=== morse_stream_decoder ===
morse_stream_decoder, wires at chosen ports, followed through buffers:
Bar = 50 um.
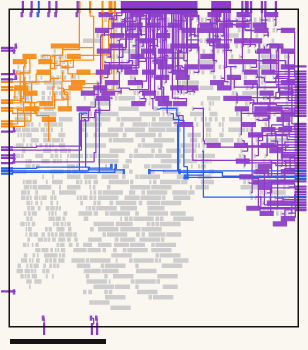
File: src/rtl/morse_pkg.sv
// Shared symbol encodings, ASCII constants and the five-slot Morse decode used
// by the stream decoder.
package morse_pkg;

  localparam logic [1:0] SYM_DOT  = 2'b00;
  localparam logic [1:0] SYM_DASH = 2'b01;
  localparam logic [1:0] SYM_GAP  = 2'b10;
  localparam logic [1:0] SYM_PAD  = 2'b11;

  localparam logic [7:0] ASCII_NULL  = 8'h00;
  localparam logic [7:0] ASCII_SPACE = 8'h20;
  localparam logic [7:0] ASCII_QMARK = 8'h3F;

  localparam logic [9:0] CODE_GAP  = {SYM_GAP, {4{SYM_PAD}}};
  localparam logic [9:0] CODE_NULL = {5{SYM_PAD}};

  typedef struct packed {
    logic       err;
    logic [7:0] ch;
  } morse_char_t;

  // Slot 0 sits in code[9:8]; anything not listed is an unmatched code.
  function automatic morse_char_t morse_decode5(input logic [9:0] code);
    morse_char_t r;
    r.err = 1'b0;
    r.ch  = ASCII_QMARK;
    case (code)
      CODE_GAP:  r.ch = ASCII_SPACE;
      CODE_NULL: r.ch = ASCII_NULL;
      {SYM_DOT,  SYM_DASH, SYM_PAD,  SYM_PAD,  SYM_PAD }: r.ch = "A";
      {SYM_DASH, SYM_DOT,  SYM_DOT,  SYM_DOT,  SYM_PAD }: r.ch = "B";
      {SYM_DASH, SYM_DOT,  SYM_DASH, SYM_DOT,  SYM_PAD }: r.ch = "C";
      {SYM_DASH, SYM_DOT,  SYM_DOT,  SYM_PAD,  SYM_PAD }: r.ch = "D";
      {SYM_DOT,  SYM_PAD,  SYM_PAD,  SYM_PAD,  SYM_PAD }: r.ch = "E";
      {SYM_DOT,  SYM_DOT,  SYM_DASH, SYM_DOT,  SYM_PAD }: r.ch = "F";
      {SYM_DASH, SYM_DASH, SYM_DOT,  SYM_PAD,  SYM_PAD }: r.ch = "G";
      {SYM_DOT,  SYM_DOT,  SYM_DOT,  SYM_DOT,  SYM_PAD }: r.ch = "H";
      {SYM_DOT,  SYM_DOT,  SYM_PAD,  SYM_PAD,  SYM_PAD }: r.ch = "I";
      {SYM_DOT,  SYM_DASH, SYM_DASH, SYM_DASH, SYM_PAD }: r.ch = "J";
      {SYM_DASH, SYM_DOT,  SYM_DASH, SYM_PAD,  SYM_PAD }: r.ch = "K";
      {SYM_DOT,  SYM_DASH, SYM_DOT,  SYM_DOT,  SYM_PAD }: r.ch = "L";
      {SYM_DASH, SYM_DASH, SYM_PAD,  SYM_PAD,  SYM_PAD }: r.ch = "M";
      {SYM_DASH, SYM_DOT,  SYM_PAD,  SYM_PAD,  SYM_PAD }: r.ch = "N";
      {SYM_DASH, SYM_DASH, SYM_DASH, SYM_PAD,  SYM_PAD }: r.ch = "O";
      {SYM_DOT,  SYM_DASH, SYM_DASH, SYM_DOT,  SYM_PAD }: r.ch = "P";
      {SYM_DASH, SYM_DASH, SYM_DOT,  SYM_DASH, SYM_PAD }: r.ch = "Q";
      {SYM_DOT,  SYM_DASH, SYM_DOT,  SYM_PAD,  SYM_PAD }: r.ch = "R";
      {SYM_DOT,  SYM_DOT,  SYM_DOT,  SYM_PAD,  SYM_PAD }: r.ch = "S";
      {SYM_DASH, SYM_PAD,  SYM_PAD,  SYM_PAD,  SYM_PAD }: r.ch = "T";
      {SYM_DOT,  SYM_DOT,  SYM_DASH, SYM_PAD,  SYM_PAD }: r.ch = "U";
      {SYM_DOT,  SYM_DOT,  SYM_DOT,  SYM_DASH, SYM_PAD }: r.ch = "V";
      {SYM_DOT,  SYM_DASH, SYM_DASH, SYM_PAD,  SYM_PAD }: r.ch = "W";
      {SYM_DASH, SYM_DOT,  SYM_DOT,  SYM_DASH, SYM_PAD }: r.ch = "X";
      {SYM_DASH, SYM_DOT,  SYM_DASH, SYM_DASH, SYM_PAD }: r.ch = "Y";
      {SYM_DASH, SYM_DASH, SYM_DOT,  SYM_DOT,  SYM_PAD }: r.ch = "Z";
      {SYM_DASH, SYM_DASH, SYM_DASH, SYM_DASH, SYM_DASH}: r.ch = "0";
      {SYM_DOT,  SYM_DASH, SYM_DASH, SYM_DASH, SYM_DASH}: r.ch = "1";
      {SYM_DOT,  SYM_DOT,  SYM_DASH, SYM_DASH, SYM_DASH}: r.ch = "2";
      {SYM_DOT,  SYM_DOT,  SYM_DOT,  SYM_DASH, SYM_DASH}: r.ch = "3";
      {SYM_DOT,  SYM_DOT,  SYM_DOT,  SYM_DOT,  SYM_DASH}: r.ch = "4";
      {SYM_DOT,  SYM_DOT,  SYM_DOT,  SYM_DOT,  SYM_DOT }: r.ch = "5";
      {SYM_DASH, SYM_DOT,  SYM_DOT,  SYM_DOT,  SYM_DOT }: r.ch = "6";
      {SYM_DASH, SYM_DASH, SYM_DOT,  SYM_DOT,  SYM_DOT }: r.ch = "7";
      {SYM_DASH, SYM_DASH, SYM_DASH, SYM_DOT,  SYM_DOT }: r.ch = "8";
      {SYM_DASH, SYM_DASH, SYM_DASH, SYM_DASH, SYM_DOT }: r.ch = "9";
      default:   r.err = 1'b1;
    endcase
    return r;
  endfunction

endpackage

File: src/rtl/morse_char_fifo.sv
// First-word-fall-through character FIFO; each entry is {error flag, char}.
module morse_char_fifo
  import morse_pkg::*;
#(
  parameter int DEPTH = 8
) (
  input  logic                     clk,
  input  logic                     rst_n,
  input  logic                     push,
  input  logic [8:0]               wdata,
  input  logic                     pop,
  output logic [8:0]               rdata,
  output logic                     valid,
  output logic [$clog2(DEPTH):0]   level
);
  localparam int AW = $clog2(DEPTH);

  logic [8:0]    mem_q [DEPTH];
  logic [AW-1:0] wr_ptr_q, rd_ptr_q;
  logic [AW:0]   count_q;
  logic          do_push, do_pop;

  always_comb begin
    do_pop  = pop && (count_q != '0);
    do_push = push && ((count_q != (AW+1)'(DEPTH)) || do_pop);
  end

  always_ff @(posedge clk) begin
    if (!rst_n) begin
      for (int i = 0; i < DEPTH; i++) mem_q[i] <= '0;
      wr_ptr_q <= '0;
      rd_ptr_q <= '0;
      count_q  <= '0;
    end else begin
      if (do_push) begin
        mem_q[wr_ptr_q] <= wdata;
        wr_ptr_q        <= wr_ptr_q + AW'(1);
      end
      if (do_pop) rd_ptr_q <= rd_ptr_q + AW'(1);
      case ({do_push, do_pop})
        2'b10:   count_q <= count_q + (AW+1)'(1);
        2'b01:   count_q <= count_q - (AW+1)'(1);
        default: count_q <= count_q;
      endcase
    end
  end

  // Head is forced to zero while empty so stale entries never leak out.
  assign valid = (count_q != '0);
  assign rdata = valid ? mem_q[rd_ptr_q] : '0;
  assign level = count_q;

endmodule

File: src/rtl/morse_stream_decoder.sv
// Morse code-word stream decoder: one-entry decode stage, character FIFO and
// a shifting line packer fed by consumer pops.
module morse_stream_decoder
  import morse_pkg::*;
#(
  parameter int SYM_N      = 5,
  parameter int FIFO_DEPTH = 8,
  parameter int LINE_CHARS = 16,
  parameter int DROP_NULL  = 1
) (
  input  logic                          clk,
  input  logic                          rst_n,
  input  logic                          in_valid,
  output logic                          in_ready,
  input  logic [2*SYM_N-1:0]            in_code,
  output logic                          out_valid,
  input  logic                          out_ready,
  output logic [7:0]                    out_char,
  output logic                          out_err,
  output logic [8*LINE_CHARS-1:0]       line_data,
  output logic                          line_valid,
  input  logic                          line_clear,
  output logic [15:0]                   err_count,
  output logic [$clog2(FIFO_DEPTH):0]   fifo_level
);
  localparam int LW = $clog2(FIFO_DEPTH) + 1;
  localparam int CW = $clog2(LINE_CHARS) + 1;
  localparam int LB = 8 * LINE_CHARS;

  logic          tail_pad;
  morse_char_t   dec;
  logic          accept, load, pop;
  logic          stage_valid_q, stage_valid_d;
  morse_char_t   stage_q, stage_d;
  logic          in_ready_q, in_ready_d;
  logic [15:0]   err_count_q, err_count_d;
  logic [LB-1:0] line_data_q, line_data_d;
  logic [CW-1:0] line_cnt_q, line_cnt_d;
  logic          line_valid_q, line_valid_d;
  logic [LW:0]   occ_d;
  logic [8:0]    fifo_rdata;

  // Slots beyond the fifth carry no meaning and must be pad for a match.
  always_comb begin
    tail_pad = 1'b1;
    for (int i = 5; i < SYM_N; i++) begin
      if (in_code[2*(SYM_N-1-i) +: 2] != SYM_PAD) tail_pad = 1'b0;
    end
    dec = morse_decode5(in_code[2*SYM_N-1 -: 10]);
    if (!tail_pad) begin
      dec.err = 1'b1;
      dec.ch  = ASCII_QMARK;
    end
  end

  always_comb begin
    accept        = in_valid & in_ready_q;
    pop           = out_valid & out_ready;
    load          = accept & ~((DROP_NULL != 0) & ~dec.err & (dec.ch == ASCII_NULL));
    stage_valid_d = load;
    stage_d       = load ? dec : '0;
    err_count_d   = err_count_q
                  + 16'(accept && dec.err && (err_count_q != 16'hFFFF));
    // The stage always drains into the FIFO, so admission only has to leave
    // one slot for whatever the stage holds after this edge.
    occ_d         = {1'b0, fifo_level} + (LW+1)'(stage_valid_q)
                  - (LW+1)'(pop) + (LW+1)'(stage_valid_d);
    in_ready_d    = occ_d < (LW+1)'(FIFO_DEPTH);
  end

  always_comb begin
    line_data_d  = line_data_q;
    line_cnt_d   = line_cnt_q;
    line_valid_d = 1'b0;
    if (line_clear) begin
      line_data_d = '0;
      line_cnt_d  = '0;
      if (pop) begin
        line_data_d = {{(LB-8){1'b0}}, out_char};
        line_cnt_d  = CW'(1);
      end
    end else if (pop) begin
      line_data_d = {line_data_q[LB-9:0], out_char};
      if (line_cnt_q == CW'(LINE_CHARS-1)) begin
        line_cnt_d   = '0;
        line_valid_d = 1'b1;
      end else begin
        line_cnt_d   = line_cnt_q + CW'(1);
      end
    end
  end

  always_ff @(posedge clk) begin
    if (!rst_n) begin
      stage_valid_q <= 1'b0;
      stage_q       <= '0;
      in_ready_q    <= 1'b0;
      err_count_q   <= '0;
      line_data_q   <= '0;
      line_cnt_q    <= '0;
      line_valid_q  <= 1'b0;
    end else begin
      stage_valid_q <= stage_valid_d;
      stage_q       <= stage_d;
      in_ready_q    <= in_ready_d;
      err_count_q   <= err_count_d;
      line_data_q   <= line_data_d;
      line_cnt_q    <= line_cnt_d;
      line_valid_q  <= line_valid_d;
    end
  end

  morse_char_fifo #(
    .DEPTH (FIFO_DEPTH)
  ) u_fifo (
    .clk   (clk),
    .rst_n (rst_n),
    .push  (stage_valid_q),
    .wdata (stage_q),
    .pop   (pop),
    .rdata (fifo_rdata),
    .valid (out_valid),
    .level (fifo_level)
  );

  assign out_err    = fifo_rdata[8];
  assign out_char   = fifo_rdata[7:0];
  assign in_ready   = in_ready_q;
  assign line_data  = line_data_q;
  assign line_valid = line_valid_q;
  assign err_count  = err_count_q;

endmodule

File: config.mk
export PLATFORM = sky130hd
export DESIGN_NAME = morse_stream_decoder
export DESIGN_NICKNAME = d
export VERILOG_FILES = /design/src/rtl/morse_pkg.sv /design/src/rtl/morse_char_fifo.sv /design/src/rtl/morse_stream_decoder.sv
export SDC_FILE = /design/constraint.sdc
export NUM_CORES = 1
export LEC_CHECK = 0
export ABC_AREA = 0
export ABC_CLOCK_PERIOD_IN_PS = 8200
export CAP_MARGIN = 5
export CORE_ASPECT_RATIO = 1.1
export CORE_MARGIN = 1
export CORE_UTILIZATION = 40
export CTS_CLUSTER_SIZE = 8
export DETAILED_ROUTE_END_ITERATION = 16
export DONT_BUFFER_PORTS = 1
export SLEW_MARGIN = 20
export SYNTH_ARGS = -nofsm -noshare
export SYNTH_HDL_FRONTEND = slang
export SYNTH_SLANG_ARGS = --single-unit
File: constraint.sdc
create_clock -name clk -period 8.2 [get_ports clk]
set_clock_uncertainty 0.05 [all_clocks]
set_input_delay 0.82 -clock clk [delete_from_list [all_inputs] [get_ports clk]]
set_output_delay 0.82 -clock clk [all_outputs]
set_load 0.005 [all_outputs]
==> flow_metrics.tcl <==
# implementation run metrics
set metrics [dict create \
    cp.depth 13 \
    place_worst_setup_slack_ns 4.05 \
    worst_skew_pair.late_latency_ns 0.55 \
    outcome "completed" \
    grt_start_max_net_pins 114 \
    netlist.area_leader.share_pct 32.8 \
    yosys-top-cells-count "250 x sky130_fd_sc_hd__nand2_1, 157 x sky130_fd_sc_hd__dfxtp_1, 125 x sky130_fd_sc_hd__a21oi_1, 69 x sky130_fd_sc_hd__and2_1, 64 x sky130_fd_sc_hd__edfxtp_1" \
    stage_log_warning_count 33 \
    via_count_of_the_first_global_routing_pass 6502 \
    clockRootBuffer "sky130_fd_sc_hd__clkbuf_16" \
    grt.busiest_layer "met2" \
    internal-power_w 0.00200 \
    cts.repair.resized 0 \
    fin_tns_setup_ns 0 \
    power.ir.vdd_worst_mv 0.190 \
    floorplan.die.width_um 149 \
    drt-wirelength-per-cell_um 17.2 \
    final_common_cell "sky130_fd_sc_hd__nand2_1" \
    final_hold_viol_count 0 \
    timing.critical_path.cells "or3b_1 -> or3_4 -> o2bb2a_4 -> nand3_2 -> or4_4 -> or4_4 -> a311oi_2 -> ha_1 -> ha_1 -> and3_1 -> nand3_1 -> xor2_1 -> nor2_1" \
    worst_setup_path_startpoint "in_code[8]" \
    ctsLongestPathBuffers 3 \
    grt_pass1_wl_um 34800 \
    stdcell_area_um2 10600 \
    timing.hold.worst_endpoint "err_count[1]" \
    final_layout_size_suffix_gt1_share_pct 6.78 \
    tot_gr_track_use_pct 17.9 \
    edf_count 64 \
    ys_async_sr_fraction_pct 0 \
    wl_met2_um 11100 \
    r2r_setup_slack_ns 4.88 \
    cpLargestDelayFamily "simple AND/OR/NAND/NOR gates" \
    yosysTopAreaCell "sky130_fd_sc_hd__dfxtp_1" \
    finish.net_count 1036 \
    power_w 0.00286 \
    total_global_routing_overflow 0 \
    design.core.area_um2 23500 \
    leakagePower_nw 3.55 \
    post-dp-hpwl_um 15200 \
    initCoreUtil_pct 40.6 \
    share_of_synthesized_cell_area_in_full_adder_half_adder_and_majority_cells_pct 2.04 \
    worstHoldPathType "input pin to flip-flop" \
    synthesis.instances 1029 \
    fp.dieArea_um2 24500 \
    crit_type "input pin to flip-flop" \
    ys.flop_type "sky130_fd_sc_hd__dfxtp_1" \
    post-route-min-period_ns 3.64 \
    synth-warning-count 0 \
    weighted_congestion_at_the_end_of_routability_driven_global_placement 0.910 \
    dr.max_layer_used "met4" \
    power_switching_share_pct 30.2 \
    rsz0062_at_grt "false" \
    count_of_max_cap_constraint_violations 0 \
    cp-start-kind "input pin" \
]
## Picture notes: 'wires at chosen ports, followed through buffers' of morse_stream_decoder
Key: orange = `err_count` [bits 16, direction output, edge 10 left, 6 top, end cells 16, buffers 0, wire 774 um]; purple = `line_data` [bits 128, direction output, edge 66 top, 48 right, 11 left, 3 bottom, end cells 128, buffers 0, wire 3860 um]; blue = `out_char` [bits 8, direction output, edge 4 right, 3 left, 1 top, end cells 8, buffers 0, wire 657 um]
I/O pin count: 175
number of port buffers: 0

-- layout make-up --
class,count,area [um2],share of cell area (%)
Clock inverter,1,20.0,0.190
Inverter,15,57.6,0.545
Clock buffer,43,831,7.87
Timing Repair Buffer,7,56.3,0.533
Multi-Input combinational cell,730,4140,39.3
Tap cell,305,382,3.62
Sequential cell,221,5060,48.0
-- metrics by stage --
| step | utilization [%] | hold slack [ns] |
|---|---|---|
| floorplan | - | 0.403 |
| global placement | 41.2 | 0.411 |
| detailed placement | 41.2 | 0.414 |
| CTS | 44.8 | 0.329 |
| global route | 44.8 | 0.333 |
| finish | 44.8 | 0.347 |

=== p22_map_store_flat ===
p22_map_store_flat, sequential cells colored by netlist name:
Bar = 100 um. Other sequential cells in the stronger gray, the rest of the logic in the fainter gray.
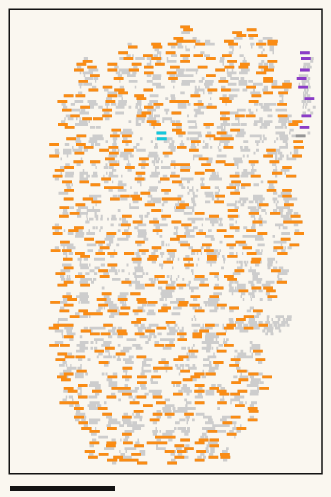
p22_map_store_flat, cell area per tile:
Bar = 100 um. 15 x 22 tiles, from white (low) to dark blue (high), 0 to 100% covered.
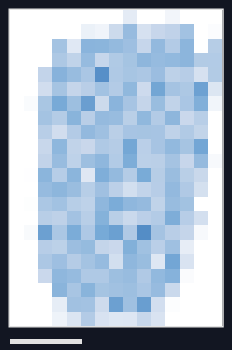
$ cat src/rtl/p22_map_store_if.sv
// Map store bus: overlay port, tracer req/ack port, loader write port.
// master drives addresses/requests/writes; slave (the store) answers.
interface p22_map_store_if #(
  parameter int MAP_WBITS = 4,
  parameter int MAP_HBITS = 4
);
  logic                 ov_active;
  logic [MAP_WBITS-1:0] ov_col;
  logic [MAP_HBITS-1:0] ov_row;
  logic [1:0]           ov_val;

  logic                 tr_req;
  logic [MAP_WBITS-1:0] tr_col;
  logic [MAP_HBITS-1:0] tr_row;
  logic                 tr_ack;
  logic [1:0]           tr_val;

  logic                 wr_en;
  logic [MAP_WBITS-1:0] wr_col;
  logic [MAP_HBITS-1:0] wr_row;
  logic [1:0]           wr_val;

  logic [7:0]           tr_wait_cnt;

  modport master (
    output ov_active, ov_col, ov_row,
    output tr_req, tr_col, tr_row,
    output wr_en, wr_col, wr_row, wr_val,
    input  ov_val, tr_ack, tr_val,
    input  tr_wait_cnt
  );

  modport slave (
    input  ov_active, ov_col, ov_row,
    input  tr_req, tr_col, tr_row,
    input  wr_en, wr_col, wr_row, wr_val,
    output ov_val, tr_ack, tr_val,
    output tr_wait_cnt
  );
endinterface

$ cat src/rtl/p22_map_store.sv
// Map store: 2-bit wall grid, combinational overlay read, req/ack tracer
// read (overlay has priority), single-cell writes. Ports: clk, rst_n, bus.
module p22_map_store #(
  parameter int MAP_WBITS = 4,
  parameter int MAP_HBITS = 4
) (
  input  logic clk,
  input  logic rst_n,
  p22_map_store_if.slave bus
);

  localparam int W = 1 << MAP_WBITS;
  localparam int H = 1 << MAP_HBITS;

  localparam logic [0:0] S_IDLE = 1'b0;
  localparam logic [0:0] S_ACK  = 1'b1;

  logic [1:0] cell_q [H][W];

  logic [0:0] state_q, state_d;
  logic [1:0] tr_val_q, tr_val_d;
  logic [7:0] cnt_q, cnt_d;

  logic idle;
  logic grant;
  logic blocked;

  assign idle    = (state_q == S_IDLE);
  assign grant   = idle && bus.tr_req && !bus.ov_active;
  assign blocked = idle && bus.tr_req && bus.ov_active;

  // Registers make the overlay read naturally read-before-write.
  assign bus.ov_val      = cell_q[bus.ov_row][bus.ov_col];
  assign bus.tr_ack      = (state_q == S_ACK);
  assign bus.tr_val      = tr_val_q;
  assign bus.tr_wait_cnt = cnt_q;

  always_ff @(posedge clk or negedge rst_n) begin
    if (!rst_n) begin
      for (int r = 0; r < H; r++) begin
        for (int c = 0; c < W; c++) begin
          if (r == 0 || r == H - 1 || c == 0 || c == W - 1)
            cell_q[r][c] <= 2'd1;
          else
            cell_q[r][c] <= 2'd0;
        end
      end
    end else if (bus.wr_en) begin
      cell_q[bus.wr_row][bus.wr_col] <= bus.wr_val;
    end
  end

  always_comb begin
    state_d  = state_q;
    tr_val_d = tr_val_q;
    cnt_d    = cnt_q;
    unique case (1'b1)
      (state_q == S_ACK): begin
        state_d = S_IDLE;
      end
      grant: begin
        state_d  = S_ACK;
        tr_val_d = cell_q[bus.tr_row][bus.tr_col];
      end
      blocked: begin
        if (cnt_q != 8'hFF)
          cnt_d = cnt_q + 8'd1;
      end
      default: ;
    endcase
  end

  always_ff @(posedge clk or negedge rst_n) begin
    if (!rst_n) begin
      state_q  <= S_IDLE;
      tr_val_q <= 2'd0;
      cnt_q    <= 8'd0;
    end else begin
      state_q  <= state_d;
      tr_val_q <= tr_val_d;
      cnt_q    <= cnt_d;
    end
  end

endmodule

$ cat src/flat_wrapper.sv
// flat-port wrapper written by rule: the top's interface ports become plain ports
module p22_map_store_flat 
#(
  parameter int MAP_WBITS = 4,
  parameter int MAP_HBITS = 4
)
  (clk, rst_n, bus_ov_active, bus_ov_col, bus_ov_row, bus_tr_req, bus_tr_col, bus_tr_row, bus_wr_en, bus_wr_col, bus_wr_row, bus_wr_val, bus_ov_val, bus_tr_ack, bus_tr_val, bus_tr_wait_cnt);
  p22_map_store_if #(.MAP_WBITS(MAP_WBITS), .MAP_HBITS(MAP_HBITS)) bus_i ();
  input  logic clk;
  input  logic rst_n;
  input wire logic [$bits(bus_i.ov_active)-1:0] bus_ov_active;
  input wire logic [$bits(bus_i.ov_col)-1:0] bus_ov_col;
  input wire logic [$bits(bus_i.ov_row)-1:0] bus_ov_row;
  input wire logic [$bits(bus_i.tr_req)-1:0] bus_tr_req;
  input wire logic [$bits(bus_i.tr_col)-1:0] bus_tr_col;
  input wire logic [$bits(bus_i.tr_row)-1:0] bus_tr_row;
  input wire logic [$bits(bus_i.wr_en)-1:0] bus_wr_en;
  input wire logic [$bits(bus_i.wr_col)-1:0] bus_wr_col;
  input wire logic [$bits(bus_i.wr_row)-1:0] bus_wr_row;
  input wire logic [$bits(bus_i.wr_val)-1:0] bus_wr_val;
  output wire logic [$bits(bus_i.ov_val)-1:0] bus_ov_val;
  output wire logic [$bits(bus_i.tr_ack)-1:0] bus_tr_ack;
  output wire logic [$bits(bus_i.tr_val)-1:0] bus_tr_val;
  output wire logic [$bits(bus_i.tr_wait_cnt)-1:0] bus_tr_wait_cnt;
  assign bus_i.ov_active = bus_ov_active;
  assign bus_i.ov_col = bus_ov_col;
  assign bus_i.ov_row = bus_ov_row;
  assign bus_i.tr_req = bus_tr_req;
  assign bus_i.tr_col = bus_tr_col;
  assign bus_i.tr_row = bus_tr_row;
  assign bus_i.wr_en = bus_wr_en;
  assign bus_i.wr_col = bus_wr_col;
  assign bus_i.wr_row = bus_wr_row;
  assign bus_i.wr_val = bus_wr_val;
  assign bus_ov_val = bus_i.ov_val;
  assign bus_tr_ack = bus_i.tr_ack;
  assign bus_tr_val = bus_i.tr_val;
  assign bus_tr_wait_cnt = bus_i.tr_wait_cnt;
  p22_map_store #(.MAP_WBITS(MAP_WBITS), .MAP_HBITS(MAP_HBITS)) u_core (.clk(clk), .rst_n(rst_n), .bus(bus_i));
endmodule
$ cat config.mk
export PLATFORM = sky130hd
export DESIGN_NAME = p22_map_store_flat
export DESIGN_NICKNAME = d
export VERILOG_FILES = /design/src/rtl/p22_map_store_if.sv /design/src/rtl/p22_map_store.sv /design/src/flat_wrapper.sv
export SDC_FILE = /design/constraint.sdc
export NUM_CORES = 1
export LEC_CHECK = 0
export CAP_MARGIN = 20
export CORE_AREA = 5 5 290 434
export DETAILED_ROUTE_END_ITERATION = 16
export DIE_AREA = 0 0 295 439
export DONT_BUFFER_PORTS = 1
export PLACE_DENSITY = 0.35
export SLEW_MARGIN = 5
export SYNTH_ARGS = -nofsm -noshare
export SYNTH_HDL_FRONTEND = slang
export SYNTH_SLANG_ARGS = --single-unit
$ cat constraint.sdc
create_clock -name clk -period 3.7 [get_ports clk]
set_input_delay 0.74 -clock clk [delete_from_list [all_inputs] [get_ports clk]]
set_output_delay 0.74 -clock clk [all_outputs]
set_load 0.1 [all_outputs]
==> flow_metrics.tcl <==
# implementation run metrics
set metrics [dict create \
    stdcell_area_um2 33300 \
    met1_usage_pct 20.5 \
    r2r_setup_slack_ns 0.94 \
    worst_skew_pair.late_latency_ns 0.67 \
    outcome "finished, violations left" \
    violations "negative hold slack, max-slew violations, negative setup slack" \
    layout.cells.most_common_list "521 x sky130_fd_sc_hd__mux2_2, 463 x sky130_fd_sc_hd__dfrtp_1, 265 x sky130_fd_sc_hd__nand2_1, 246 x sky130_fd_sc_hd__mux4_2, 74 x sky130_fd_sc_hd__buf_4" \
    final.signal_buffer_count 84 \
    n_multi_input_combinational_cell 1433 \
    rsz0062_at_grt "true" \
    yosys-top-cells-count "521 x sky130_fd_sc_hd__mux2_2, 463 x sky130_fd_sc_hd__dfrtp_1, 265 x sky130_fd_sc_hd__nand2_1, 246 x sky130_fd_sc_hd__mux4_2, 128 x sky130_fd_sc_hd__clkbuf_1" \
    hold_ws_ns -0.186 \
    setup_viol 2 \
    stage_log_warning_count 51 \
    final_hold_viol_count 158 \
    finalWorstSetupSlack_ns -0.111 \
    num_vias 18974 \
    well_tap_count 1590 \
    final_number_of_max_transition_violations 264 \
    drt-wirelength-per-cell_um 28.3 \
    route.final.wire_length_um 106000 \
    seq_cell_count 523 \
]
About 'sequential cells colored by netlist name' of p22_map_store_flat:
Key: orange = `u_core.cell_q` [placed flops 512]; purple = `u_core.bus.tr_wait_cnt` [placed flops 8, where top right]; cyan = `u_core.bus.tr_val` [placed flops 2]
Another 1 sequential cells are not colored.
share of the core filled with cells: 27.4%
FF+latch area: 13200 um2
Seq/total area: 39.5%
power in sequential cells: 0.00632 W

About 'cell area per tile' of p22_map_store_flat:
The mean over all tiles is 24%. 27% of the tiles are nearly empty. The fullest tile reaches 62%.
Core Region: 122000 um2
fp_density: 23.8%

==> flip-flops by register name (all words and copies together) (netlist names) <==
signal / flops
u_core.bus.tr_ack: 1
u_core.bus.tr_val: 2
u_core.bus.tr_wait_cnt: 8
u_core.cell_q: 512
==> logic make-up after synthesis <==
| kind of cell | Yosys count | synth area share, % |
|---|---|---|
| AOI/OAI and AO/OA | 171 | 4.01 |
| buffers and inverters | 189 | 3.01 |
| and+or+nand+nor | 454 | 6.80 |
| xor gates and xnor gates | 7 | 0.212 |
| muxes | 800 | 40.5 |
| DFF | 523 | 45.4 |
| adders and majority gates | 1 | 0.0432 |

=== fetch_unit ===
[src/rtl/fetch_pkg.sv]
// ---------------------------------------------------------------------------
// fetch_pkg: shared fetch-path defaults and the prefetch queue entry type.
// Rev 1.0
// ---------------------------------------------------------------------------
`default_nettype none

package fetch_pkg;

  localparam int DEF_ADDR_W = 16;
  localparam int DEF_INST_W = 24;
  localparam int DEF_DEPTH  = 4;

  typedef struct packed {
    logic [DEF_INST_W-1:0] inst;
    logic [DEF_ADDR_W-1:0] pc;
  } fetch_entry_t;

endpackage

`default_nettype wire

[src/rtl/fetch_fifo.sv]
// ---------------------------------------------------------------------------
// fetch_fifo: synchronous power-of-two FIFO with flush and occupancy count.
// Rev 1.0
// ---------------------------------------------------------------------------
`default_nettype none

module fetch_fifo
  import fetch_pkg::*;
#(
  parameter int WIDTH = DEF_INST_W + DEF_ADDR_W,
  parameter int DEPTH = DEF_DEPTH
) (
  input  logic                     clk,
  input  logic                     reset,
  input  logic                     flush,
  input  logic                     push,
  input  logic [WIDTH-1:0]         push_data,
  input  logic                     pop,
  output logic [WIDTH-1:0]         pop_data,
  output logic [$clog2(DEPTH):0]   count
);

  localparam int AW = $clog2(DEPTH);

  logic [WIDTH-1:0] mem_q [DEPTH];
  logic [AW-1:0]    wr_ptr_q, wr_ptr_d;
  logic [AW-1:0]    rd_ptr_q, rd_ptr_d;
  logic [AW:0]      count_q, count_d;

  always_comb begin
    wr_ptr_d = wr_ptr_q;
    rd_ptr_d = rd_ptr_q;
    count_d  = count_q;
    if (flush) begin
      wr_ptr_d = '0;
      rd_ptr_d = '0;
      count_d  = '0;
    end else begin
      if (push) wr_ptr_d = wr_ptr_q + AW'(1);
      if (pop)  rd_ptr_d = rd_ptr_q + AW'(1);
      case ({push, pop})
        2'b10:   count_d = count_q + (AW+1)'(1);
        2'b01:   count_d = count_q - (AW+1)'(1);
        default: count_d = count_q;
      endcase
    end
  end

  always_ff @(posedge clk) begin
    if (!reset) begin
      wr_ptr_q <= '0;
      rd_ptr_q <= '0;
      count_q  <= '0;
    end else begin
      wr_ptr_q <= wr_ptr_d;
      rd_ptr_q <= rd_ptr_d;
      count_q  <= count_d;
    end
  end

  // Storage is only ever read behind a non-zero count, so it carries no reset.
  always_ff @(posedge clk) begin
    if (push && !flush) mem_q[wr_ptr_q] <= push_data;
  end

  assign pop_data = mem_q[rd_ptr_q];
  assign count    = count_q;

endmodule

`default_nettype wire

[src/rtl/fetch_unit.sv]
// ---------------------------------------------------------------------------
// fetch_unit: sequential instruction prefetcher with redirect and queue.
// Rev 1.0
// ---------------------------------------------------------------------------
`default_nettype none

module fetch_unit
  import fetch_pkg::*;
#(
  parameter int                ADDR_W   = DEF_ADDR_W,
  parameter int                INST_W   = DEF_INST_W,
  parameter int                DEPTH    = DEF_DEPTH,
  parameter int                PC_STEP  = 1,
  parameter logic [ADDR_W-1:0] RESET_PC = '0
) (
  input  logic                     clk,
  input  logic                     reset,
  output logic [ADDR_W-1:0]        imem_addr,
  output logic                     imem_rd,
  input  logic [INST_W-1:0]        imem_rdata,
  input  logic                     redirect_valid,
  input  logic [ADDR_W-1:0]        redirect_pc,
  output logic                     out_valid,
  input  logic                     out_ready,
  output logic [INST_W-1:0]        out_inst,
  output logic [ADDR_W-1:0]        out_pc,
  output logic [$clog2(DEPTH):0]   count
);

  localparam int CW = $clog2(DEPTH) + 1;
  localparam int EW = INST_W + ADDR_W;

  logic [ADDR_W-1:0] fetch_pc_q, fetch_pc_d;
  logic [ADDR_W-1:0] tag_q, tag_d;
  logic              inflight_q, inflight_d;
  logic [CW-1:0]     fifo_count;
  logic [CW-1:0]     occupancy;
  logic [EW-1:0]     fifo_head;
  logic              fifo_push;
  logic              fifo_pop;

  // Occupancy counts reads still in flight so a response always has a slot.
  always_comb begin
    occupancy  = fifo_count + CW'(inflight_q);
    imem_rd    = reset && !redirect_valid && (occupancy < CW'(DEPTH));
    fetch_pc_d = fetch_pc_q;
    tag_d      = tag_q;
    inflight_d = imem_rd;
    if (redirect_valid) begin
      fetch_pc_d = redirect_pc;
    end else if (imem_rd) begin
      fetch_pc_d = fetch_pc_q + ADDR_W'(PC_STEP);
      tag_d      = fetch_pc_q;
    end
  end

  always_ff @(posedge clk) begin
    if (!reset) begin
      fetch_pc_q <= RESET_PC;
      tag_q      <= RESET_PC;
      inflight_q <= 1'b0;
    end else begin
      fetch_pc_q <= fetch_pc_d;
      tag_q      <= tag_d;
      inflight_q <= inflight_d;
    end
  end

  always_comb begin
    fifo_push = inflight_q && !redirect_valid;
    out_valid = reset && !redirect_valid && (fifo_count != '0);
    fifo_pop  = out_valid && out_ready;
    out_inst  = out_valid ? fifo_head[EW-1:ADDR_W] : '0;
    out_pc    = out_valid ? fifo_head[ADDR_W-1:0]  : '0;
    imem_addr = reset ? fetch_pc_q : RESET_PC;
    count     = fifo_count;
  end

  fetch_fifo #(
    .WIDTH (EW),
    .DEPTH (DEPTH)
  ) u_fifo (
    .clk       (clk),
    .reset     (reset),
    .flush     (redirect_valid),
    .push      (fifo_push),
    .push_data ({imem_rdata, tag_q}),
    .pop       (fifo_pop),
    .pop_data  (fifo_head),
    .count     (fifo_count)
  );

endmodule

`default_nettype wire

[config.mk]
export PLATFORM = sky130hd
export DESIGN_NAME = fetch_unit
export DESIGN_NICKNAME = d
export VERILOG_FILES = /design/src/rtl/fetch_pkg.sv /design/src/rtl/fetch_fifo.sv /design/src/rtl/fetch_unit.sv
export SDC_FILE = /design/constraint.sdc
export NUM_CORES = 1
export LEC_CHECK = 0
export CORE_UTILIZATION = 50
export CTS_BUF_LIST = sky130_fd_sc_hd__clkbuf_4 sky130_fd_sc_hd__clkbuf_8
export CTS_CLUSTER_SIZE = 30
export DETAILED_ROUTE_END_ITERATION = 12
export PLACE_DENSITY = 0.73
export SLEW_MARGIN = 25
export SYNTH_ARGS = -nofsm -noshare
export SYNTH_HDL_FRONTEND = slang
export SYNTH_HIERARCHICAL = 1
export SYNTH_SLANG_ARGS = --single-unit
[constraint.sdc]
create_clock -name clk -period 3.1 [get_ports clk]
set_input_delay 0.31 -clock clk [delete_from_list [all_inputs] [get_ports clk]]
set_output_delay 0.31 -clock clk [all_outputs]
set_load 0.03 [all_outputs]
==> flow_metrics.tcl <==
# implementation run metrics
set metrics [dict create \
    worst_slew_pin_slew_ns 0.831 \
    syn2layout_area_growth_pct 23.7 \
    syn_area_per_cell_um2 16.1 \
    crit_type "input pin to output pin" \
    fp.dieArea_um2 17000 \
    detail_route.drc_violations 0 \
    rsz0062_at_grt "false" \
    ys_chip_area_um2 8240 \
    synth.yosys.seq_area_share_pct 68.5 \
    stage_log_warning_count 29 \
    timing.critical_path.cells "clkdlybuf4s50_1 -> buf_4 -> or3b_1 -> mux2i_4 -> buf_4" \
    final_number_of_max_transition_violations 0 \
    via_count_of_the_first_global_routing_pass 4587 \
    finalClockSkew_ns 0.00859 \
    cts.repair.resized 0 \
    layout.cells.most_common_list "160 x sky130_fd_sc_hd__edfxtp_1, 62 x sky130_fd_sc_hd__clkdlybuf4s50_1, 53 x sky130_fd_sc_hd__and2_1, 41 x sky130_fd_sc_hd__buf_4" \
    outcome "completed" \
    pg_clk_w 0.00239 \
    total_global_routing_overflow 0 \
    fmax_mhz 391 \
    worstPathMaxFanout 44 \
    r2r_setup_slack_ns 0.71 \
    post_cts_setup_buffer_count 0 \
    seq_cell_count 202 \
    setup_viol 0 \
    tritoncts_buffers 31 \
    yosys-top-cells-count "160 x sky130_fd_sc_hd__edfxtp_1, 57 x sky130_fd_sc_hd__and2_1, 42 x sky130_fd_sc_hd__dfxtp_1, 40 x sky130_fd_sc_hd__mux4_2, 38 x sky130_fd_sc_hd__nand2_1" \
    dominant_power_group "registers" \
    worstPathRequired_ns 2.79 \
    netlist-cell-type-count 56 \
    timing.hold.worst_endpoint "fetch_pc_q[0]" \
    pwr_density_cell_nw_per_um2 552 \
    cp-end-kind "output pin" \
    ys.flops 202 \
    regMostFlops "u_fifo/mem_q" \
    final_antenna_net_count 0 \
    synthSimpleGateAreaFrac_pct 10.0 \
    fin_crit_sh_pct 82.5 \
    ys_cells 511 \
    min_from "redirect_pc[0]" \
]
metrics by stage:
step           instances  hold WS [ns]  instance area (um2)
6_report             872         0.392                10200
5_1_grt              872         0.377                10200
4_1_cts              872         0.362                10200
3_5_place_dp         815         0.497                 9500
3_3_place_gp         815         0.476                 9500
2_1_floorplan        511         0.409                 8240
layer usage:
| metal | up-vias | share of wire, % | GRT usage, % |
|---|---|---|---|
| li1 | 2188 | - | - |
| met1 | 2300 | 44 | 23.9 |
| met2 | 151 | 49 | 30.6 |
| met3 | 24 | 6.0 | 3.44 |
| met4 | 0 | 1.6 | 5.14 |
| met5 | - | 0 | 0 |
fetch_unit, cell area per tile:
Bar = 50 um. 13 x 13 tiles, from white (low) to dark blue (high), 0 to 100% covered.
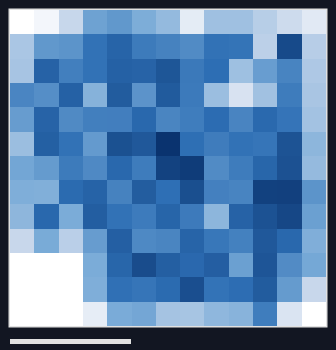
6.5% of the tiles are nearly empty. The densest ninth of the die: middle. The mean over all tiles is 58%.
Core Region: 16000 um2
share of the core filled with cells: 63.7%
fp_density: 51.5%

fetch_unit, sequential cells colored by netlist name:
Bar = 50 um. Other sequential cells in the stronger gray, the rest of the logic in the fainter gray.
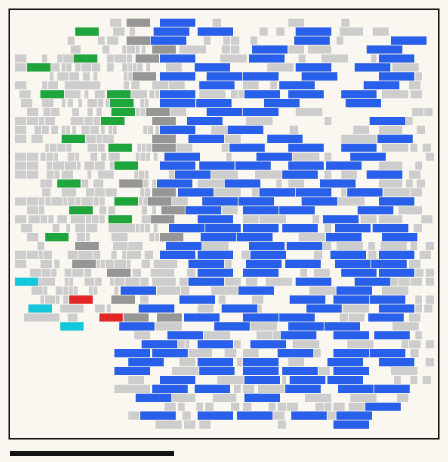
Key: green = `fetch_pc_q` [placed flops 16]; blue = `u_fifo/mem_q` [placed flops 160]; cyan = `u_fifo/count` [placed flops 3]; red = `u_fifo/rd_ptr_q` [placed flops 2]
FF+latch area: 5650 um2
power in sequential cells: 0.00300 W
Seq/total area: 55.4%


=== obi_data_protocol_monitor ===
obi_data_protocol_monitor, placement view:
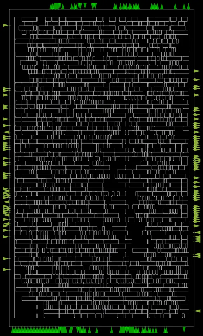
obi_data_protocol_monitor, wires at chosen ports, followed through buffers:
Bar = 20 um.
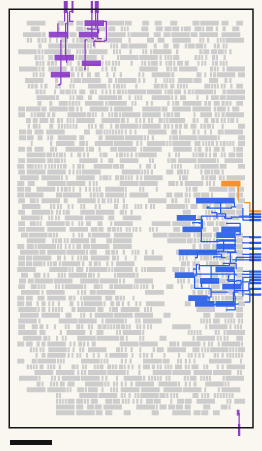
$ cat config.mk
export PLATFORM = sky130hd
export DESIGN_NAME = obi_data_protocol_monitor
export DESIGN_NICKNAME = d
export VERILOG_FILES = /design/src/rtl/obi_mon_pkg.sv /design/src/rtl/obi_mon_fifo.sv /design/src/rtl/obi_data_protocol_monitor.sv
export SDC_FILE = /design/constraint.sdc
export NUM_CORES = 1
export LEC_CHECK = 0
export ABC_AREA = 1
export CAP_MARGIN = 40
export CORE_AREA = 3 3 112 195
export DETAILED_ROUTE_END_ITERATION = 8
export DIE_AREA = 0 0 115 198
export PLACE_DENSITY_LB_ADDON = 0.2
export SLEW_MARGIN = 25
export SYNTH_ARGS = -nofsm -noshare
export SYNTH_HDL_FRONTEND = slang
export SYNTH_HIERARCHICAL = 1
export SYNTH_SLANG_ARGS = --single-unit
$ cat constraint.sdc
create_clock -name clk -period 3.2 [get_ports clk]
set_input_delay 0.64 -clock clk [delete_from_list [all_inputs] [get_ports clk]]
set_output_delay 0.64 -clock clk [all_outputs]
set_load 0.005 [all_outputs]
$ cat src/rtl/obi_mon_pkg.sv
// obi_mon_pkg: error-bit map, queued transaction type and byte-enable legality helper; ts field present with `OBI_MON_LATENCY_STATS_EN
package obi_mon_pkg;
  localparam int ERR_SPURIOUS_RVALID = 0;
  localparam int ERR_OVERFLOW = 1;
  localparam int ERR_REQ_UNSTABLE = 2;
  localparam int ERR_REQ_RETRACT = 3;
  localparam int ERR_TIMEOUT = 4;
  localparam int ERR_BE_MISALIGN = 5;
  localparam int ERR_RDATA_X = 6;
  localparam int ERR_W = 7;
  localparam int TXN_ADDR_W = 32;
  localparam int TXN_BE_W = 4;
  localparam int TXN_TS_W = 16;
  typedef struct packed {
    logic we;
    logic [TXN_ADDR_W-1:0] addr;
    logic [TXN_BE_W-1:0] be;
`ifdef OBI_MON_LATENCY_STATS_EN
    logic [TXN_TS_W-1:0] ts;
`endif
  } obi_txn_t;
  function automatic logic be_addr_legal(input logic [3:0] be, input logic [1:0] addr_lo);
    return ($onehot(be) && be[addr_lo]) ||
           (be == 4'b0011 && addr_lo == 2'd0) ||
           (be == 4'b1100 && addr_lo == 2'd2) ||
           (be == 4'b1111 && addr_lo == 2'd0);
  endfunction
endpackage

$ cat src/rtl/obi_mon_fifo.sv
// obi_mon_fifo: outstanding-transaction queue; push while full is dropped unless a pop happens the same cycle
module obi_mon_fifo
  import obi_mon_pkg::*;
#(
  parameter int DEPTH = 2,
  localparam int CW = $clog2(DEPTH+1),
  localparam int PW = (DEPTH > 1) ? $clog2(DEPTH) : 1
)(
  input logic clk,
  input logic rst_n,
  input logic push,
  input logic pop,
  input obi_txn_t din,
  output obi_txn_t dout,
  output logic full,
  output logic empty,
  output logic [CW-1:0] count
);
  obi_txn_t mem [DEPTH];
  logic [PW-1:0] wr_ptr, rd_ptr;
  logic do_push, do_pop;
  function automatic logic [PW-1:0] inc(input logic [PW-1:0] p);
    return p == PW'(DEPTH-1) ? '0 : p + PW'(1);
  endfunction
  assign empty = count == '0;
  assign full = count == CW'(DEPTH);
  assign do_pop = pop && !empty;
  assign do_push = push && (!full || do_pop);
  assign dout = mem[rd_ptr];
  always_ff @(posedge clk or negedge rst_n)
    if (!rst_n) begin
      for (int i = 0; i < DEPTH; i++) mem[i] <= '0;
      wr_ptr <= '0;
      rd_ptr <= '0;
      count <= '0;
    end else begin
      if (do_push) mem[wr_ptr] <= din;
      if (do_push) wr_ptr <= inc(wr_ptr);
      if (do_pop) rd_ptr <= inc(rd_ptr);
      count <= count + CW'(do_push) - CW'(do_pop);
    end
endmodule

$ cat src/rtl/obi_data_protocol_monitor.sv
// obi_data_protocol_monitor: passive OBI data-channel checker with counters; `OBI_MON_LATENCY_STATS_EN adds grant-to-rvalid latency stats
module obi_data_protocol_monitor
  import obi_mon_pkg::*;
#(
  parameter int ADDR_W = 32,
  parameter int DATA_W = 32,
  parameter int MAX_OUTSTANDING = 2,
  parameter int TIMEOUT_CYC = 64,
  parameter int CNT_W = 16,
  localparam int BE_W = DATA_W/8,
  localparam int OW = $clog2(MAX_OUTSTANDING+1)
)(
  input logic clk,
  input logic rst_n,
  input logic data_req_o,
  input logic data_we_o,
  input logic [ADDR_W-1:0] data_addr_o,
  input logic [BE_W-1:0] data_be_o,
  input logic [DATA_W-1:0] data_wdata_o,
  input logic data_gnt_i,
  input logic data_rvalid_i,
  input logic [DATA_W-1:0] data_rdata_i,
  input logic clr_i,
  output logic [ERR_W-1:0] err_o,
  output logic err_pulse_o,
  output logic [CNT_W-1:0] err_cnt_o,
  output logic [OW-1:0] outstanding_o,
  output logic [CNT_W-1:0] rd_cnt_o,
  output logic [CNT_W-1:0] wr_cnt_o,
  output logic rsp_valid_o,
  output logic rsp_we_o,
`ifdef OBI_MON_LATENCY_STATS_EN
  output logic [CNT_W-1:0] lat_min_o,
  output logic [CNT_W-1:0] lat_max_o,
  output logic [CNT_W-1:0] lat_sum_o,
`endif
  output logic [ADDR_W-1:0] rsp_addr_o
);
  localparam int AW = TIMEOUT_CYC > 0 ? $clog2(TIMEOUT_CYC+1) : 1;
  obi_txn_t push_txn, head;
  logic full, empty, acc, pop;
  logic [ERR_W-1:0] err_new;
  logic prev_pend, prev_we;
  logic [ADDR_W-1:0] prev_addr;
  logic [BE_W-1:0] prev_be;
  logic [DATA_W-1:0] prev_wdata;
  logic [AW-1:0] age;
  logic to_done;
  logic unused_be;
  assign acc = data_req_o && data_gnt_i;
  assign pop = data_rvalid_i && !empty;
  assign unused_be = ^head.be;
  function automatic logic [CNT_W-1:0] bump(input logic [CNT_W-1:0] c, input logic en);
    return (en && !(&c)) ? c + CNT_W'(1) : c;
  endfunction
  obi_mon_fifo #(.DEPTH(MAX_OUTSTANDING)) u_fifo (
    .clk(clk),
    .rst_n(rst_n),
    .push(acc),
    .pop(data_rvalid_i),
    .din(push_txn),
    .dout(head),
    .full(full),
    .empty(empty),
    .count(outstanding_o)
  );
`ifdef OBI_MON_LATENCY_STATS_EN
  logic [CNT_W-1:0] ts_cnt, lat, min_base, max_base, sum_base;
  logic [CNT_W:0] sum_ext;
  always_comb begin
    lat = ts_cnt - CNT_W'(head.ts);
    min_base = clr_i ? '1 : lat_min_o;
    max_base = clr_i ? '0 : lat_max_o;
    sum_base = clr_i ? '0 : lat_sum_o;
    sum_ext = {1'b0, sum_base} + {1'b0, lat};
  end
  always_ff @(posedge clk or negedge rst_n)
    if (!rst_n) begin
      ts_cnt <= '0;
      lat_min_o <= '1;
      lat_max_o <= '0;
      lat_sum_o <= '0;
    end else begin
      ts_cnt <= ts_cnt + CNT_W'(1);
      lat_min_o <= (pop && lat < min_base) ? lat : min_base;
      lat_max_o <= (pop && lat > max_base) ? lat : max_base;
      lat_sum_o <= !pop ? sum_base : sum_ext[CNT_W] ? '1 : sum_ext[CNT_W-1:0];
    end
`endif
  always_comb begin
    push_txn = '0;
    push_txn.we = data_we_o;
    push_txn.addr = TXN_ADDR_W'(data_addr_o);
    push_txn.be = TXN_BE_W'(data_be_o);
`ifdef OBI_MON_LATENCY_STATS_EN
    push_txn.ts = TXN_TS_W'(ts_cnt);
`endif
  end
  always_comb begin
    err_new = '0;
    err_new[ERR_SPURIOUS_RVALID] = data_rvalid_i && empty;
    err_new[ERR_OVERFLOW] = acc && full && !data_rvalid_i;
    err_new[ERR_REQ_UNSTABLE] = prev_pend && data_req_o &&
      ({data_we_o, data_addr_o, data_be_o, data_wdata_o} != {prev_we, prev_addr, prev_be, prev_wdata});
    err_new[ERR_REQ_RETRACT] = prev_pend && !data_req_o;
    err_new[ERR_TIMEOUT] = (TIMEOUT_CYC != 0) && !empty && !data_rvalid_i && !to_done && age == AW'(TIMEOUT_CYC-1);
    err_new[ERR_BE_MISALIGN] = acc && !be_addr_legal(4'(data_be_o), data_addr_o[1:0]);
`ifndef SYNTHESIS
    err_new[ERR_RDATA_X] = pop && !head.we && $isunknown(data_rdata_i);
`endif
  end
  always_ff @(posedge clk or negedge rst_n)
    if (!rst_n) begin
      prev_pend <= 1'b0;
      prev_we <= 1'b0;
      prev_addr <= '0;
      prev_be <= '0;
      prev_wdata <= '0;
    end else begin
      prev_pend <= data_req_o && !data_gnt_i;
      prev_we <= data_we_o;
      prev_addr <= data_addr_o;
      prev_be <= data_be_o;
      prev_wdata <= data_wdata_o;
    end
  always_ff @(posedge clk or negedge rst_n)
    if (!rst_n) begin
      age <= '0;
      to_done <= 1'b0;
    end else if (empty || pop) begin
      age <= '0;
      to_done <= 1'b0;
    end else begin
      age <= (to_done || TIMEOUT_CYC == 0) ? age : age + AW'(1);
      to_done <= to_done || err_new[ERR_TIMEOUT];
    end
  always_ff @(posedge clk or negedge rst_n)
    if (!rst_n) begin
      err_o <= '0;
      err_pulse_o <= 1'b0;
      err_cnt_o <= '0;
      rd_cnt_o <= '0;
      wr_cnt_o <= '0;
      rsp_valid_o <= 1'b0;
      rsp_we_o <= 1'b0;
      rsp_addr_o <= '0;
    end else begin
      err_o <= (clr_i ? '0 : err_o) | err_new;
      err_pulse_o <= |err_new;
      err_cnt_o <= bump(clr_i ? '0 : err_cnt_o, |err_new);
      rd_cnt_o <= bump(clr_i ? '0 : rd_cnt_o, pop && !head.we);
      wr_cnt_o <= bump(clr_i ? '0 : wr_cnt_o, pop && head.we);
      rsp_valid_o <= pop;
      if (pop) rsp_we_o <= head.we;
      if (pop) rsp_addr_o <= ADDR_W'(head.addr);
    end
endmodule
==> flow_metrics.tcl <==
# implementation run metrics
set metrics [dict create \
    route.final.wire_length_um 26700 \
    drt_first_pass_iters 5 \
    initCoreUtil_pct 55.9 \
    worstPathBufferInverterCount 4 \
    via_count_of_the_first_global_routing_pass 9257 \
    grt.busiest_layer "met2" \
    layout.cells.most_common_list "572 x sky130_fd_sc_hd__nand2_1, 237 x sky130_fd_sc_hd__dfrtp_1, 164 x sky130_fd_sc_hd__clkdlybuf4s50_1, 144 x sky130_fd_sc_hd__inv_1, 132 x sky130_fd_sc_hd__nor2_1" \
    placed_cell_area_um2 13300 \
    post_cts_setup_buffer_count 0 \
    floorplan.die.width_um 115 \
    r2r_setup_slack_ns 0.97 \
    die_height_um 198 \
    clockRootBuffer "sky130_fd_sc_hd__clkbuf_16" \
    finish.net_count 1692 \
    seq_cell_count 237 \
    slowest_stage "sky130_fd_sc_hd__fa_1" \
    num-clock-buffers 29 \
    post-route-min-period_ns 2.92 \
    tritoncts_buffers 22 \
    clockNetworkAreaShare_pct 5.32 \
    dominant_kind_of_cell "registers" \
    stdcell_area_um2 14100 \
    layout.buffer.nonclock.area_share_pct 13.8 \
    drtIter0Drc 677 \
    combAreaFraction_pct 32.4 \
    final_layout_size_suffix_gt1_share_pct 6.48 \
    finalClockSkew_ns 0.0108 \
    cp-end-kind "flip-flop" \
    pwr_density_cell_nw_per_um2 677 \
    rr_worst_depth 14 \
    ctsHoldBuffers 0 \
    cts.repair.resized 0 \
    power_w 0.00952 \
    worst_setup_path_startpoint "data_be_o[0]" \
    well_tap_count 248 \
    cp-start-kind "input pin" \
    fin_crit_sh_pct 91.1 \
    worstPathRequired_ns 3.60 \
    tot_gr_track_use_pct 23.7 \
    worst_slew_pin_slew_ns 0.719 \
    leakagePower_nw 7.19 \
    clock_pin_slew_on_the_worst_setup_and_hold_paths_ns 0.06 \
    total_global_routing_overflow 0 \
    worst_r2r_startpoint "err_cnt_o[0]" \
    syn2layout_area_growth_pct 23.4 \
    cp.depth 15 \
    ctsLongestPathBuffers 3 \
    worstPathMaxFanout 15 \
    regMostFlops "u_fifo/mem" \
    final_hold_viol_count 0 \
    final_antenna_net_count 0 \
    tritoncts "done" \
    diodes 1 \
    timing.max_slew.rel_slack_pct 52.1 \
    outcome "completed" \
]
About 'placement view' of obi_data_protocol_monitor:
Filler Cells Inserted: 1646
count of placed standard cells in the final layout, fillers left out: 1838
Seq/total area: 42.2%
Core Region: 20400 um2
share of the core filled with cells: 69.0%

About 'wires at chosen ports, followed through buffers' of obi_data_protocol_monitor:
Key: blue = `wr_cnt_o` [bits 16, direction output, edge right, end cells 16, buffers 16, wire 452 um]; orange = `err_pulse_o` [bits 1, direction output, edge right, end cells 1, buffers 1, wire 15.3 um]; purple = `err_o` [bits 7, direction output, edge 6 top, 1 bottom, end cells 7, buffers 6, wire 180 um]
I/O pin count: 199
number of port buffers: 165

[power by group]
group	internal (W)	switching (W)	total [W]	leakage, nW
clock network	0.00162	0.00112	0.00274	0.374
registers	0.00370	0.000410	0.00411	2.99
logic	0.00111	0.00156	0.00267	3.83
[through the flow]
stage                     worst slack (ns)  TNS (ns)
final                                0.285         0
after global routing                0.0941         0
after CTS                            0.311         0
after detailed placement            -0.209     -3.17
after global placement              -0.163     -2.53
after floorplan                      0.452         0

=== fifo_wr_arbiter ===
fifo_wr_arbiter, cell area per tile:
Bar = 20 um. 7 x 7 tiles, from white (low) to dark blue (high), 0 to 100% covered.
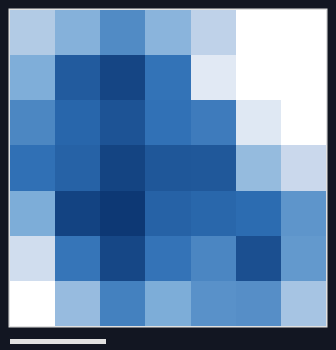
fifo_wr_arbiter, sequential cells colored by netlist name:
Bar = 20 um. Other sequential cells in the stronger gray, the rest of the logic in the fainter gray.
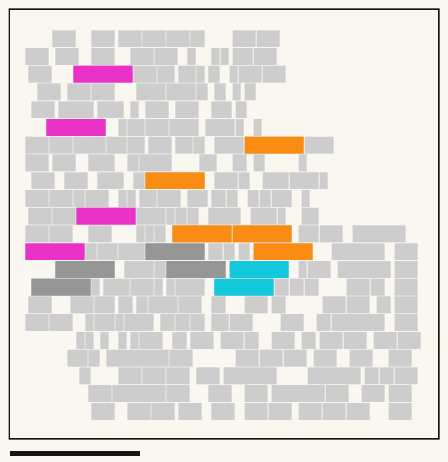
fifo_wr_arbiter, placement view:
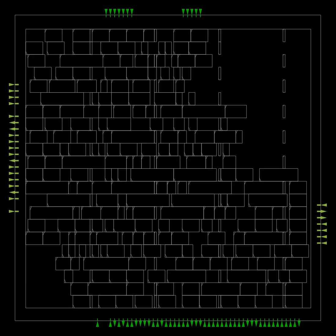
### src/rtl/fifo_arb_pkg.sv
`default_nettype none
// ============================================================================
// Module  : fifo_arb_pkg
// Purpose : Shared definitions for the FIFO write arbiter: arbiter state
//           encoding and default parameter values.
// Ports   : none (package)
// Rev     : 1.0  initial release
// ============================================================================
package fifo_arb_pkg;

  // IDLE  : looking for a requester that fits in the FIFO
  // BURST : streaming beats from the granted requester
  // GAP   : one settling cycle so fifo_wr_count reflects the finished burst
  typedef enum logic [1:0] {
    IDLE  = 2'd0,
    BURST = 2'd1,
    GAP   = 2'd2
  } arb_state_e;

  localparam int DEF_DSIZE = 8;
  localparam int DEF_NREQ  = 4;
  localparam int DEF_DEPTH = 16;
  localparam int DEF_LSIZE = 5;
  localparam int DEF_CSIZE = 5;

endpackage : fifo_arb_pkg
`default_nettype wire

### src/rtl/fifo_wr_arbiter_rr_pick.sv
`default_nettype none
// ============================================================================
// Module  : rr_pick
// Purpose : Combinational round-robin picker. Returns the first set bit of
//           vld, scanning upward from ptr and wrapping at NREQ.
// Ports   : vld   [NREQ]          request vector
//           ptr   [clog2(NREQ)]   highest-priority index
//           found                 any request present
//           idx   [clog2(NREQ)]   index of the winner (0 when !found)
// Rev     : 1.0  initial release
// ============================================================================
module rr_pick
  import fifo_arb_pkg::*;
#(
  parameter int NREQ = DEF_NREQ
) (
  input  logic [NREQ-1:0]         vld,
  input  logic [$clog2(NREQ)-1:0] ptr,
  output logic                    found,
  output logic [$clog2(NREQ)-1:0] idx
);

  localparam int IDW = $clog2(NREQ);

  int             pos;
  logic [IDW-1:0] pos_idx;

  // Walk from the farthest offset down to ptr itself so the closest
  // requester (lowest offset) is the last to overwrite the result.
  always_comb begin
    found   = 1'b0;
    idx     = '0;
    pos     = 0;
    pos_idx = '0;
    for (int k = NREQ - 1; k >= 0; k--) begin
      pos     = (int'(ptr) + k) % NREQ;
      pos_idx = IDW'(pos);
      if (vld[pos_idx]) begin
        found = 1'b1;
        idx   = pos_idx;
      end
    end
  end

endmodule : rr_pick
`default_nettype wire

### src/rtl/fifo_wr_arbiter.sv
`default_nettype none
// ============================================================================
// Module  : fifo_wr_arbiter
// Purpose : Round-robin arbiter granting whole bursts from NREQ requesters
//           into one FIFO write port. A burst is granted only if the FIFO
//           has room for all of it, so a granted burst never overflows.
// Ports   : clk, rst                 clock, async active-high reset
//           req_vld  [NREQ]          per-requester request / beat valid
//           req_len  [NREQ*LSIZE]    burst length (0 means 1), sampled at grant
//           req_data [NREQ*DSIZE]    per-requester beat data
//           req_gnt  [NREQ]          one-hot grant, held for the burst
//           req_rdy  [NREQ]          one-hot beat-accept strobe
//           fifo_wr_en/fifo_wr_data  FIFO write port
//           fifo_wr_full/_count      FIFO write-side status
//           busy, cur_id             not-idle flag, granted requester index
// Rev     : 1.0  initial release
// ============================================================================
module fifo_wr_arbiter
  import fifo_arb_pkg::*;
#(
  parameter int DSIZE = DEF_DSIZE,
  parameter int NREQ  = DEF_NREQ,
  parameter int DEPTH = DEF_DEPTH,
  parameter int LSIZE = DEF_LSIZE,
  parameter int CSIZE = DEF_CSIZE
) (
  input  logic                    clk,
  input  logic                    rst,
  input  logic [NREQ-1:0]         req_vld,
  input  logic [NREQ*LSIZE-1:0]   req_len,
  input  logic [NREQ*DSIZE-1:0]   req_data,
  output logic [NREQ-1:0]         req_gnt,
  output logic [NREQ-1:0]         req_rdy,
  output logic                    fifo_wr_en,
  output logic [DSIZE-1:0]        fifo_wr_data,
  input  logic                    fifo_wr_full,
  input  logic [CSIZE-1:0]        fifo_wr_count,
  output logic                    busy,
  output logic [$clog2(NREQ)-1:0] cur_id
);

  localparam int             IDW     = $clog2(NREQ);
  localparam logic [IDW-1:0] LAST_ID = IDW'(NREQ - 1);

  arb_state_e       state_q;
  logic [IDW-1:0]   ptr_q;
  logic [IDW-1:0]   ptr_d;
  logic [IDW-1:0]   cur_id_q;
  logic [LSIZE-1:0] cnt_q;
  logic [LSIZE-1:0] cnt_d;
  logic [NREQ-1:0]  gnt_q;

  logic [LSIZE-1:0] len_arr  [NREQ];
  logic [DSIZE-1:0] data_arr [NREQ];

  logic             pick_found;
  logic [IDW-1:0]   pick_idx;
  logic [LSIZE-1:0] eff_len;
  int               free_words;
  logic             space_ok;
  logic             beat;

  for (genvar g = 0; g < NREQ; g++) begin : g_unpack
    assign len_arr[g]  = req_len[g*LSIZE +: LSIZE];
    assign data_arr[g] = req_data[g*DSIZE +: DSIZE];
  end

  rr_pick #(
    .NREQ (NREQ)
  ) u_rr_pick (
    .vld   (req_vld),
    .ptr   (ptr_q),
    .found (pick_found),
    .idx   (pick_idx)
  );

  // A zero length still moves one beat. A count above DEPTH means the
  // status is out of range, so treat the FIFO as having no room at all.
  always_comb begin
    eff_len    = (len_arr[pick_idx] == '0) ? LSIZE'(1) : len_arr[pick_idx];
    free_words = (int'(fifo_wr_count) > DEPTH) ? 0 : DEPTH - int'(fifo_wr_count);
    space_ok   = free_words >= int'(eff_len);
  end

  // Only the granted requester can move a beat; everyone else's valid is
  // ignored once a burst is in flight.
  assign beat  = (state_q == BURST) && req_vld[cur_id_q] && !fifo_wr_full;
  assign cnt_d = cnt_q - LSIZE'(1);
  assign ptr_d = (cur_id_q == LAST_ID) ? '0 : cur_id_q + IDW'(1);

  assign fifo_wr_en   = beat;
  assign req_rdy      = beat ? (NREQ'(1) << cur_id_q) : '0;
  assign fifo_wr_data = (state_q == BURST) ? data_arr[cur_id_q] : '0;
  assign req_gnt      = gnt_q;
  assign cur_id       = cur_id_q;
  assign busy         = (state_q != IDLE);

  always_ff @(posedge clk or posedge rst) begin
    if (rst) begin
      state_q  <= IDLE;
      ptr_q    <= '0;
      cur_id_q <= '0;
      cnt_q    <= '0;
      gnt_q    <= '0;
    end else begin
      case (state_q)
        IDLE: begin
          // If the round-robin winner does not fit we simply wait for it;
          // skipping to a smaller burst could starve large requesters.
          if (pick_found && space_ok) begin
            gnt_q    <= NREQ'(1) << pick_idx;
            cur_id_q <= pick_idx;
            cnt_q    <= eff_len;
            state_q  <= BURST;
          end
        end
        BURST: begin
          if (beat) begin
            if (cnt_q == LSIZE'(1)) begin
              state_q <= GAP;
              gnt_q   <= '0;
              ptr_q   <= ptr_d;
              cnt_q   <= '0;
            end else begin
              cnt_q <= cnt_d;
            end
          end
        end
        GAP: begin
          state_q <= IDLE;
        end
        default: begin
          state_q <= IDLE;
        end
      endcase
    end
  end

endmodule : fifo_wr_arbiter
`default_nettype wire

### config.mk
export PLATFORM = sky130hd
export DESIGN_NAME = fifo_wr_arbiter
export DESIGN_NICKNAME = d
export VERILOG_FILES = /design/src/rtl/fifo_arb_pkg.sv /design/src/rtl/fifo_wr_arbiter_rr_pick.sv /design/src/rtl/fifo_wr_arbiter.sv
export SDC_FILE = /design/constraint.sdc
export NUM_CORES = 1
export LEC_CHECK = 0
export CORE_MARGIN = 2
export CORE_UTILIZATION = 40
export DETAILED_ROUTE_END_ITERATION = 8
export PLACE_DENSITY = 0.91
export SLEW_MARGIN = 20
export SYNTH_ARGS = -nofsm -noshare
export SYNTH_HDL_FRONTEND = slang
export SYNTH_SLANG_ARGS = --single-unit
export TNS_END_PERCENT = 100
### constraint.sdc
create_clock -name clk -period 6 [get_ports clk]
set_input_delay 1.5 -clock clk [delete_from_list [all_inputs] [get_ports clk]]
set_output_delay 1.5 -clock clk [all_outputs]
set_load 0.005 [all_outputs]
==> flow_metrics.tcl <==
# implementation run metrics
set metrics [dict create \
    worst_r2r_startpoint "ptr_q[1]" \
    clockNetworkAreaShare_pct 1.91 \
    die_height_um 65.6 \
    place_worst_setup_slack_ns 0.618 \
    ys.flop_type "sky130_fd_sc_hd__dfrtp_1" \
    outcome "completed" \
    slowest_stage "sky130_fd_sc_hd__a21oi_2" \
    finish.net_count 316 \
    dominant_power_group "combinational logic" \
    post_cts_setup_buffer_count 0 \
    clockRootBuffer "sky130_fd_sc_hd__clkbuf_8" \
    syn2layout_area_growth_pct 59.9 \
    sw_power_w 0.000307 \
    tot_gr_track_use_pct 21.7 \
    syn_area_per_cell_um2 9.73 \
    count_of_max_cap_constraint_violations 0 \
    clock_pin_slew_on_the_worst_setup_and_hold_paths_ns 0.06 \
    total_global_routing_overflow 0 \
    grt_pass1_wl_um 7130 \
    post_synth_ao_oa_area_fraction_pct 17.1 \
    final_common_cell "sky130_fd_sc_hd__clkdlybuf4s50_1" \
    worst_setup_path_startpoint "req_vld[2]" \
    cp-start-kind "input pin" \
    fmax_mhz 191 \
    ys.flops 15 \
]
## Picture notes: 'cell area per tile' of fifo_wr_arbiter
31% of the tiles are over 75% full. The emptiest ninth of the die: top right. The densest ninth of the die: middle.
share of the core filled with cells: 66.3%
fp_density: 41.5%
Core Region: 3660 um2

## Picture notes: 'sequential cells colored by netlist name' of fifo_wr_arbiter
Key: cyan = `state_q` [placed flops 2]; orange = `cnt_q` [placed flops 5, where middle]; magenta = `req_gnt` [placed flops 4]
FF+latch area: 375 um2
power in sequential cells: 0.000208 W

## Picture notes: 'placement view' of fifo_wr_arbiter
Seq/total area: 15.5%
number of sequential cells in the layout: 15
count of placed standard cells in the final layout, fillers left out: 287

==> cells in the mapped netlist (all sizes together) (4+ instances only) <==
cell	count	share of area, %
dfrtp	15	25
inv	12	3.0
mux4	9	14
ha	12	9.9
and2	13	5.4
o21ai	15	4.9
mux2	7	5.4
buf	4	2.1
nand2	6	1.5
nor3	4	1.3
nor2	12	3.0
mux2i	11	7.3
a21oi	5	1.9
==> metal layers <==
metal	routed length, um	vias up	GRT usage (%)
li1	-	748	-
met2	2370	41	39.8
met1	1770	745	25.4
met5	0	-	0
met3	152	10	3.94
met4	89	0	7.03

=== enemy_bullets_flat ===
## src/rtl/enemy_bullets_if.sv

```systemverilog
// Shooter request handshake between the enemy shot pool (master) and the enemy formation (slave).
interface enemy_bullets_if #(
    parameter int NUM_COLS = 8
);
    localparam int COL_W = (NUM_COLS > 1) ? $clog2(NUM_COLS) : 1;

    logic                    shot_req;
    logic [COL_W-1:0]        shot_col;
    logic                    shooter_valid;
    logic                    shooter_none;
    logic signed [11:0]      shooter_x;
    logic signed [11:0]      shooter_y;

    modport master (
        output shot_req, shot_col,
        input  shooter_valid, shooter_none, shooter_x, shooter_y
    );

    modport slave (
        input  shot_req, shot_col,
        output shooter_valid, shooter_none, shooter_x, shooter_y
    );
endinterface

```

## src/rtl/enemy_bullets.sv

```systemverilog
// Pool of downward enemy shots: per-frame move/hit sweep, shooter request handshake,
// and a combinational pixel layer for the video mixer.
module enemy_bullets #(
    parameter int          NUM_SLOTS     = 4,
    parameter int          NUM_COLS      = 8,
    parameter int          EB_SPEED      = 4,
    parameter int          EB_W          = 4,
    parameter int          EB_H          = 10,
    parameter int          FIRE_COOLDOWN = 30,
    parameter int          REQ_TIMEOUT   = 16,
    parameter logic [15:0] LFSR_SEED     = 16'hACE1,
    parameter int          VRES          = 720,
    parameter logic [23:0] EB_COLOR      = 24'hFF4040
) (
    input  logic               pixel_clk,
    input  logic               rst,
    input  logic               fsync,
    input  logic               enable,
    input  logic signed [11:0] player_left,
    input  logic signed [11:0] player_right,
    input  logic signed [11:0] player_top,
    input  logic signed [11:0] player_bottom,
    enemy_bullets_if.master    shot_bus,
    input  logic signed [11:0] hpos,
    input  logic signed [11:0] vpos,
    output logic [7:0]         pixel [0:2],
    output logic               player_hit,
    output logic [3:0]         live_count
);
    localparam int COL_W = (NUM_COLS > 1) ? $clog2(NUM_COLS) : 1;
    localparam int IDX_W = (NUM_SLOTS > 1) ? $clog2(NUM_SLOTS) : 1;
    localparam int CD_W  = $clog2(FIRE_COOLDOWN + 2);
    localparam int TO_W  = $clog2(REQ_TIMEOUT + 1);

    localparam logic [IDX_W-1:0] LAST_SLOT     = IDX_W'(NUM_SLOTS - 1);
    localparam logic [CD_W-1:0]  COOLDOWN_INIT = CD_W'(FIRE_COOLDOWN);
    localparam logic [TO_W-1:0]  TIMEOUT_LAST  = TO_W'(REQ_TIMEOUT - 1);

    typedef enum logic [1:0] {IDLE, MOVE, SPAWN, REQ} state_t;

    state_t             state;
    logic [NUM_SLOTS-1:0] live;
    logic signed [11:0] slot_x [NUM_SLOTS];
    logic signed [11:0] slot_y [NUM_SLOTS];
    logic [IDX_W-1:0]   slot_idx;
    logic [CD_W-1:0]    cooldown;
    logic [TO_W-1:0]    wait_cnt;
    logic [15:0]        lfsr;
    logic               hit_flag;

    logic signed [13:0] y_next;
    logic signed [13:0] box_left;
    logic signed [13:0] box_right;
    logic signed [13:0] box_bottom;
    logic               leaves;
    logic               hits;
    logic               slot_hit;
    logic               any_free;
    logic [IDX_W-1:0]   free_idx;
    logic               draw;

    // Widened signed arithmetic so a shot near the bottom edge can never wrap back on screen.
    always_comb begin
        y_next     = 14'(slot_y[slot_idx]) + 14'(EB_SPEED);
        box_left   = 14'(slot_x[slot_idx]) - 14'(EB_W / 2);
        box_right  = 14'(slot_x[slot_idx]) + 14'(EB_W / 2);
        box_bottom = y_next + 14'(EB_H);
        leaves     = (y_next >= 14'(VRES));
        hits       = (box_left <= 14'(player_right)) && (box_right >= 14'(player_left)) &&
                     (y_next <= 14'(player_bottom)) && (box_bottom >= 14'(player_top));
        slot_hit   = live[slot_idx] && !leaves && hits;
    end

    always_comb begin
        any_free = 1'b0;
        free_idx = '0;
        for (int k = NUM_SLOTS - 1; k >= 0; k--) begin
            if (!live[k]) begin
                any_free = 1'b1;
                free_idx = IDX_W'(k);
            end
        end
    end

    always_comb begin
        draw = 1'b0;
        for (int k = 0; k < NUM_SLOTS; k++) begin
            if (live[k] &&
                14'(hpos) >= 14'(slot_x[k]) - 14'(EB_W / 2) &&
                14'(hpos) <= 14'(slot_x[k]) + 14'(EB_W / 2) &&
                14'(vpos) >= 14'(slot_y[k]) &&
                14'(vpos) <= 14'(slot_y[k]) + 14'(EB_H))
                draw = 1'b1;
        end
        pixel[2] = draw ? EB_COLOR[23:16] : 8'h00;
        pixel[1] = draw ? EB_COLOR[15:8]  : 8'h00;
        pixel[0] = draw ? EB_COLOR[7:0]   : 8'h00;
    end

    // Galois form of x^16 + x^14 + x^13 + x^11 + 1.
    always_ff @(posedge pixel_clk) begin
        if (rst)
            lfsr <= LFSR_SEED;
        else
            lfsr <= {1'b0, lfsr[15:1]} ^ (lfsr[0] ? 16'hB400 : 16'h0000);
    end

    always_ff @(posedge pixel_clk) begin
        if (rst) begin
            state             <= IDLE;
            live              <= '0;
            for (int k = 0; k < NUM_SLOTS; k++) begin
                slot_x[k] <= '0;
                slot_y[k] <= '0;
            end
            slot_idx          <= '0;
            cooldown          <= COOLDOWN_INIT;
            wait_cnt          <= '0;
            hit_flag          <= 1'b0;
            shot_bus.shot_req <= 1'b0;
            shot_bus.shot_col <= '0;
            player_hit        <= 1'b0;
            live_count        <= '0;
        end else begin
            player_hit <= 1'b0;
            case (state)
                IDLE: begin
                    if (fsync) begin
                        state    <= MOVE;
                        slot_idx <= '0;
                        hit_flag <= 1'b0;
                    end
                end
                MOVE: begin
                    if (live[slot_idx]) begin
                        if (leaves || hits) begin
                            live[slot_idx] <= 1'b0;
                            live_count     <= live_count - 4'd1;
                        end else begin
                            slot_y[slot_idx] <= y_next[11:0];
                        end
                    end
                    // The last slot's hit is folded straight into the pulse shown during SPAWN.
                    if (slot_idx == LAST_SLOT) begin
                        state      <= SPAWN;
                        player_hit <= hit_flag | slot_hit;
                    end else begin
                        slot_idx <= slot_idx + 1'b1;
                        hit_flag <= hit_flag | slot_hit;
                    end
                end
                SPAWN: begin
                    if (cooldown != '0) begin
                        cooldown <= cooldown - 1'b1;
                        state    <= IDLE;
                    end else if (enable && any_free) begin
                        shot_bus.shot_col <= lfsr[COL_W-1:0];
                        shot_bus.shot_req <= 1'b1;
                        wait_cnt          <= '0;
                        state             <= REQ;
                    end else begin
                        state <= IDLE;
                    end
                end
                REQ: begin
                    if (shot_bus.shooter_valid) begin
                        shot_bus.shot_req <= 1'b0;
                        state             <= IDLE;
                        if (!shot_bus.shooter_none) begin
                            live[free_idx]   <= 1'b1;
                            slot_x[free_idx] <= shot_bus.shooter_x;
                            slot_y[free_idx] <= shot_bus.shooter_y;
                            live_count       <= live_count + 4'd1;
                            cooldown         <= COOLDOWN_INIT;
                        end
                    end else if (wait_cnt == TIMEOUT_LAST) begin
                        shot_bus.shot_req <= 1'b0;
                        state             <= IDLE;
                    end else begin
                        wait_cnt <= wait_cnt + 1'b1;
                    end
                end
                default: state <= IDLE;
            endcase
        end
    end
endmodule

```

## src/flat_wrapper.sv

```systemverilog
// flat-port wrapper written by rule: the top's interface ports become plain ports
module enemy_bullets_flat 
#(
    parameter int          NUM_SLOTS     = 4,
    parameter int          NUM_COLS      = 8,
    parameter int          EB_SPEED      = 4,
    parameter int          EB_W          = 4,
    parameter int          EB_H          = 10,
    parameter int          FIRE_COOLDOWN = 30,
    parameter int          REQ_TIMEOUT   = 16,
    parameter logic [15:0] LFSR_SEED     = 16'hACE1,
    parameter int          VRES          = 720,
    parameter logic [23:0] EB_COLOR      = 24'hFF4040
)
  (pixel_clk, rst, fsync, enable, player_left, player_right, player_top, player_bottom, hpos, vpos, pixel, player_hit, live_count, shot_bus_shot_req, shot_bus_shot_col, shot_bus_shooter_valid, shot_bus_shooter_none, shot_bus_shooter_x, shot_bus_shooter_y);
  enemy_bullets_if #(.NUM_COLS(NUM_COLS)) shot_bus_i ();
  input  logic pixel_clk;
  input  logic rst;
  input  logic fsync;
  input  logic enable;
  input  logic signed [11:0] player_left;
  input  logic signed [11:0] player_right;
  input  logic signed [11:0] player_top;
  input  logic signed [11:0] player_bottom;
  input  logic signed [11:0] hpos;
  input  logic signed [11:0] vpos;
  output logic [7:0] pixel[0:2];
  output logic player_hit;
  output logic [3:0] live_count;
  output wire logic [$bits(shot_bus_i.shot_req)-1:0] shot_bus_shot_req;
  output wire logic [$bits(shot_bus_i.shot_col)-1:0] shot_bus_shot_col;
  input wire logic [$bits(shot_bus_i.shooter_valid)-1:0] shot_bus_shooter_valid;
  input wire logic [$bits(shot_bus_i.shooter_none)-1:0] shot_bus_shooter_none;
  input wire logic [$bits(shot_bus_i.shooter_x)-1:0] shot_bus_shooter_x;
  input wire logic [$bits(shot_bus_i.shooter_y)-1:0] shot_bus_shooter_y;
  assign shot_bus_shot_req = shot_bus_i.shot_req;
  assign shot_bus_shot_col = shot_bus_i.shot_col;
  assign shot_bus_i.shooter_valid = shot_bus_shooter_valid;
  assign shot_bus_i.shooter_none = shot_bus_shooter_none;
  assign shot_bus_i.shooter_x = shot_bus_shooter_x;
  assign shot_bus_i.shooter_y = shot_bus_shooter_y;
  enemy_bullets #(.NUM_SLOTS(NUM_SLOTS), .NUM_COLS(NUM_COLS), .EB_SPEED(EB_SPEED), .EB_W(EB_W), .EB_H(EB_H), .FIRE_COOLDOWN(FIRE_COOLDOWN), .REQ_TIMEOUT(REQ_TIMEOUT), .LFSR_SEED(LFSR_SEED), .VRES(VRES), .EB_COLOR(EB_COLOR)) u_core (.pixel_clk(pixel_clk), .rst(rst), .fsync(fsync), .enable(enable), .player_left(player_left), .player_right(player_right), .player_top(player_top), .player_bottom(player_bottom), .shot_bus(shot_bus_i), .hpos(hpos), .vpos(vpos), .pixel(pixel), .player_hit(player_hit), .live_count(live_count));
endmodule
```

## config.mk

```make
export PLATFORM = sky130hd
export DESIGN_NAME = enemy_bullets_flat
export DESIGN_NICKNAME = d
export VERILOG_FILES = /design/src/rtl/enemy_bullets_if.sv /design/src/rtl/enemy_bullets.sv /design/src/flat_wrapper.sv
export SDC_FILE = /design/constraint.sdc
export NUM_CORES = 1
export LEC_CHECK = 0
export CAP_MARGIN = 10
export CORE_ASPECT_RATIO = 1.2
export CORE_MARGIN = 5
export CORE_UTILIZATION = 54
export DETAILED_ROUTE_END_ITERATION = 16
export DONT_BUFFER_PORTS = 1
export PLACE_DENSITY_LB_ADDON = 0.15
export SLEW_MARGIN = 20
export SYNTH_ARGS = -nofsm -noshare
export SYNTH_HDL_FRONTEND = slang
export SYNTH_SLANG_ARGS = --single-unit
export TNS_END_PERCENT = 100
```

## constraint.sdc

```tcl
create_clock -name pixel_clk -period 13.3 [get_ports pixel_clk]
set_clock_uncertainty 0.05 [all_clocks]
set_input_delay 3.325 -clock pixel_clk [delete_from_list [all_inputs] [get_ports pixel_clk]]
set_output_delay 3.325 -clock pixel_clk [all_outputs]
set_load 0.05 [all_outputs]
```

==> flow_metrics.tcl <==
# implementation run metrics
set metrics [dict create \
    final_common_cell "sky130_fd_sc_hd__ha_1" \
    tot_gr_track_use_pct 24.5 \
    largestRegisters "u_core.slot_x (48), u_core.slot_y (48), u_core.lfsr (16)" \
    final_hold_viol_count 0 \
    synth.yosys.seq_area_share_pct 25.5 \
    syn2layout_area_growth_pct 5.30 \
    setup_viol 0 \
    yosys-top-cells-count "271 x sky130_fd_sc_hd__ha_1, 183 x sky130_fd_sc_hd__inv_1, 142 x sky130_fd_sc_hd__nor2_1, 106 x sky130_fd_sc_hd__xnor2_1, 97 x sky130_fd_sc_hd__nand2_1" \
    min_from "u_core.lfsr[8]" \
    clockRootBuffer "sky130_fd_sc_hd__clkbuf_16" \
    worst_slew_pin_slew_ns 1.13 \
    dr_wl_met3_um 2420 \
    rr_worst_depth 18 \
    number_of_sinks_handled_by_clock_tree_synthesis 142 \
    post_synth_ao_oa_area_fraction_pct 13.0 \
    outcome "completed" \
    num-clock-buffers 21 \
    leakagePower_nw 6.80 \
    timing.hold.worst_endpoint "u_core.lfsr[7]" \
    wl_met2_um 18200 \
    pwr_density_cell_nw_per_um2 80.4 \
    rsz0062_at_grt "false" \
    ys_chip_area_um2 14900 \
    cp-start-kind "input pin" \
    timing.critical_path.cells "inv_1 -> ha_1 -> nand2b_1 -> a21o_1 -> a21o_1 -> a21o_1 -> a21o_1 -> a2111oi_0 -> o21ai_0 -> nand4_1 -> nand4_1 -> buf_4 -> buf_16" \
    synthSimpleGateAreaFrac_pct 18.6 \
    finish.net_count 2038 \
    grt_antenna_before_repair 0 \
    route.final.wire_length_um 38300 \
    combined_area_of_the_multi_input_logic_cells_um2 10100 \
    final.signal_buffer_count 7 \
    register_area_um2 3800 \
]
[power breakdown]
group	internal, W	switching (W)
sequential	0.000486	0.0000252
clock	0.000281	0.000185
combinational	0.000126	0.000162
total	0.000892	0.000372
[stage by stage]
stage               power (W)  hold WS, ns  setup slack, ns  cells
finish                0.00126        0.362             3.40   2017
global route          0.00133        0.376             3.17   2017
CTS                   0.00127        0.365             3.34   2017
detailed placement   0.000807        0.348             3.34   1985
global placement     0.000797        0.343             3.44   1985
floorplan            0.000738        0.339             4.36   1711
enemy_bullets_flat, cell area per tile:
Bar = 50 um. 16 x 19 tiles, from white (low) to dark blue (high), 0 to 100% covered.
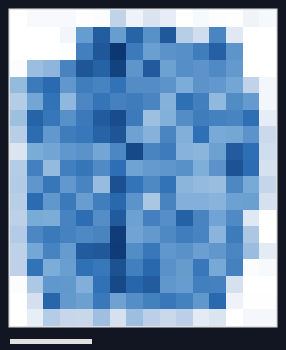
9.9% of the tiles are nearly empty. The fullest tile reaches 97%. 13% of the tiles are over 75% full. The mean over all tiles is 49%.
Core Region: 27200 um2
share of the core filled with cells: 57.9%


=== nor_input_conditioner ===
nor_input_conditioner, wires at chosen ports, followed through buffers:
Bar = 20 um.
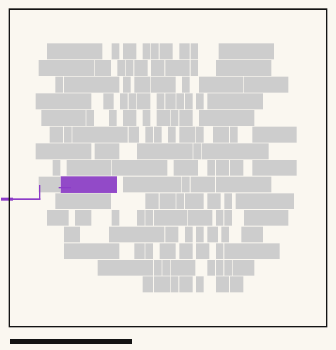
nor_input_conditioner, cell area per tile:
Bar = 20 um. 10 x 10 tiles, from white (low) to dark blue (high), 0 to 100% covered.
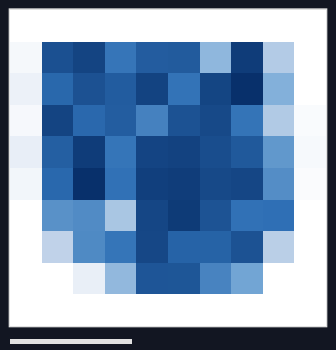
nor_input_conditioner, sequential cells colored by netlist name:
Bar = 20 um. Other sequential cells in the stronger gray, the rest of the logic in the fainter gray.
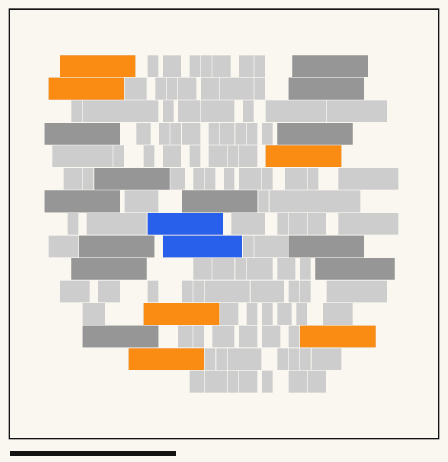
<file path="config.mk">
export PLATFORM = sky130hd
export DESIGN_NAME = nor_input_conditioner
export DESIGN_NICKNAME = d
export VERILOG_FILES = /design/src/rtl/nor_input_conditioner.sv
export SDC_FILE = /design/constraint.sdc
export NUM_CORES = 1
export LEC_CHECK = 0
export ABC_AREA = 1
export CORE_MARGIN = 4
export CORE_UTILIZATION = 48
export DETAILED_ROUTE_END_ITERATION = 7
export PLACE_DENSITY = 0.78
export SKIP_CTS_REPAIR_TIMING = 1
export SLEW_MARGIN = 20
export SYNTH_ARGS = -nofsm -noshare
export SYNTH_HDL_FRONTEND = slang
export SYNTH_SLANG_ARGS = --single-unit
</file>
<file path="constraint.sdc">
create_clock -name clk -period 0.95 [get_ports clk]
set_input_delay 0.1425 -clock clk [delete_from_list [all_inputs] [get_ports clk]]
set_output_delay 0.1425 -clock clk [all_outputs]
set_load 0.05 [all_outputs]
</file>
<file path="src/rtl/nor_input_conditioner.sv">
// Two-channel synchroniser + debouncer feeding the a/b inputs of a NOR stage.
// Each channel emits a glitch-free level and one-cycle rise/fall pulses.
module nor_input_conditioner #(
  parameter int SYNC_STAGES     = 2,
  parameter int DEBOUNCE_CYCLES = 4,
  parameter int CNT_W           = $clog2(DEBOUNCE_CYCLES + 1)
) (
  input  logic clk,
  input  logic rst_n,
  input  logic a_raw,
  input  logic b_raw,
  output logic a_clean,
  output logic b_clean,
  output logic a_rise,
  output logic a_fall,
  output logic b_rise,
  output logic b_fall
);

  typedef enum logic [1:0] {
    STABLE_LO = 2'd0,
    WAIT_HI   = 2'd1,
    STABLE_HI = 2'd2,
    WAIT_LO   = 2'd3
  } state_e;

  localparam logic [CNT_W-1:0] CNT_ONE  = CNT_W'(1);
  localparam logic [CNT_W-1:0] CNT_LAST = CNT_W'(DEBOUNCE_CYCLES - 1);
  localparam bit               NO_WAIT  = (DEBOUNCE_CYCLES == 1);

  // Index 0 is channel a, index 1 is channel b; state_q is the per-channel FSM state.
  logic                   raw     [2];
  logic                   s_sync  [2];
  logic [SYNC_STAGES-1:0] sync_q  [2];
  logic [SYNC_STAGES-1:0] sync_d  [2];
  state_e                 state_q [2];
  state_e                 state_d [2];
  logic [CNT_W-1:0]       cnt_q   [2];
  logic [CNT_W-1:0]       cnt_d   [2];
  logic                   clean_q [2];
  logic                   clean_d [2];
  logic                   rise_q  [2];
  logic                   rise_d  [2];
  logic                   fall_q  [2];
  logic                   fall_d  [2];

  assign raw[0]    = a_raw;
  assign raw[1]    = b_raw;
  assign s_sync[0] = sync_q[0][SYNC_STAGES-1];
  assign s_sync[1] = sync_q[1][SYNC_STAGES-1];

  always_comb begin
    for (int c = 0; c < 2; c++) begin
      sync_d[c]  = {sync_q[c][SYNC_STAGES-2:0], raw[c]};
      state_d[c] = state_q[c];
      cnt_d[c]   = cnt_q[c];
      clean_d[c] = clean_q[c];
      rise_d[c]  = 1'b0;
      fall_d[c]  = 1'b0;
      case (state_q[c])
        STABLE_LO: begin
          if (s_sync[c]) begin
            if (NO_WAIT) begin
              state_d[c] = STABLE_HI;
              clean_d[c] = 1'b1;
              rise_d[c]  = 1'b1;
              cnt_d[c]   = '0;
            end else begin
              state_d[c] = WAIT_HI;
              cnt_d[c]   = CNT_ONE;
            end
          end
        end
        WAIT_HI: begin
          if (!s_sync[c]) begin
            state_d[c] = STABLE_LO;
            cnt_d[c]   = '0;
          end else if (cnt_q[c] == CNT_LAST) begin
            state_d[c] = STABLE_HI;
            clean_d[c] = 1'b1;
            rise_d[c]  = 1'b1;
            cnt_d[c]   = '0;
          end else begin
            cnt_d[c] = cnt_q[c] + CNT_ONE;
          end
        end
        STABLE_HI: begin
          if (!s_sync[c]) begin
            if (NO_WAIT) begin
              state_d[c] = STABLE_LO;
              clean_d[c] = 1'b0;
              fall_d[c]  = 1'b1;
              cnt_d[c]   = '0;
            end else begin
              state_d[c] = WAIT_LO;
              cnt_d[c]   = CNT_ONE;
            end
          end
        end
        WAIT_LO: begin
          if (s_sync[c]) begin
            state_d[c] = STABLE_HI;
            cnt_d[c]   = '0;
          end else if (cnt_q[c] == CNT_LAST) begin
            state_d[c] = STABLE_LO;
            clean_d[c] = 1'b0;
            fall_d[c]  = 1'b1;
            cnt_d[c]   = '0;
          end else begin
            cnt_d[c] = cnt_q[c] + CNT_ONE;
          end
        end
        default: begin
          state_d[c] = STABLE_LO;
          cnt_d[c]   = '0;
        end
      endcase
    end
  end

  always_ff @(posedge clk or negedge rst_n) begin
    if (!rst_n) begin
      for (int c = 0; c < 2; c++) begin
        sync_q[c]  <= '0;
        state_q[c] <= STABLE_LO;
        cnt_q[c]   <= '0;
        clean_q[c] <= 1'b0;
        rise_q[c]  <= 1'b0;
        fall_q[c]  <= 1'b0;
      end
    end else begin
      for (int c = 0; c < 2; c++) begin
        sync_q[c]  <= sync_d[c];
        state_q[c] <= state_d[c];
        cnt_q[c]   <= cnt_d[c];
        clean_q[c] <= clean_d[c];
        rise_q[c]  <= rise_d[c];
        fall_q[c]  <= fall_d[c];
      end
    end
  end

  assign a_clean = clean_q[0];
  assign b_clean = clean_q[1];
  assign a_rise  = rise_q[0];
  assign a_fall  = fall_q[0];
  assign b_rise  = rise_q[1];
  assign b_fall  = fall_q[1];

endmodule

</file>
==> flow_metrics.tcl <==
# implementation run metrics
set metrics [dict create \
    num_vias 724 \
    timing.max_slew.rel_slack_pct 82.4 \
    ys_chip_area_um2 915 \
    seq_cell_count 20 \
    met1Wirelength_um 764 \
    number_of_sinks_handled_by_clock_tree_synthesis 20 \
    rows 15 \
    final_common_cell "sky130_fd_sc_hd__nand2_1" \
    timing.critical_path.cells "inv_2 -> nand2_2 -> nor2_2 -> nand2_1 -> nand2_1 -> nand2_2" \
    vias_per_cell 4.79 \
    tritoncts "done" \
    final_layout_size_suffix_gt1_share_pct 45.2 \
    floorplan.die.width_um 51.7 \
    placed_cell_area_um2 1140 \
    internal-power_w 0.00217 \
    pwr_density_cell_nw_per_um2 2740 \
    layout.non_clock_inverters 22 \
    post_layout_nonfiller_instances 151 \
    via_count_of_the_first_global_routing_pass 676 \
    outcome "finished, violations left" \
    pg_clk_w 0.000686 \
    dr_wl_met3_um 109 \
    ys_async_sr_fraction_pct 100 \
    mappedNetlistNets 112 \
    power.combinational.total_w 0.00149 \
    slowest_stage "sky130_fd_sc_hd__dfrtp_1" \
    violations "negative setup slack" \
    ys.flops 20 \
    setup_viol 22 \
    layout.cells.most_common_list "21 x sky130_fd_sc_hd__nand2_1, 18 x sky130_fd_sc_hd__dfrtp_1, 12 x sky130_fd_sc_hd__inv_2, 10 x sky130_fd_sc_hd__nand2_2, 9 x sky130_fd_sc_hd__inv_1" \
    largest_reg_flops 6 \
    drt-wirelength-per-cell_um 11.9 \
    power.ir.vdd_worst_mv 1.64 \
    use_met2_pct 24.8 \
    final_number_of_max_transition_violations 0 \
    diodes 0 \
    grt_antenna_before_repair 0 \
    drtIter0Drc 10 \
    met1_usage_pct 17.0 \
    syn_area_per_cell_um2 8.63 \
    synth.yosys.seq_area_share_pct 54.7 \
    grt_pass1_wl_um 2880 \
    post_synth_ao_oa_area_fraction_pct 1.64 \
    synth_xor_xnor_area_share_pct 0 \
    clock_pin_slew_on_the_worst_setup_and_hold_paths_ns 0.11 \
    worstPathBufferInverterCount 1 \
    die_height_um 51.7 \
    finalWorstSetupSlack_ns -0.130 \
    detail_route.drc_violations 0 \
    route.final.wire_length_um 1800 \
    mux_share_pct 0 \
    worst_slew_pin_slew_ns 0.264 \
    ys_top_logic_family "simple AND/OR/NAND/NOR gates" \
]
Notes on 'wires at chosen ports, followed through buffers' of nor_input_conditioner above:
Key: purple = `b_raw` [bits 1, direction input, edge left, end cells 1, buffers 1, wire 8.40 um]
I/O pin count: 10
number of port buffers: 9

Notes on 'cell area per tile' of nor_input_conditioner above:
The densest ninth of the die: middle. The emptiest ninth of the die: bottom left. 37% of the tiles are over 75% full. The mean over all tiles is 47%.
fp_density: 51.8%
Core Region: 1760 um2
share of the core filled with cells: 72.4%

Notes on 'sequential cells colored by netlist name' of nor_input_conditioner above:
Key: blue = `s_sync` [placed flops 2]; orange = `cnt_q` [placed flops 6]
Another 12 sequential cells are not colored.
FF+latch area: 503 um2
Seq/total area: 39.4%
power in sequential cells: 0.00132 W

## worst paths after layout
path | from | endpoint | slack, ns | depth (start not counted)
max in group asynchronous | rst_n | s_sync[1] | 0.65 | 2
worst max register to register | cnt_q[5] | a_clean | -0.13 | 6
worst min-delay path | rst_n | cnt_q[5] | 0.16 | 2
worst min register to register | sync_d[1] | s_sync[0] | 0.36 | 0
min in group clk | b_raw | sync_d[1] | 0.26 | 1
worst max-delay path | cnt_q[5] | a_clean | -0.13 | 6

=== cdb_req_buffer ===
==> src/rtl/cdb_req_buffer.sv <==
// Requester-side CDB endpoint: queues FU results in a circular FIFO, requests the
// CDB arbiter while non-empty, and broadcasts/pops the head entry on grant.
module cdb_req_buffer #(
    parameter int DEPTH     = 4,
    parameter int DATA_W    = 32,
    parameter int ROB_IDX_W = 5,
    parameter int PREG_W    = 6,
    parameter int AREG_W    = 5
) (
    input  logic                      clk,
    input  logic                      rst,
    input  logic                      flush,
    input  logic                      in_valid,
    output logic                      in_ready,
    input  logic [ROB_IDX_W-1:0]      in_rob_idx,
    input  logic [PREG_W-1:0]         in_pd,
    input  logic [AREG_W-1:0]         in_rd,
    input  logic [DATA_W-1:0]         in_data,
    output logic                      req,
    input  logic                      grant,
    output logic                      cdb_valid,
    output logic [ROB_IDX_W-1:0]      cdb_rob_idx,
    output logic [PREG_W-1:0]         cdb_pd,
    output logic [AREG_W-1:0]         cdb_rd,
    output logic [DATA_W-1:0]         cdb_data,
    output logic [$clog2(DEPTH):0]    count
);
    localparam int PW = $clog2(DEPTH);
    localparam int CW = PW + 1;
    localparam logic [CW-1:0] FULL = CW'(DEPTH);

    typedef struct packed {
        logic [ROB_IDX_W-1:0] rob_idx;
        logic [PREG_W-1:0]    pd;
        logic [AREG_W-1:0]    rd;
        logic [DATA_W-1:0]    data;
    } entry_t;

    entry_t        mem [DEPTH];
    entry_t        head_e;
    logic [PW-1:0] head, tail;
    logic          push, pop;

    // req comes only from flops so the arbiter's grant path cannot loop back
    assign req      = (count != '0);
    assign in_ready = (count != FULL) && !rst;
    assign push     = in_valid && in_ready && !flush;
    assign pop      = req && grant && !flush;

    assign cdb_valid = pop;
    assign head_e    = mem[head];
    assign cdb_rob_idx = head_e.rob_idx;
    assign cdb_pd      = head_e.pd;
    assign cdb_rd      = head_e.rd;
    assign cdb_data    = head_e.data;

    always_ff @(posedge clk) begin
        if (push) mem[tail] <= '{in_rob_idx, in_pd, in_rd, in_data};
    end

    // Full/empty is judged by count alone; pointers simply wrap
    always_ff @(posedge clk or posedge rst) begin
        if (rst) begin
            head  <= '0;
            tail  <= '0;
            count <= '0;
        end else if (flush) begin
            head  <= '0;
            tail  <= '0;
            count <= '0;
        end else begin
            if (push) tail <= tail + 1'b1;
            if (pop)  head <= head + 1'b1;
            count <= count + CW'(push) - CW'(pop);
        end
    end
endmodule

==> config.mk <==
export PLATFORM = sky130hd
export DESIGN_NAME = cdb_req_buffer
export DESIGN_NICKNAME = d
export VERILOG_FILES = /design/src/rtl/cdb_req_buffer.sv
export SDC_FILE = /design/constraint.sdc
export NUM_CORES = 1
export LEC_CHECK = 0
export CAP_MARGIN = 20
export CORE_MARGIN = 4
export CORE_UTILIZATION = 45
export DETAILED_ROUTE_END_ITERATION = 8
export DONT_BUFFER_PORTS = 1
export SLEW_MARGIN = 20
export SYNTH_ARGS = -nofsm -noshare
export SYNTH_HDL_FRONTEND = slang
export SYNTH_SLANG_ARGS = --single-unit
==> constraint.sdc <==
create_clock -name clk -period 2.5 [get_ports clk]
set_input_delay 0.625 -clock clk [delete_from_list [all_inputs] [get_ports clk]]
set_output_delay 0.625 -clock clk [all_outputs]
set_load 0.05 [all_outputs]
cdb_req_buffer, floorplan with the power grid:
Bar = 50 um. Pins as bars on the die edge. Tap cells in gray.
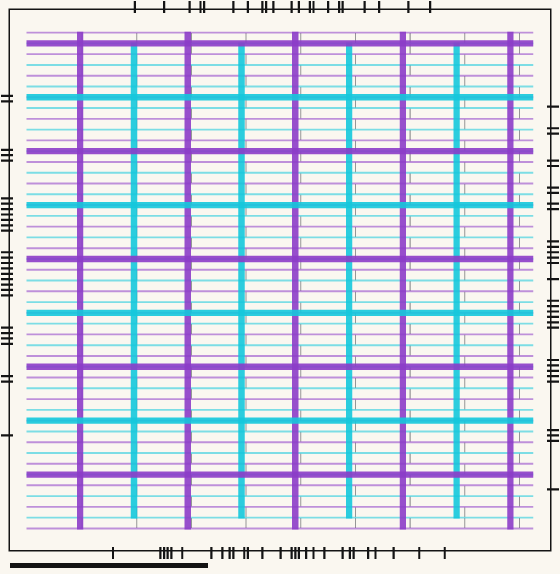
Key: purple = VSS; cyan = VDD
9 straps on met5. 107 signal pins sit on the boundary. The core has 46 rows. 47 met1 rails follow the rows. 9 straps on met4.
Chip Width: 136 um
worst vdd rail ir drop: 0.458 mV
die height: 136 um

cdb_req_buffer, sequential cells colored by netlist name:
Bar = 50 um. Other sequential cells in the stronger gray, the rest of the logic in the fainter gray.
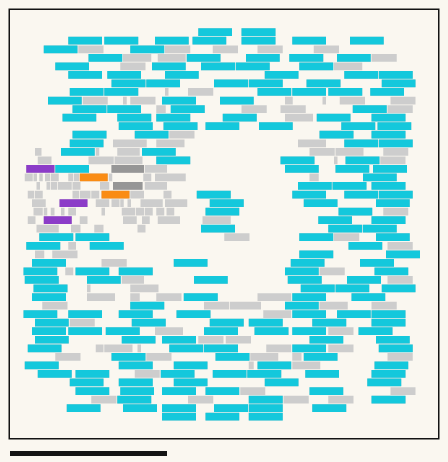
Key: purple = `count` [placed flops 3]; orange = `tail` [placed flops 2]; cyan = `mem` [placed flops 192, where widely spread]
Another 2 sequential cells are not colored.
share of the core filled with cells: 52.8%
power in sequential cells: 0.00382 W
FF+latch area: 5950 um2
Seq/total area: 70.4%

==> flow_metrics.tcl <==
# implementation run metrics
set metrics [dict create \
    outcome "completed" \
    clockRootBuffer "sky130_fd_sc_hd__clkbuf_16" \
    yosysTopAreaCell "sky130_fd_sc_hd__edfxtp_1" \
    worst_slew_pin_slew_ns 0.450 \
    initCoreUtil_pct 46.3 \
    synthesis.area_um2 7400 \
    grt.busiest_layer "met2" \
    htree_levels 4 \
    fp.dieArea_um2 18600 \
    tot_gr_track_use_pct 14.8 \
    dominant_kind_of_cell "registers" \
    netlist-cell-type-count 26 \
    fin_tns_setup_ns 0 \
    layout.non_clock_inverters 6 \
    ys.flop_type "sky130_fd_sc_hd__edfxtp_1" \
    cp.arrival_ns 1.86 \
    num_vias 3037 \
    yosys-top-cells-area "sky130_fd_sc_hd__edfxtp_1 78%, sky130_fd_sc_hd__mux4_2 15%, sky130_fd_sc_hd__dfrtp_1 2.4%" \
    total_global_routing_overflow 0 \
    layout.buffer.nonclock.area_share_pct 3.38 \
    r2r_setup_slack_ns 0.34 \
    ios 107 \
    ys_cells 299 \
    timing.max_slew.rel_slack_pct 69.7 \
    finish.net_count 387 \
    place_worst_setup_slack_ns 0.181 \
    rr_endpoint "count[2]" \
    groute.layer.met3.usage_pct 7.11 \
    worst_setup_path_endpoint "cdb_data[8]" \
    hold_ws_ns 0.0205 \
    nFillCells 1293 \
    cts.repair.resized 2 \
    vias_per_cell 5.46 \
    ys_async_sr_fraction_pct 3.52 \
    final_number_of_max_transition_violations 0 \
    combAreaFraction_pct 16.1 \
    power.combinational.total_w 0.00223 \
    final_hold_viol_count 0 \
    synth_xor_xnor_area_share_pct 0.473 \
    final_layout_size_suffix_gt1_share_pct 30.6 \
    seq_power_share_pct 44.2 \
    number_of_sinks_handled_by_clock_tree_synthesis 199 \
    stdcell_area_um2 8440 \
    pwr_density_cell_nw_per_um2 1020 \
    worst_skew_pair.late_latency_ns 0.42 \
    final.signal_buffer_count 21 \
    edf_count 192 \
    tritoncts "done" \
    weighted_congestion_at_the_end_of_routability_driven_global_placement 0.716 \
    power_w 0.00865 \
    drtIter0Drc 203 \
    cp-start-kind "flip-flop" \
    met1_usage_pct 17.8 \
    io_buffers 0 \
    syn_area_per_cell_um2 24.8 \
    setup_viol 0 \
    ctsLongestPathBuffers 2 \
    final_antenna_net_count 0 \
]
critical path: stages, from the launching register on:
cell                      delay [ns]
sky130_fd_sc_hd__dfrtp_4        0.50
sky130_fd_sc_hd__buf_12         0.22
sky130_fd_sc_hd__mux4_2         0.70
kinds of logic after synthesis:
kind of cell	Yosys count
AND/OR/NAND/NOR	18
multiplexers	48
AND-OR/OR-AND	5
XOR/XNOR	4
flip-flops	199
buffers and inverters	18
adder cells (fa/ha/maj)	7
registers in the layout, summed over array words and instances (netlist names):
name   cells
count      3
tail       2
head       2
mem      192

=== kronos_lsu ===
kronos_lsu, cell area per tile:
Bar = 20 um. 12 x 12 tiles, from white (low) to dark blue (high), 0 to 100% covered.
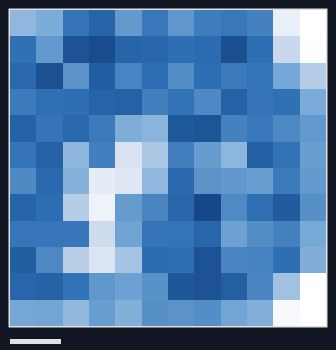
$ cat src/rtl/kronos_lsu.sv
// Kronos load-store unit: single-outstanding data-bus master with lane masking, load extension,
// misalignment and timeout errors. Define KRONOS_LSU_MISALIGN_EN to split misaligned accesses.
module kronos_lsu #(
    parameter int unsigned TIMEOUT_CYCLES = 0,
    parameter int unsigned TIMEOUT_W      = 8
) (
    input  logic        clk,
    input  logic        rst,
    input  logic        lsu_vld,
    output logic        lsu_rdy,
    input  logic [31:0] lsu_addr,
    input  logic [31:0] lsu_wdata,
    input  logic [1:0]  lsu_size,
    input  logic        lsu_unsigned,
    input  logic        lsu_store,
    input  logic [4:0]  lsu_rd,
    output logic        lsu_done,
    output logic        lsu_err,
    output logic [1:0]  lsu_err_code,
    output logic [31:0] lsu_err_addr,
    output logic [31:0] data_addr,
    input  logic [31:0] data_rd_data,
    output logic [31:0] data_wr_data,
    output logic [3:0]  data_mask,
    output logic        data_wr_en,
    output logic        data_req,
    input  logic        data_ack,
    output logic [31:0] regwr_data,
    output logic [4:0]  regwr_sel,
    output logic        regwr_en
);

    typedef enum logic [1:0] {
        StIdle = 2'd0,
        StReq  = 2'd1,
`ifdef KRONOS_LSU_MISALIGN_EN
        StReq2 = 2'd3,
`endif
        StResp = 2'd2
    } state_e;

    localparam bit TimeoutEn = (TIMEOUT_CYCLES > 0);
    localparam logic [TIMEOUT_W-1:0] TimeoutLast =
        TIMEOUT_W'(TimeoutEn ? TIMEOUT_CYCLES - 1 : 0);

    state_e                state_q, state_d;
    logic [31:0]           addr_q, addr_d;
    logic [31:0]           wdata_q, wdata_d;
    logic [1:0]            size_q, size_d;
    logic                  unsigned_q, unsigned_d;
    logic                  store_q, store_d;
    logic [4:0]            rd_q, rd_d;
    logic                  err_q, err_d;
    logic [1:0]            err_code_q, err_code_d;
    logic [31:0]           result_q, result_d;
    logic [TIMEOUT_W-1:0]  tcnt_q, tcnt_d;
`ifdef KRONOS_LSU_MISALIGN_EN
    logic [31:0]           lo_q, lo_d;
    logic [3:0]            mask_hi;
    logic                  cross;
`endif

    logic [1:0]  off;
    logic [3:0]  lane_base;
    logic [3:0]  mask_lo;
    logic [31:0] wr_repl;
    logic [31:0] wr_rot;
    logic        mis_in;
    logic        timeout_hit;

    function automatic logic [31:0] load_ext(input logic [63:0] pair, input logic [1:0] sh,
                                             input logic [1:0] size, input logic uns);
        logic [31:0] w;
        w = 32'(pair >> {sh, 3'b000});
        case (size)
            2'd0:    load_ext = {{24{~uns & w[7]}}, w[7:0]};
            2'd1:    load_ext = {{16{~uns & w[15]}}, w[15:0]};
            default: load_ext = w;
        endcase
    endfunction

    assign off         = addr_q[1:0];
    assign lane_base   = (size_q == 2'd0) ? 4'b0001 : (size_q == 2'd1) ? 4'b0011 : 4'b1111;
    assign mask_lo     = lane_base << off;
    assign wr_repl     = (size_q == 2'd0) ? {4{wdata_q[7:0]}} :
                         (size_q == 2'd1) ? {2{wdata_q[15:0]}} : wdata_q;
    // Rotation lines each byte up with its lane; a no-op for aligned accesses.
    assign wr_rot      = (wr_repl << {off, 3'b000}) | (wr_repl >> (6'd32 - {1'b0, off, 3'b000}));
    assign mis_in      = ((lsu_size == 2'd1) && lsu_addr[0]) ||
                         (lsu_size[1] && (lsu_addr[1:0] != 2'b00));
    assign timeout_hit = TimeoutEn && (tcnt_q == TimeoutLast);
`ifdef KRONOS_LSU_MISALIGN_EN
    assign mask_hi     = lane_base >> (3'd4 - {1'b0, off});
    assign cross       = |mask_hi;
`endif

    always_comb begin
        state_d    = state_q;
        addr_d     = addr_q;
        wdata_d    = wdata_q;
        size_d     = size_q;
        unsigned_d = unsigned_q;
        store_d    = store_q;
        rd_d       = rd_q;
        err_d      = err_q;
        err_code_d = err_code_q;
        result_d   = result_q;
        tcnt_d     = tcnt_q;
`ifdef KRONOS_LSU_MISALIGN_EN
        lo_d       = lo_q;
`endif
        case (state_q)
            StIdle: begin
                if (lsu_vld) begin
                    addr_d     = lsu_addr;
                    wdata_d    = lsu_wdata;
                    size_d     = lsu_size;
                    unsigned_d = lsu_unsigned;
                    store_d    = lsu_store;
                    rd_d       = lsu_rd;
                    err_d      = 1'b0;
                    err_code_d = 2'd0;
                    tcnt_d     = '0;
`ifdef KRONOS_LSU_MISALIGN_EN
                    state_d    = StReq;
`else
                    if (mis_in) begin
                        err_d      = 1'b1;
                        err_code_d = lsu_store ? 2'd2 : 2'd1;
                        state_d    = StResp;
                    end else begin
                        state_d    = StReq;
                    end
`endif
                end
            end
            StReq: begin
                if (data_ack) begin
`ifdef KRONOS_LSU_MISALIGN_EN
                    if (cross) begin
                        lo_d    = data_rd_data;
                        tcnt_d  = '0;
                        state_d = StReq2;
                    end else
`endif
                    begin
                        if (!store_q) begin
                            result_d = load_ext({32'b0, data_rd_data}, off, size_q, unsigned_q);
                        end
                        state_d = StResp;
                    end
                end else if (timeout_hit) begin
                    err_d      = 1'b1;
                    err_code_d = 2'd3;
                    state_d    = StResp;
                end else begin
                    tcnt_d = tcnt_q + 1'b1;
                end
            end
`ifdef KRONOS_LSU_MISALIGN_EN
            StReq2: begin
                if (data_ack) begin
                    if (!store_q) begin
                        result_d = load_ext({data_rd_data, lo_q}, off, size_q, unsigned_q);
                    end
                    state_d = StResp;
                end else if (timeout_hit) begin
                    err_d      = 1'b1;
                    err_code_d = 2'd3;
                    state_d    = StResp;
                end else begin
                    tcnt_d = tcnt_q + 1'b1;
                end
            end
`endif
            StResp:  state_d = StIdle;
            default: state_d = StIdle;
        endcase
    end

    always_comb begin
        data_req     = 1'b0;
        data_addr    = '0;
        data_mask    = '0;
        data_wr_data = '0;
        data_wr_en   = 1'b0;
        case (state_q)
            StReq: begin
                data_req     = 1'b1;
                data_addr    = {addr_q[31:2], 2'b00};
                data_mask    = mask_lo;
                data_wr_data = wr_rot;
                data_wr_en   = store_q;
            end
`ifdef KRONOS_LSU_MISALIGN_EN
            StReq2: begin
                data_req     = 1'b1;
                data_addr    = {addr_q[31:2] + 30'd1, 2'b00};
                data_mask    = mask_hi;
                data_wr_data = wr_rot;
                data_wr_en   = store_q;
            end
`endif
            default: ;
        endcase
    end

    assign lsu_rdy      = (state_q == StIdle);
    assign lsu_done     = (state_q == StResp);
    assign lsu_err      = lsu_done & err_q;
    assign lsu_err_code = lsu_err ? err_code_q : 2'd0;
    assign lsu_err_addr = lsu_err ? addr_q : 32'd0;
    assign regwr_en     = lsu_done & ~err_q & ~store_q & (rd_q != 5'd0);
    assign regwr_data   = result_q;
    assign regwr_sel    = rd_q;

    always_ff @(posedge clk) begin
        if (rst) begin
            state_q    <= StIdle;
            addr_q     <= '0;
            wdata_q    <= '0;
            size_q     <= '0;
            unsigned_q <= 1'b0;
            store_q    <= 1'b0;
            rd_q       <= '0;
            err_q      <= 1'b0;
            err_code_q <= '0;
            result_q   <= '0;
            tcnt_q     <= '0;
`ifdef KRONOS_LSU_MISALIGN_EN
            lo_q       <= '0;
`endif
        end else begin
            state_q    <= state_d;
            addr_q     <= addr_d;
            wdata_q    <= wdata_d;
            size_q     <= size_d;
            unsigned_q <= unsigned_d;
            store_q    <= store_d;
            rd_q       <= rd_d;
            err_q      <= err_d;
            err_code_q <= err_code_d;
            result_q   <= result_d;
            tcnt_q     <= tcnt_d;
`ifdef KRONOS_LSU_MISALIGN_EN
            lo_q       <= lo_d;
`endif
        end
    end

endmodule

$ cat config.mk
export PLATFORM = sky130hd
export DESIGN_NAME = kronos_lsu
export DESIGN_NICKNAME = d
export VERILOG_FILES = /design/src/rtl/kronos_lsu.sv
export SDC_FILE = /design/constraint.sdc
export NUM_CORES = 1
export LEC_CHECK = 0
export ABC_AREA = 1
export CORE_UTILIZATION = 45
export CTS_CLUSTER_SIZE = 28
export DETAILED_ROUTE_END_ITERATION = 12
export PLACE_DENSITY = 0.86
export SYNTH_ARGS = -nofsm -noshare
export SYNTH_HDL_FRONTEND = slang
export SYNTH_SLANG_ARGS = --single-unit
$ cat constraint.sdc
create_clock -name clk -period 3.66 [get_ports clk]
set_input_delay 1.098 -clock clk [delete_from_list [all_inputs] [get_ports clk]]
set_output_delay 1.098 -clock clk [all_outputs]
set_load 0.005 [all_outputs]
==> flow_metrics.tcl <==
# implementation run metrics
set metrics [dict create \
    outcome "completed" \
    internal-power_w 0.00229 \
    post_synth_ao_oa_area_fraction_pct 20.5 \
    combined_area_of_the_multi_input_logic_cells_um2 3640 \
    placed_cell_area_um2 9190 \
    r2r_setup_slack_ns 1.62 \
    register_area_um2 2200 \
    tritoncts "done" \
    crit_type "flip-flop to output pin" \
    netlist.area_leader.share_pct 33.1 \
    worst_skew_pair.late_latency_ns 0.35 \
    diodes 1 \
    worstPathBufferInverterCount 5 \
    tritoncts_buffers 9 \
    hold_depth 2 \
    grt_pass1_wl_um 34300 \
    route.final.wire_length_um 22600 \
    final_hold_viol_count 0 \
    via_count_of_the_first_global_routing_pass 6982 \
    seq_power_share_pct 38.6 \
    edf_count 0 \
    vias_per_cell 5.34 \
    final_common_cell "sky130_fd_sc_hd__clkdlybuf4s50_1" \
    mux_share_pct 0 \
    worst_setup_path_startpoint "addr_q[0]" \
    drt_first_pass_iters 6 \
    synthSimpleGateAreaFrac_pct 33.8 \
    cp-end-kind "output pin" \
    final_antenna_net_count 0 \
    netlist-cell-type-count 34 \
    clock_power_share_pct 29.5 \
    clock_pin_slew_on_the_worst_setup_and_hold_paths_ns 0.08 \
    grt_antenna_before_repair 1 \
    seq_cell_count 110 \
    power_switching_share_pct 34.1 \
    rr_endpoint "regwr_data[9]" \
    synthesis.area_um2 6650 \
    ys_async_sr_fraction_pct 0 \
    drtIter0Drc 949 \
    worstHoldPathType "flip-flop to flip-flop" \
    detail_route.drc_violations 0 \
    leakagePower_nw 4.04 \
    synth_xor_xnor_area_share_pct 0 \
    cp-start-kind "flip-flop" \
    groute.layer.met3.usage_pct 5.22 \
    ys.flop_type "sky130_fd_sc_hd__dfxtp_1" \
    rr_worst_depth 8 \
    ctsHoldBuffers 0 \
    post-route-min-period_ns 3.61 \
    synth.most_common_cell "sky130_fd_sc_hd__nand2_1" \
]
About 'cell area per tile' of kronos_lsu:
2.8% of the tiles are nearly empty. The fullest tile reaches 91%. 26% of the tiles are over 75% full. The mean over all tiles is 61%.
fp_density: 46.0%
share of the core filled with cells: 66.0%
Core Region: 14500 um2

[per-stage QoR]
| step | power (W) | hold WS (ns) | setup TNS (ns) | cells | setup WS, ns |
|---|---|---|---|---|---|
| CTS | 0.00346 | 0.456 | 0 | 1496 | 0.0353 |
| finish | 0.00347 | 0.458 | 0 | 1501 | 0.0539 |
| global route | 0.00367 | 0.469 | -0.0124 | 1501 | -0.0116 |
| detailed placement | 0.00244 | 0.444 | 0 | 1480 | 0.385 |
| global placement | 0.00242 | 0.443 | 0 | 1480 | 0.434 |
| floorplan | 0.00204 | 0.429 | 0 | 1102 | 0.560 |

=== beam_gate_gen ===
beam_gate_gen, cell area per tile:
Bar = 50 um. 13 x 13 tiles, from white (low) to dark blue (high), 0 to 100% covered.
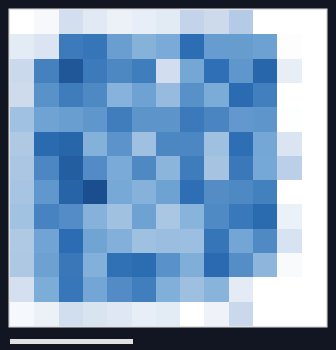
`config.mk`:
```
export PLATFORM = sky130hd
export DESIGN_NAME = beam_gate_gen
export DESIGN_NICKNAME = d
export VERILOG_FILES = /design/src/rtl/beam_gate_gen.sv
export SDC_FILE = /design/constraint.sdc
export NUM_CORES = 1
export LEC_CHECK = 0
export CAP_MARGIN = 20
export CORE_MARGIN = 3
export CORE_UTILIZATION = 40
export DETAILED_ROUTE_END_ITERATION = 12
export HOLD_SLACK_MARGIN = 0.12
export SYNTH_ARGS = -nofsm -noshare
export SYNTH_HDL_FRONTEND = slang
export SYNTH_SLANG_ARGS = --single-unit
```
`constraint.sdc`:
```
create_clock -name clk -period 2.4 [get_ports clk]
set_input_delay 0.48 -clock clk [delete_from_list [all_inputs] [get_ports clk]]
set_output_delay 0.48 -clock clk [all_outputs]
set_load 0.05 [all_outputs]
```
`src/rtl/beam_gate_gen.sv`:
```
// beam_gate_gen: multi-channel trigger -> delay -> gate generator with shared run-time config
// Ports: clk, reset (sync, active-high); trig[NUM_CH] per-channel trigger;
//   cfg_load/len_cfg/dly_cfg load the shared gate length and delay registers;
//   gate_out[NUM_CH] registered gate, busy[NUM_CH] channel not idle,
//   done[NUM_CH] one-cycle pulse on return to idle.
// Optional macro BEAM_GATE_RETRIG_EN: a trigger while the gate is active reloads the length.
module beam_gate_gen #(
  parameter int NUM_CH      = 4,
  parameter int CNT_W       = 9,
  parameter int DEFAULT_LEN = 65,
  parameter int DEFAULT_DLY = 0
) (
  input  logic              clk,
  input  logic              reset,
  input  logic [NUM_CH-1:0] trig,
  input  logic              cfg_load,
  input  logic [CNT_W-1:0]  len_cfg,
  input  logic [CNT_W-1:0]  dly_cfg,
  output logic [NUM_CH-1:0] gate_out,
  output logic [NUM_CH-1:0] busy,
  output logic [NUM_CH-1:0] done
);
  typedef enum logic [1:0] {IDLE, DELAY, ACTIVE} state_t;
  state_t           r_state [NUM_CH];
  state_t           w_nxt   [NUM_CH];
  logic [CNT_W-1:0] r_cnt   [NUM_CH];
  logic [CNT_W-1:0] w_cnt   [NUM_CH];
  logic [CNT_W-1:0] r_len   [NUM_CH];
  logic [CNT_W-1:0] w_len   [NUM_CH];
  logic [CNT_W-1:0] r_len_cfg;
  logic [CNT_W-1:0] r_dly_cfg;
  logic [NUM_CH-1:0] w_done;
  always_ff @(posedge clk) begin
    if (reset) begin
      r_len_cfg <= CNT_W'(DEFAULT_LEN);
      r_dly_cfg <= CNT_W'(DEFAULT_DLY);
      gate_out  <= '0;
      done      <= '0;
      for (int c = 0; c < NUM_CH; c++) begin
        r_state[c] <= IDLE;
        r_cnt[c]   <= '0;
        r_len[c]   <= '0;
      end
    end else begin
      if (cfg_load) begin
        r_len_cfg <= len_cfg;
        r_dly_cfg <= dly_cfg;
      end
      done <= w_done;
      for (int c = 0; c < NUM_CH; c++) begin
        r_state[c]  <= w_nxt[c];
        r_cnt[c]    <= w_cnt[c];
        r_len[c]    <= w_len[c];
        gate_out[c] <= w_nxt[c] == ACTIVE;
      end
    end
  end
  // Per-channel next state; the length is snapshotted at acceptance so later loads do not disturb it.
  always_comb begin
    for (int c = 0; c < NUM_CH; c++) begin
      w_nxt[c]  = r_state[c];
      w_cnt[c]  = r_cnt[c];
      w_len[c]  = r_len[c];
      w_done[c] = 1'b0;
      busy[c]   = r_state[c] != IDLE;
      case (r_state[c])
        IDLE: if (trig[c]) begin
          w_len[c]  = r_len_cfg;
          w_nxt[c]  = r_dly_cfg != '0 ? DELAY : r_len_cfg != '0 ? ACTIVE : IDLE;
          w_cnt[c]  = r_dly_cfg != '0 ? r_dly_cfg : r_len_cfg;
          w_done[c] = r_dly_cfg == '0 && r_len_cfg == '0;
        end
        DELAY: begin
          w_cnt[c] = r_cnt[c] == CNT_W'(1) ? r_len[c] : r_cnt[c] - 1'b1;
          if (r_cnt[c] == CNT_W'(1)) begin
            w_nxt[c]  = r_len[c] != '0 ? ACTIVE : IDLE;
            w_done[c] = r_len[c] == '0;
          end
        end
        ACTIVE: begin
          w_cnt[c]  = r_cnt[c] - 1'b1;
          w_nxt[c]  = r_cnt[c] == CNT_W'(1) ? IDLE : ACTIVE;
          w_done[c] = r_cnt[c] == CNT_W'(1);
`ifdef BEAM_GATE_RETRIG_EN
          // Retrigger uses the live config, not the snapshot; zero length ends the gate now.
          if (trig[c]) begin
            w_cnt[c]  = r_len_cfg;
            w_nxt[c]  = r_len_cfg != '0 ? ACTIVE : IDLE;
            w_done[c] = r_len_cfg == '0;
          end
`endif
        end
        default: w_nxt[c] = IDLE;
      endcase
    end
  end
endmodule
```
==> flow_metrics.tcl <==
# implementation run metrics
set metrics [dict create \
    synth.yosys.seq_area_share_pct 35.6 \
    outcome "completed" \
    combined_area_of_the_multi_input_logic_cells_um2 3540 \
    via_count_of_the_first_global_routing_pass 5529 \
    groute.layer.met3.usage_pct 2.71 \
    cp-end-kind "flip-flop" \
    register_area_um2 2120 \
    cp-start-kind "flip-flop" \
    num-clock-buffers 11 \
    tritoncts_buffers 9 \
    total_global_routing_overflow 0 \
    mappedNetlistNets 792 \
    synth-warning-count 0 \
    worst_r2r_startpoint "r_cnt[3][0]" \
    synth.most_common_cell "sky130_fd_sc_hd__dfxtp_1" \
    finalClockSkew_ns 0.00476 \
    ys_cells 742 \
    yosys-top-cells-count "106 x sky130_fd_sc_hd__dfxtp_1, 100 x sky130_fd_sc_hd__nand2_1, 69 x sky130_fd_sc_hd__a21oi_1, 61 x sky130_fd_sc_hd__nor2_1, 33 x sky130_fd_sc_hd__inv_1" \
    diodes 0 \
    die_height_um 128 \
    fp.dieArea_um2 16400 \
    r2r_setup_slack_ns 0.14 \
    slowest_stage "sky130_fd_sc_hd__or3b_2" \
    power.ir.vdd_worst_mv 0.389 \
    crit_type "flip-flop to flip-flop" \
    layout.cells.most_common_list "106 x sky130_fd_sc_hd__dfxtp_1, 100 x sky130_fd_sc_hd__nand2_1, 69 x sky130_fd_sc_hd__a21oi_1, 60 x sky130_fd_sc_hd__nor2_1, 47 x sky130_fd_sc_hd__buf_4" \
    tot_gr_track_use_pct 21.3 \
    worstPathMaxFanout 4 \
    netlist.area_leader.share_pct 35.6 \
    worstPathBufferInverterCount 1 \
    syn2layout_area_growth_pct 18.2 \
    met1_usage_pct 30.4 \
    ctsLongestPathBuffers 2 \
    ys_async_sr_fraction_pct 0 \
    layout.non_clock_inverters 33 \
    grt_antenna_before_repair 0 \
    dr_wl_met3_um 982 \
    clock_pin_slew_on_the_worst_setup_and_hold_paths_ns 0.07 \
    count_of_max_cap_constraint_violations 0 \
    post-dp-hpwl_um 12600 \
    dominant_kind_of_cell "multi-input combinational cells" \
    clockRootBuffer "sky130_fd_sc_hd__clkbuf_16" \
    mux_share_pct 3.24 \
    wl_met2_um 7970 \
]
Notes on 'cell area per tile' of beam_gate_gen above:
15% of the tiles are nearly empty. The emptiest ninth of the die: bottom right. The fullest tile reaches 88%. The mean over all tiles is 42%. 8.9% of the tiles are over 75% full.
Core Region: 14200 um2
share of the core filled with cells: 49.6%
fp_density: 41.9%

through the flow:
stage	total power (W)	cell area [um2]	hold WS (ns)	setup WS, ns
2_1_floorplan	0.00413	5950	0.444	0.325
3_3_place_gp	0.00481	6660	0.459	0.195
3_5_place_dp	0.00484	6660	0.464	0.182
4_1_cts	0.00667	7030	0.473	0.150
5_1_grt	0.00709	7040	0.497	-0.00551
6_report	0.00669	7040	0.472	0.137
report_power, final:
group          total (W)  internal (W)  switching (W)
sequential       0.00223       0.00199       0.000246
combinational    0.00265       0.00107        0.00158
clock            0.00181       0.00115       0.000659
total            0.00669       0.00421        0.00249

=== sfifo_ctrl ===
sfifo_ctrl, placement view:
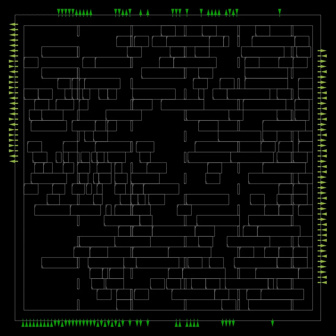
===== src/rtl/sfifo_ctrl.sv =====
// Controller for a single-port FIFO memory: pointers, fill count, write holding register
// and one-port arbitration between writes and read prefetches. Optional o_level via SFIFO_CTRL_LEVEL_EN.
module sfifo_ctrl #(
    parameter int BW     = 32,
    parameter int LGFLEN = 4
) (
    input  logic              i_clk,
    input  logic              i_reset_n,
    input  logic              i_wr_valid,
    input  logic [BW-1:0]     i_wr_data,
    output logic              o_wr_ready,
    output logic              o_rd_valid,
    output logic [BW-1:0]     o_rd_data,
    input  logic              i_rd_ready,
    output logic              o_full,
`ifdef SFIFO_CTRL_LEVEL_EN
    output logic [LGFLEN+1:0] o_level,
`endif
    output logic              o_mem_wr,
    output logic [LGFLEN:0]   o_mem_wr_addr,
    output logic [BW-1:0]     o_mem_data,
    output logic              o_mem_rd,
    output logic [LGFLEN:0]   o_mem_rd_addr,
    input  logic [BW-1:0]     i_mem_data
);
    localparam int              DEPTH   = 1 << LGFLEN;
    localparam logic [LGFLEN:0] DEPTH_C = DEPTH[LGFLEN:0];

    logic [LGFLEN-1:0] wptr_q, wptr_d, rptr_q, rptr_d;
    logic [LGFLEN:0]   count_q, count_d;
    logic [BW-1:0]     w_data_q;
    logic              w_valid_q, w_valid_d;
    logic              rd_valid_q, rd_valid_d;
    logic              rr_q, rr_d;
    logic              we, re, gnt_wr, gnt_rd, accept;

    always_comb begin
        we     = w_valid_q && (count_q < DEPTH_C);
        re     = (count_q != '0) && (!rd_valid_q || i_rd_ready);
        // rr=0 lets the write win a contested cycle, rr=1 lets the read win
        gnt_wr = we && (!re || !rr_q);
        gnt_rd = re && !gnt_wr;
        accept = i_wr_valid && (!w_valid_q || gnt_wr);

        wptr_d     = gnt_wr ? wptr_q + LGFLEN'(1) : wptr_q;
        rptr_d     = gnt_rd ? rptr_q + LGFLEN'(1) : rptr_q;
        count_d    = count_q;
        if (gnt_wr)      count_d = count_q + (LGFLEN+1)'(1);
        else if (gnt_rd) count_d = count_q - (LGFLEN+1)'(1);

        w_valid_d  = w_valid_q;
        if (accept)      w_valid_d = 1'b1;
        else if (gnt_wr) w_valid_d = 1'b0;

        rd_valid_d = rd_valid_q;
        if (gnt_rd)                        rd_valid_d = 1'b1;
        else if (rd_valid_q && i_rd_ready) rd_valid_d = 1'b0;

        rr_d = (we && re) ? !rr_q : rr_q;
    end

    always_ff @(posedge i_clk or negedge i_reset_n) begin
        if (!i_reset_n) begin
            wptr_q     <= '0;
            rptr_q     <= '0;
            count_q    <= '0;
            w_valid_q  <= 1'b0;
            rd_valid_q <= 1'b0;
            rr_q       <= 1'b0;
        end else begin
            wptr_q     <= wptr_d;
            rptr_q     <= rptr_d;
            count_q    <= count_d;
            w_valid_q  <= w_valid_d;
            rd_valid_q <= rd_valid_d;
            rr_q       <= rr_d;
        end
    end

    // Holding data needs no reset; w_valid_q qualifies it.
    always_ff @(posedge i_clk) begin
        if (accept) w_data_q <= i_wr_data;
    end

`ifdef SFIFO_CTRL_LEVEL_EN
    logic [LGFLEN+1:0] level_d;
    always_comb begin
        level_d = (LGFLEN+2)'(count_d) + (LGFLEN+2)'(w_valid_d) + (LGFLEN+2)'(rd_valid_d);
    end

    always_ff @(posedge i_clk or negedge i_reset_n) begin
        if (!i_reset_n) o_level <= '0;
        else            o_level <= level_d;
    end
`endif

    assign o_wr_ready    = !w_valid_q || gnt_wr;
    assign o_rd_valid    = rd_valid_q;
    assign o_rd_data     = i_mem_data;
    assign o_full        = w_valid_q && (count_q == DEPTH_C);
    assign o_mem_wr      = gnt_wr;
    assign o_mem_wr_addr = {1'b0, wptr_q};
    assign o_mem_data    = w_data_q;
    assign o_mem_rd      = gnt_rd;
    assign o_mem_rd_addr = {1'b0, rptr_q};

endmodule


===== config.mk =====
export PLATFORM = sky130hd
export DESIGN_NAME = sfifo_ctrl
export DESIGN_NICKNAME = d
export VERILOG_FILES = /design/src/rtl/sfifo_ctrl.sv
export SDC_FILE = /design/constraint.sdc
export NUM_CORES = 1
export LEC_CHECK = 0
export CAP_MARGIN = 30
export CORE_MARGIN = 2
export CORE_UTILIZATION = 38
export DETAILED_ROUTE_END_ITERATION = 12
export PLACE_DENSITY_LB_ADDON = 0.15
export SYNTH_ARGS = -nofsm -noshare
export SYNTH_HDL_FRONTEND = slang
export SYNTH_SLANG_ARGS = --single-unit

===== constraint.sdc =====
create_clock -name i_clk -period 8.45 [get_ports i_clk]
set_clock_uncertainty 0.2 [all_clocks]
set_input_delay 1.69 -clock i_clk [delete_from_list [all_inputs] [get_ports i_clk]]
set_output_delay 1.69 -clock i_clk [all_outputs]
set_load 0.05 [all_outputs]

==> flow_metrics.tcl <==
# implementation run metrics
set metrics [dict create \
    groute.layer.met3.usage_pct 6.59 \
    rsz0062_at_grt "false" \
    ctsHoldBuffers 0 \
    crit_type "input pin to output pin" \
    cp-start-kind "input pin" \
    worstPathRequired_ns 6.56 \
    netlist-cell-type-count 38 \
    post-dp-hpwl_um 3020 \
    synth.most_common_cell "sky130_fd_sc_hd__buf_4" \
    sw_power_w 0.000464 \
    grt_antenna_before_repair 0 \
    post-place-cells 264 \
    outcome "completed" \
    total_global_routing_overflow 0 \
    yosysTopAreaCell "sky130_fd_sc_hd__edfxtp_1" \
    final_layout_size_suffix_gt1_share_pct 10.5 \
    ys_async_sr_fraction_pct 33.3 \
    ios 147 \
    well_tap_count 72 \
    met1Wirelength_um 1670 \
    worst_skew_pair.late_latency_ns 0.29 \
    synthesis.instances 146 \
    worstPathBufferInverterCount 2 \
    cp.depth 5 \
    ctsLongestPathBuffers 2 \
    ys_chip_area_um2 2130 \
    die_height_um 78.9 \
    synthesis.area_um2 2130 \
    post_cts_setup_buffer_count 0 \
    leakagePower_nw 1.09 \
    final_hold_viol_count 0 \
    clockRootBuffer "sky130_fd_sc_hd__clkbuf_8" \
    final_antenna_net_count 0 \
    fin_crit_sh_pct 66.5 \
    timing.hold.worst_endpoint "rptr_q[3]" \
    hold_ws_ns 0.279 \
    power_in_sequential_cells_w 0.000385 \
    drt-wirelength-per-cell_um 15.0 \
    critical-path-max-stage-delay_ns 0.83 \
    placed_cell_area_um2 2760 \
    pwr_density_cell_nw_per_um2 387 \
    mux_share_pct 2.76 \
    slowest_stage "sky130_fd_sc_hd__clkdlybuf4s50_1" \
    dr.max_layer_used "met4" \
    synth.yosys.seq_area_share_pct 63.8 \
    initCoreUtil_pct 39.0 \
    yosys-top-cells-area "sky130_fd_sc_hd__edfxtp_1 45%, sky130_fd_sc_hd__dfrtp_1 19%, sky130_fd_sc_hd__buf_4 12%" \
    comb_power_share_pct 48.6 \
    worst_setup_path_startpoint "i_rd_ready" \
    yosys-top-cells-count "34 x sky130_fd_sc_hd__buf_4, 32 x sky130_fd_sc_hd__edfxtp_1, 16 x sky130_fd_sc_hd__dfrtp_1, 7 x sky130_fd_sc_hd__xor2_1, 6 x sky130_fd_sc_hd__nand2_1" \
    number_of_sinks_handled_by_clock_tree_synthesis 48 \
    register_area_um2 1360 \
    hold_depth 1 \
    stage_log_warning_count 26 \
    power.combinational.total_w 0.000544 \
    n_multi_input_combinational_cell 61 \
    share_of_synthesized_cell_area_in_full_adder_half_adder_and_majority_cells_pct 3.87 \
    finalWorstSetupSlack_ns 2.83 \
    worst_r2r_startpoint "count_q[0]" \
    fp.dieArea_um2 6230 \
    netlist.area_leader.share_pct 45.1 \
    worst_setup_path_endpoint "o_wr_ready" \
    tritoncts "done" \
    route.final.wire_length_um 4080 \
    weighted_congestion_at_the_end_of_routability_driven_global_placement 0.739 \
]
Notes on 'placement view' of sfifo_ctrl above:
num rows: 27
Core Region: 5470 um2
Filler Cells Inserted: 491
Seq/total area: 47.0%

state kept, by name, summed over array words and instances (netlist names):
name        count
w_valid_q       1
rr_q            1
o_mem_data     32
o_rd_valid      1
rptr_q          4
count_q         5
wptr_q          4
worst reg2reg max path: cells and delay by family, from the launching register on:
kind,cells,cell delay [ns]
simple gates,1,0.75
fa+ha+maj,1,0.48
flops,1,0.43
compound gates,4,0.84
mux,1,0.22
buf+inv,1,0.17


==> layout pictures side by side <==
Floorplan with the power grid.
Plate I
Bar = 20 um. Pins as bars on the die edge. Tap cells in gray.
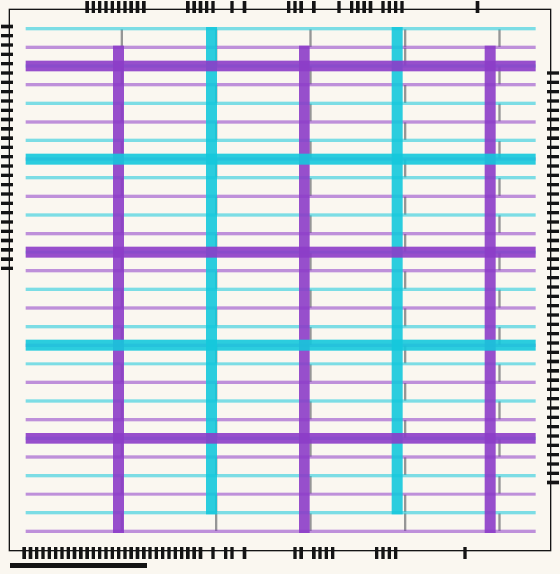
Plate II
Bar = 100 um. Pins as bars on the die edge. Tap cells in gray.
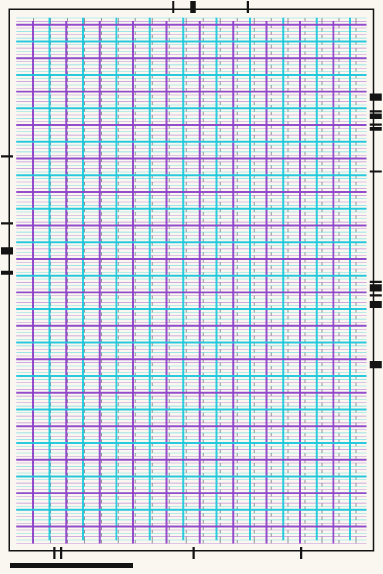
Plate III
Bar = 50 um. Pins as bars on the die edge. Tap cells in gray.
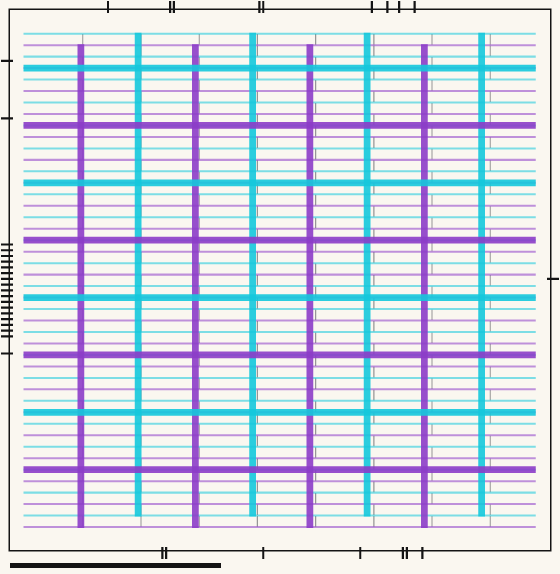
Plate IV
Bar = 20 um. Pins as bars on the die edge. Tap cells in gray.
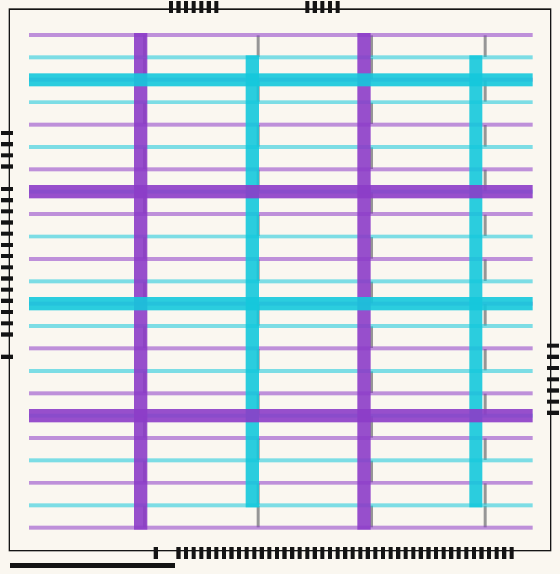
Plate V
Bar = 50 um. Pins as bars on the die edge. Tap cells in gray.
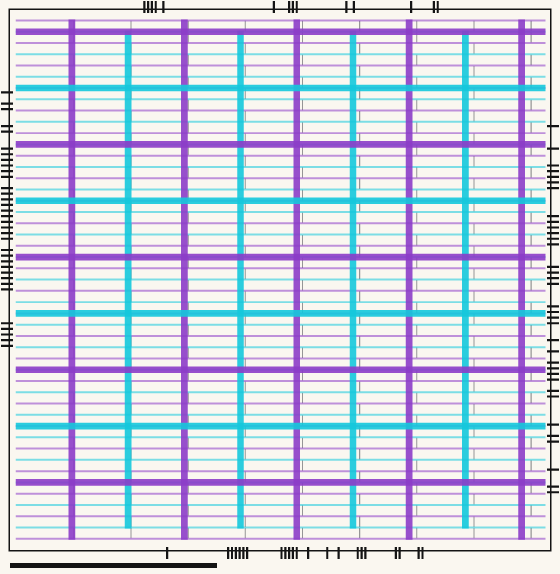
Plate VI
Bar = 20 um. Pins as bars on the die edge. Tap cells in gray.
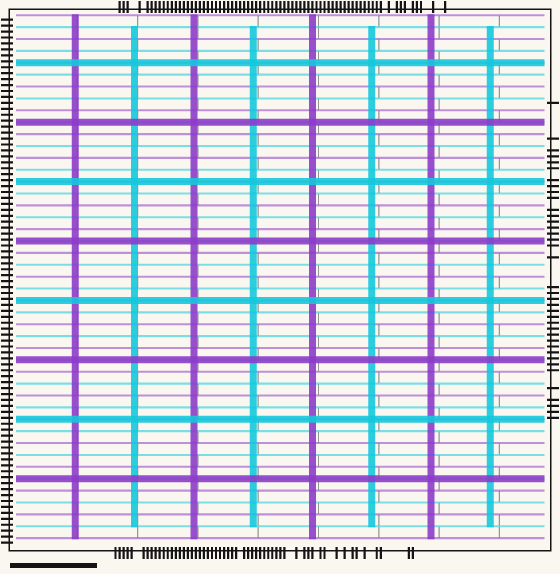
beam_gate_gen: Plate III
fetch_unit: Plate V
kronos_lsu: Plate VI
sfifo_ctrl: Plate I
fifo_wr_arbiter: Plate IV
p22_map_store_flat: Plate II
- largest die: Plate II
- smallest die: Plate IV


## Gallery

Cell area per tile.
shot_01.png
Bar = 20 um. 8 x 8 tiles, from white (low) to dark blue (high), 0 to 100% covered.
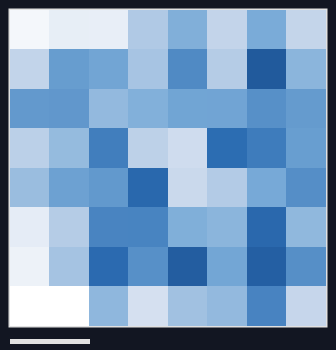
shot_02.png
Bar = 50 um. 14 x 14 tiles, from white (low) to dark blue (high), 0 to 100% covered.
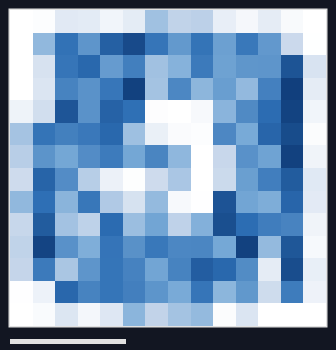
shot_03.png
Bar = 50 um. 15 x 16 tiles, from white (low) to dark blue (high), 0 to 100% covered.
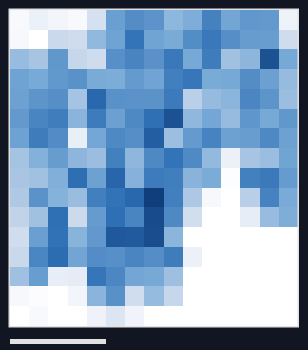
shot_04.png
Bar = 20 um. 12 x 20 tiles, from white (low) to dark blue (high), 0 to 100% covered.
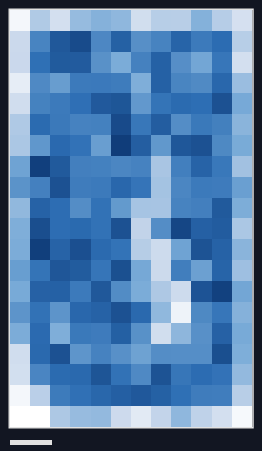
shot_04.png -> obi_data_protocol_monitor
shot_03.png -> morse_stream_decoder
shot_01.png -> sfifo_ctrl
shot_02.png -> cdb_req_buffer
Of these, smallest die: shot_01.png
Of these, lowest utilization: shot_03.png

Key to shot_04.png:
The mean over all tiles is 60%. 30% of the tiles are over 75% full. The fullest tile reaches 95%.

Power figures rest on the tool's default switching activity, not on a simulated workload.
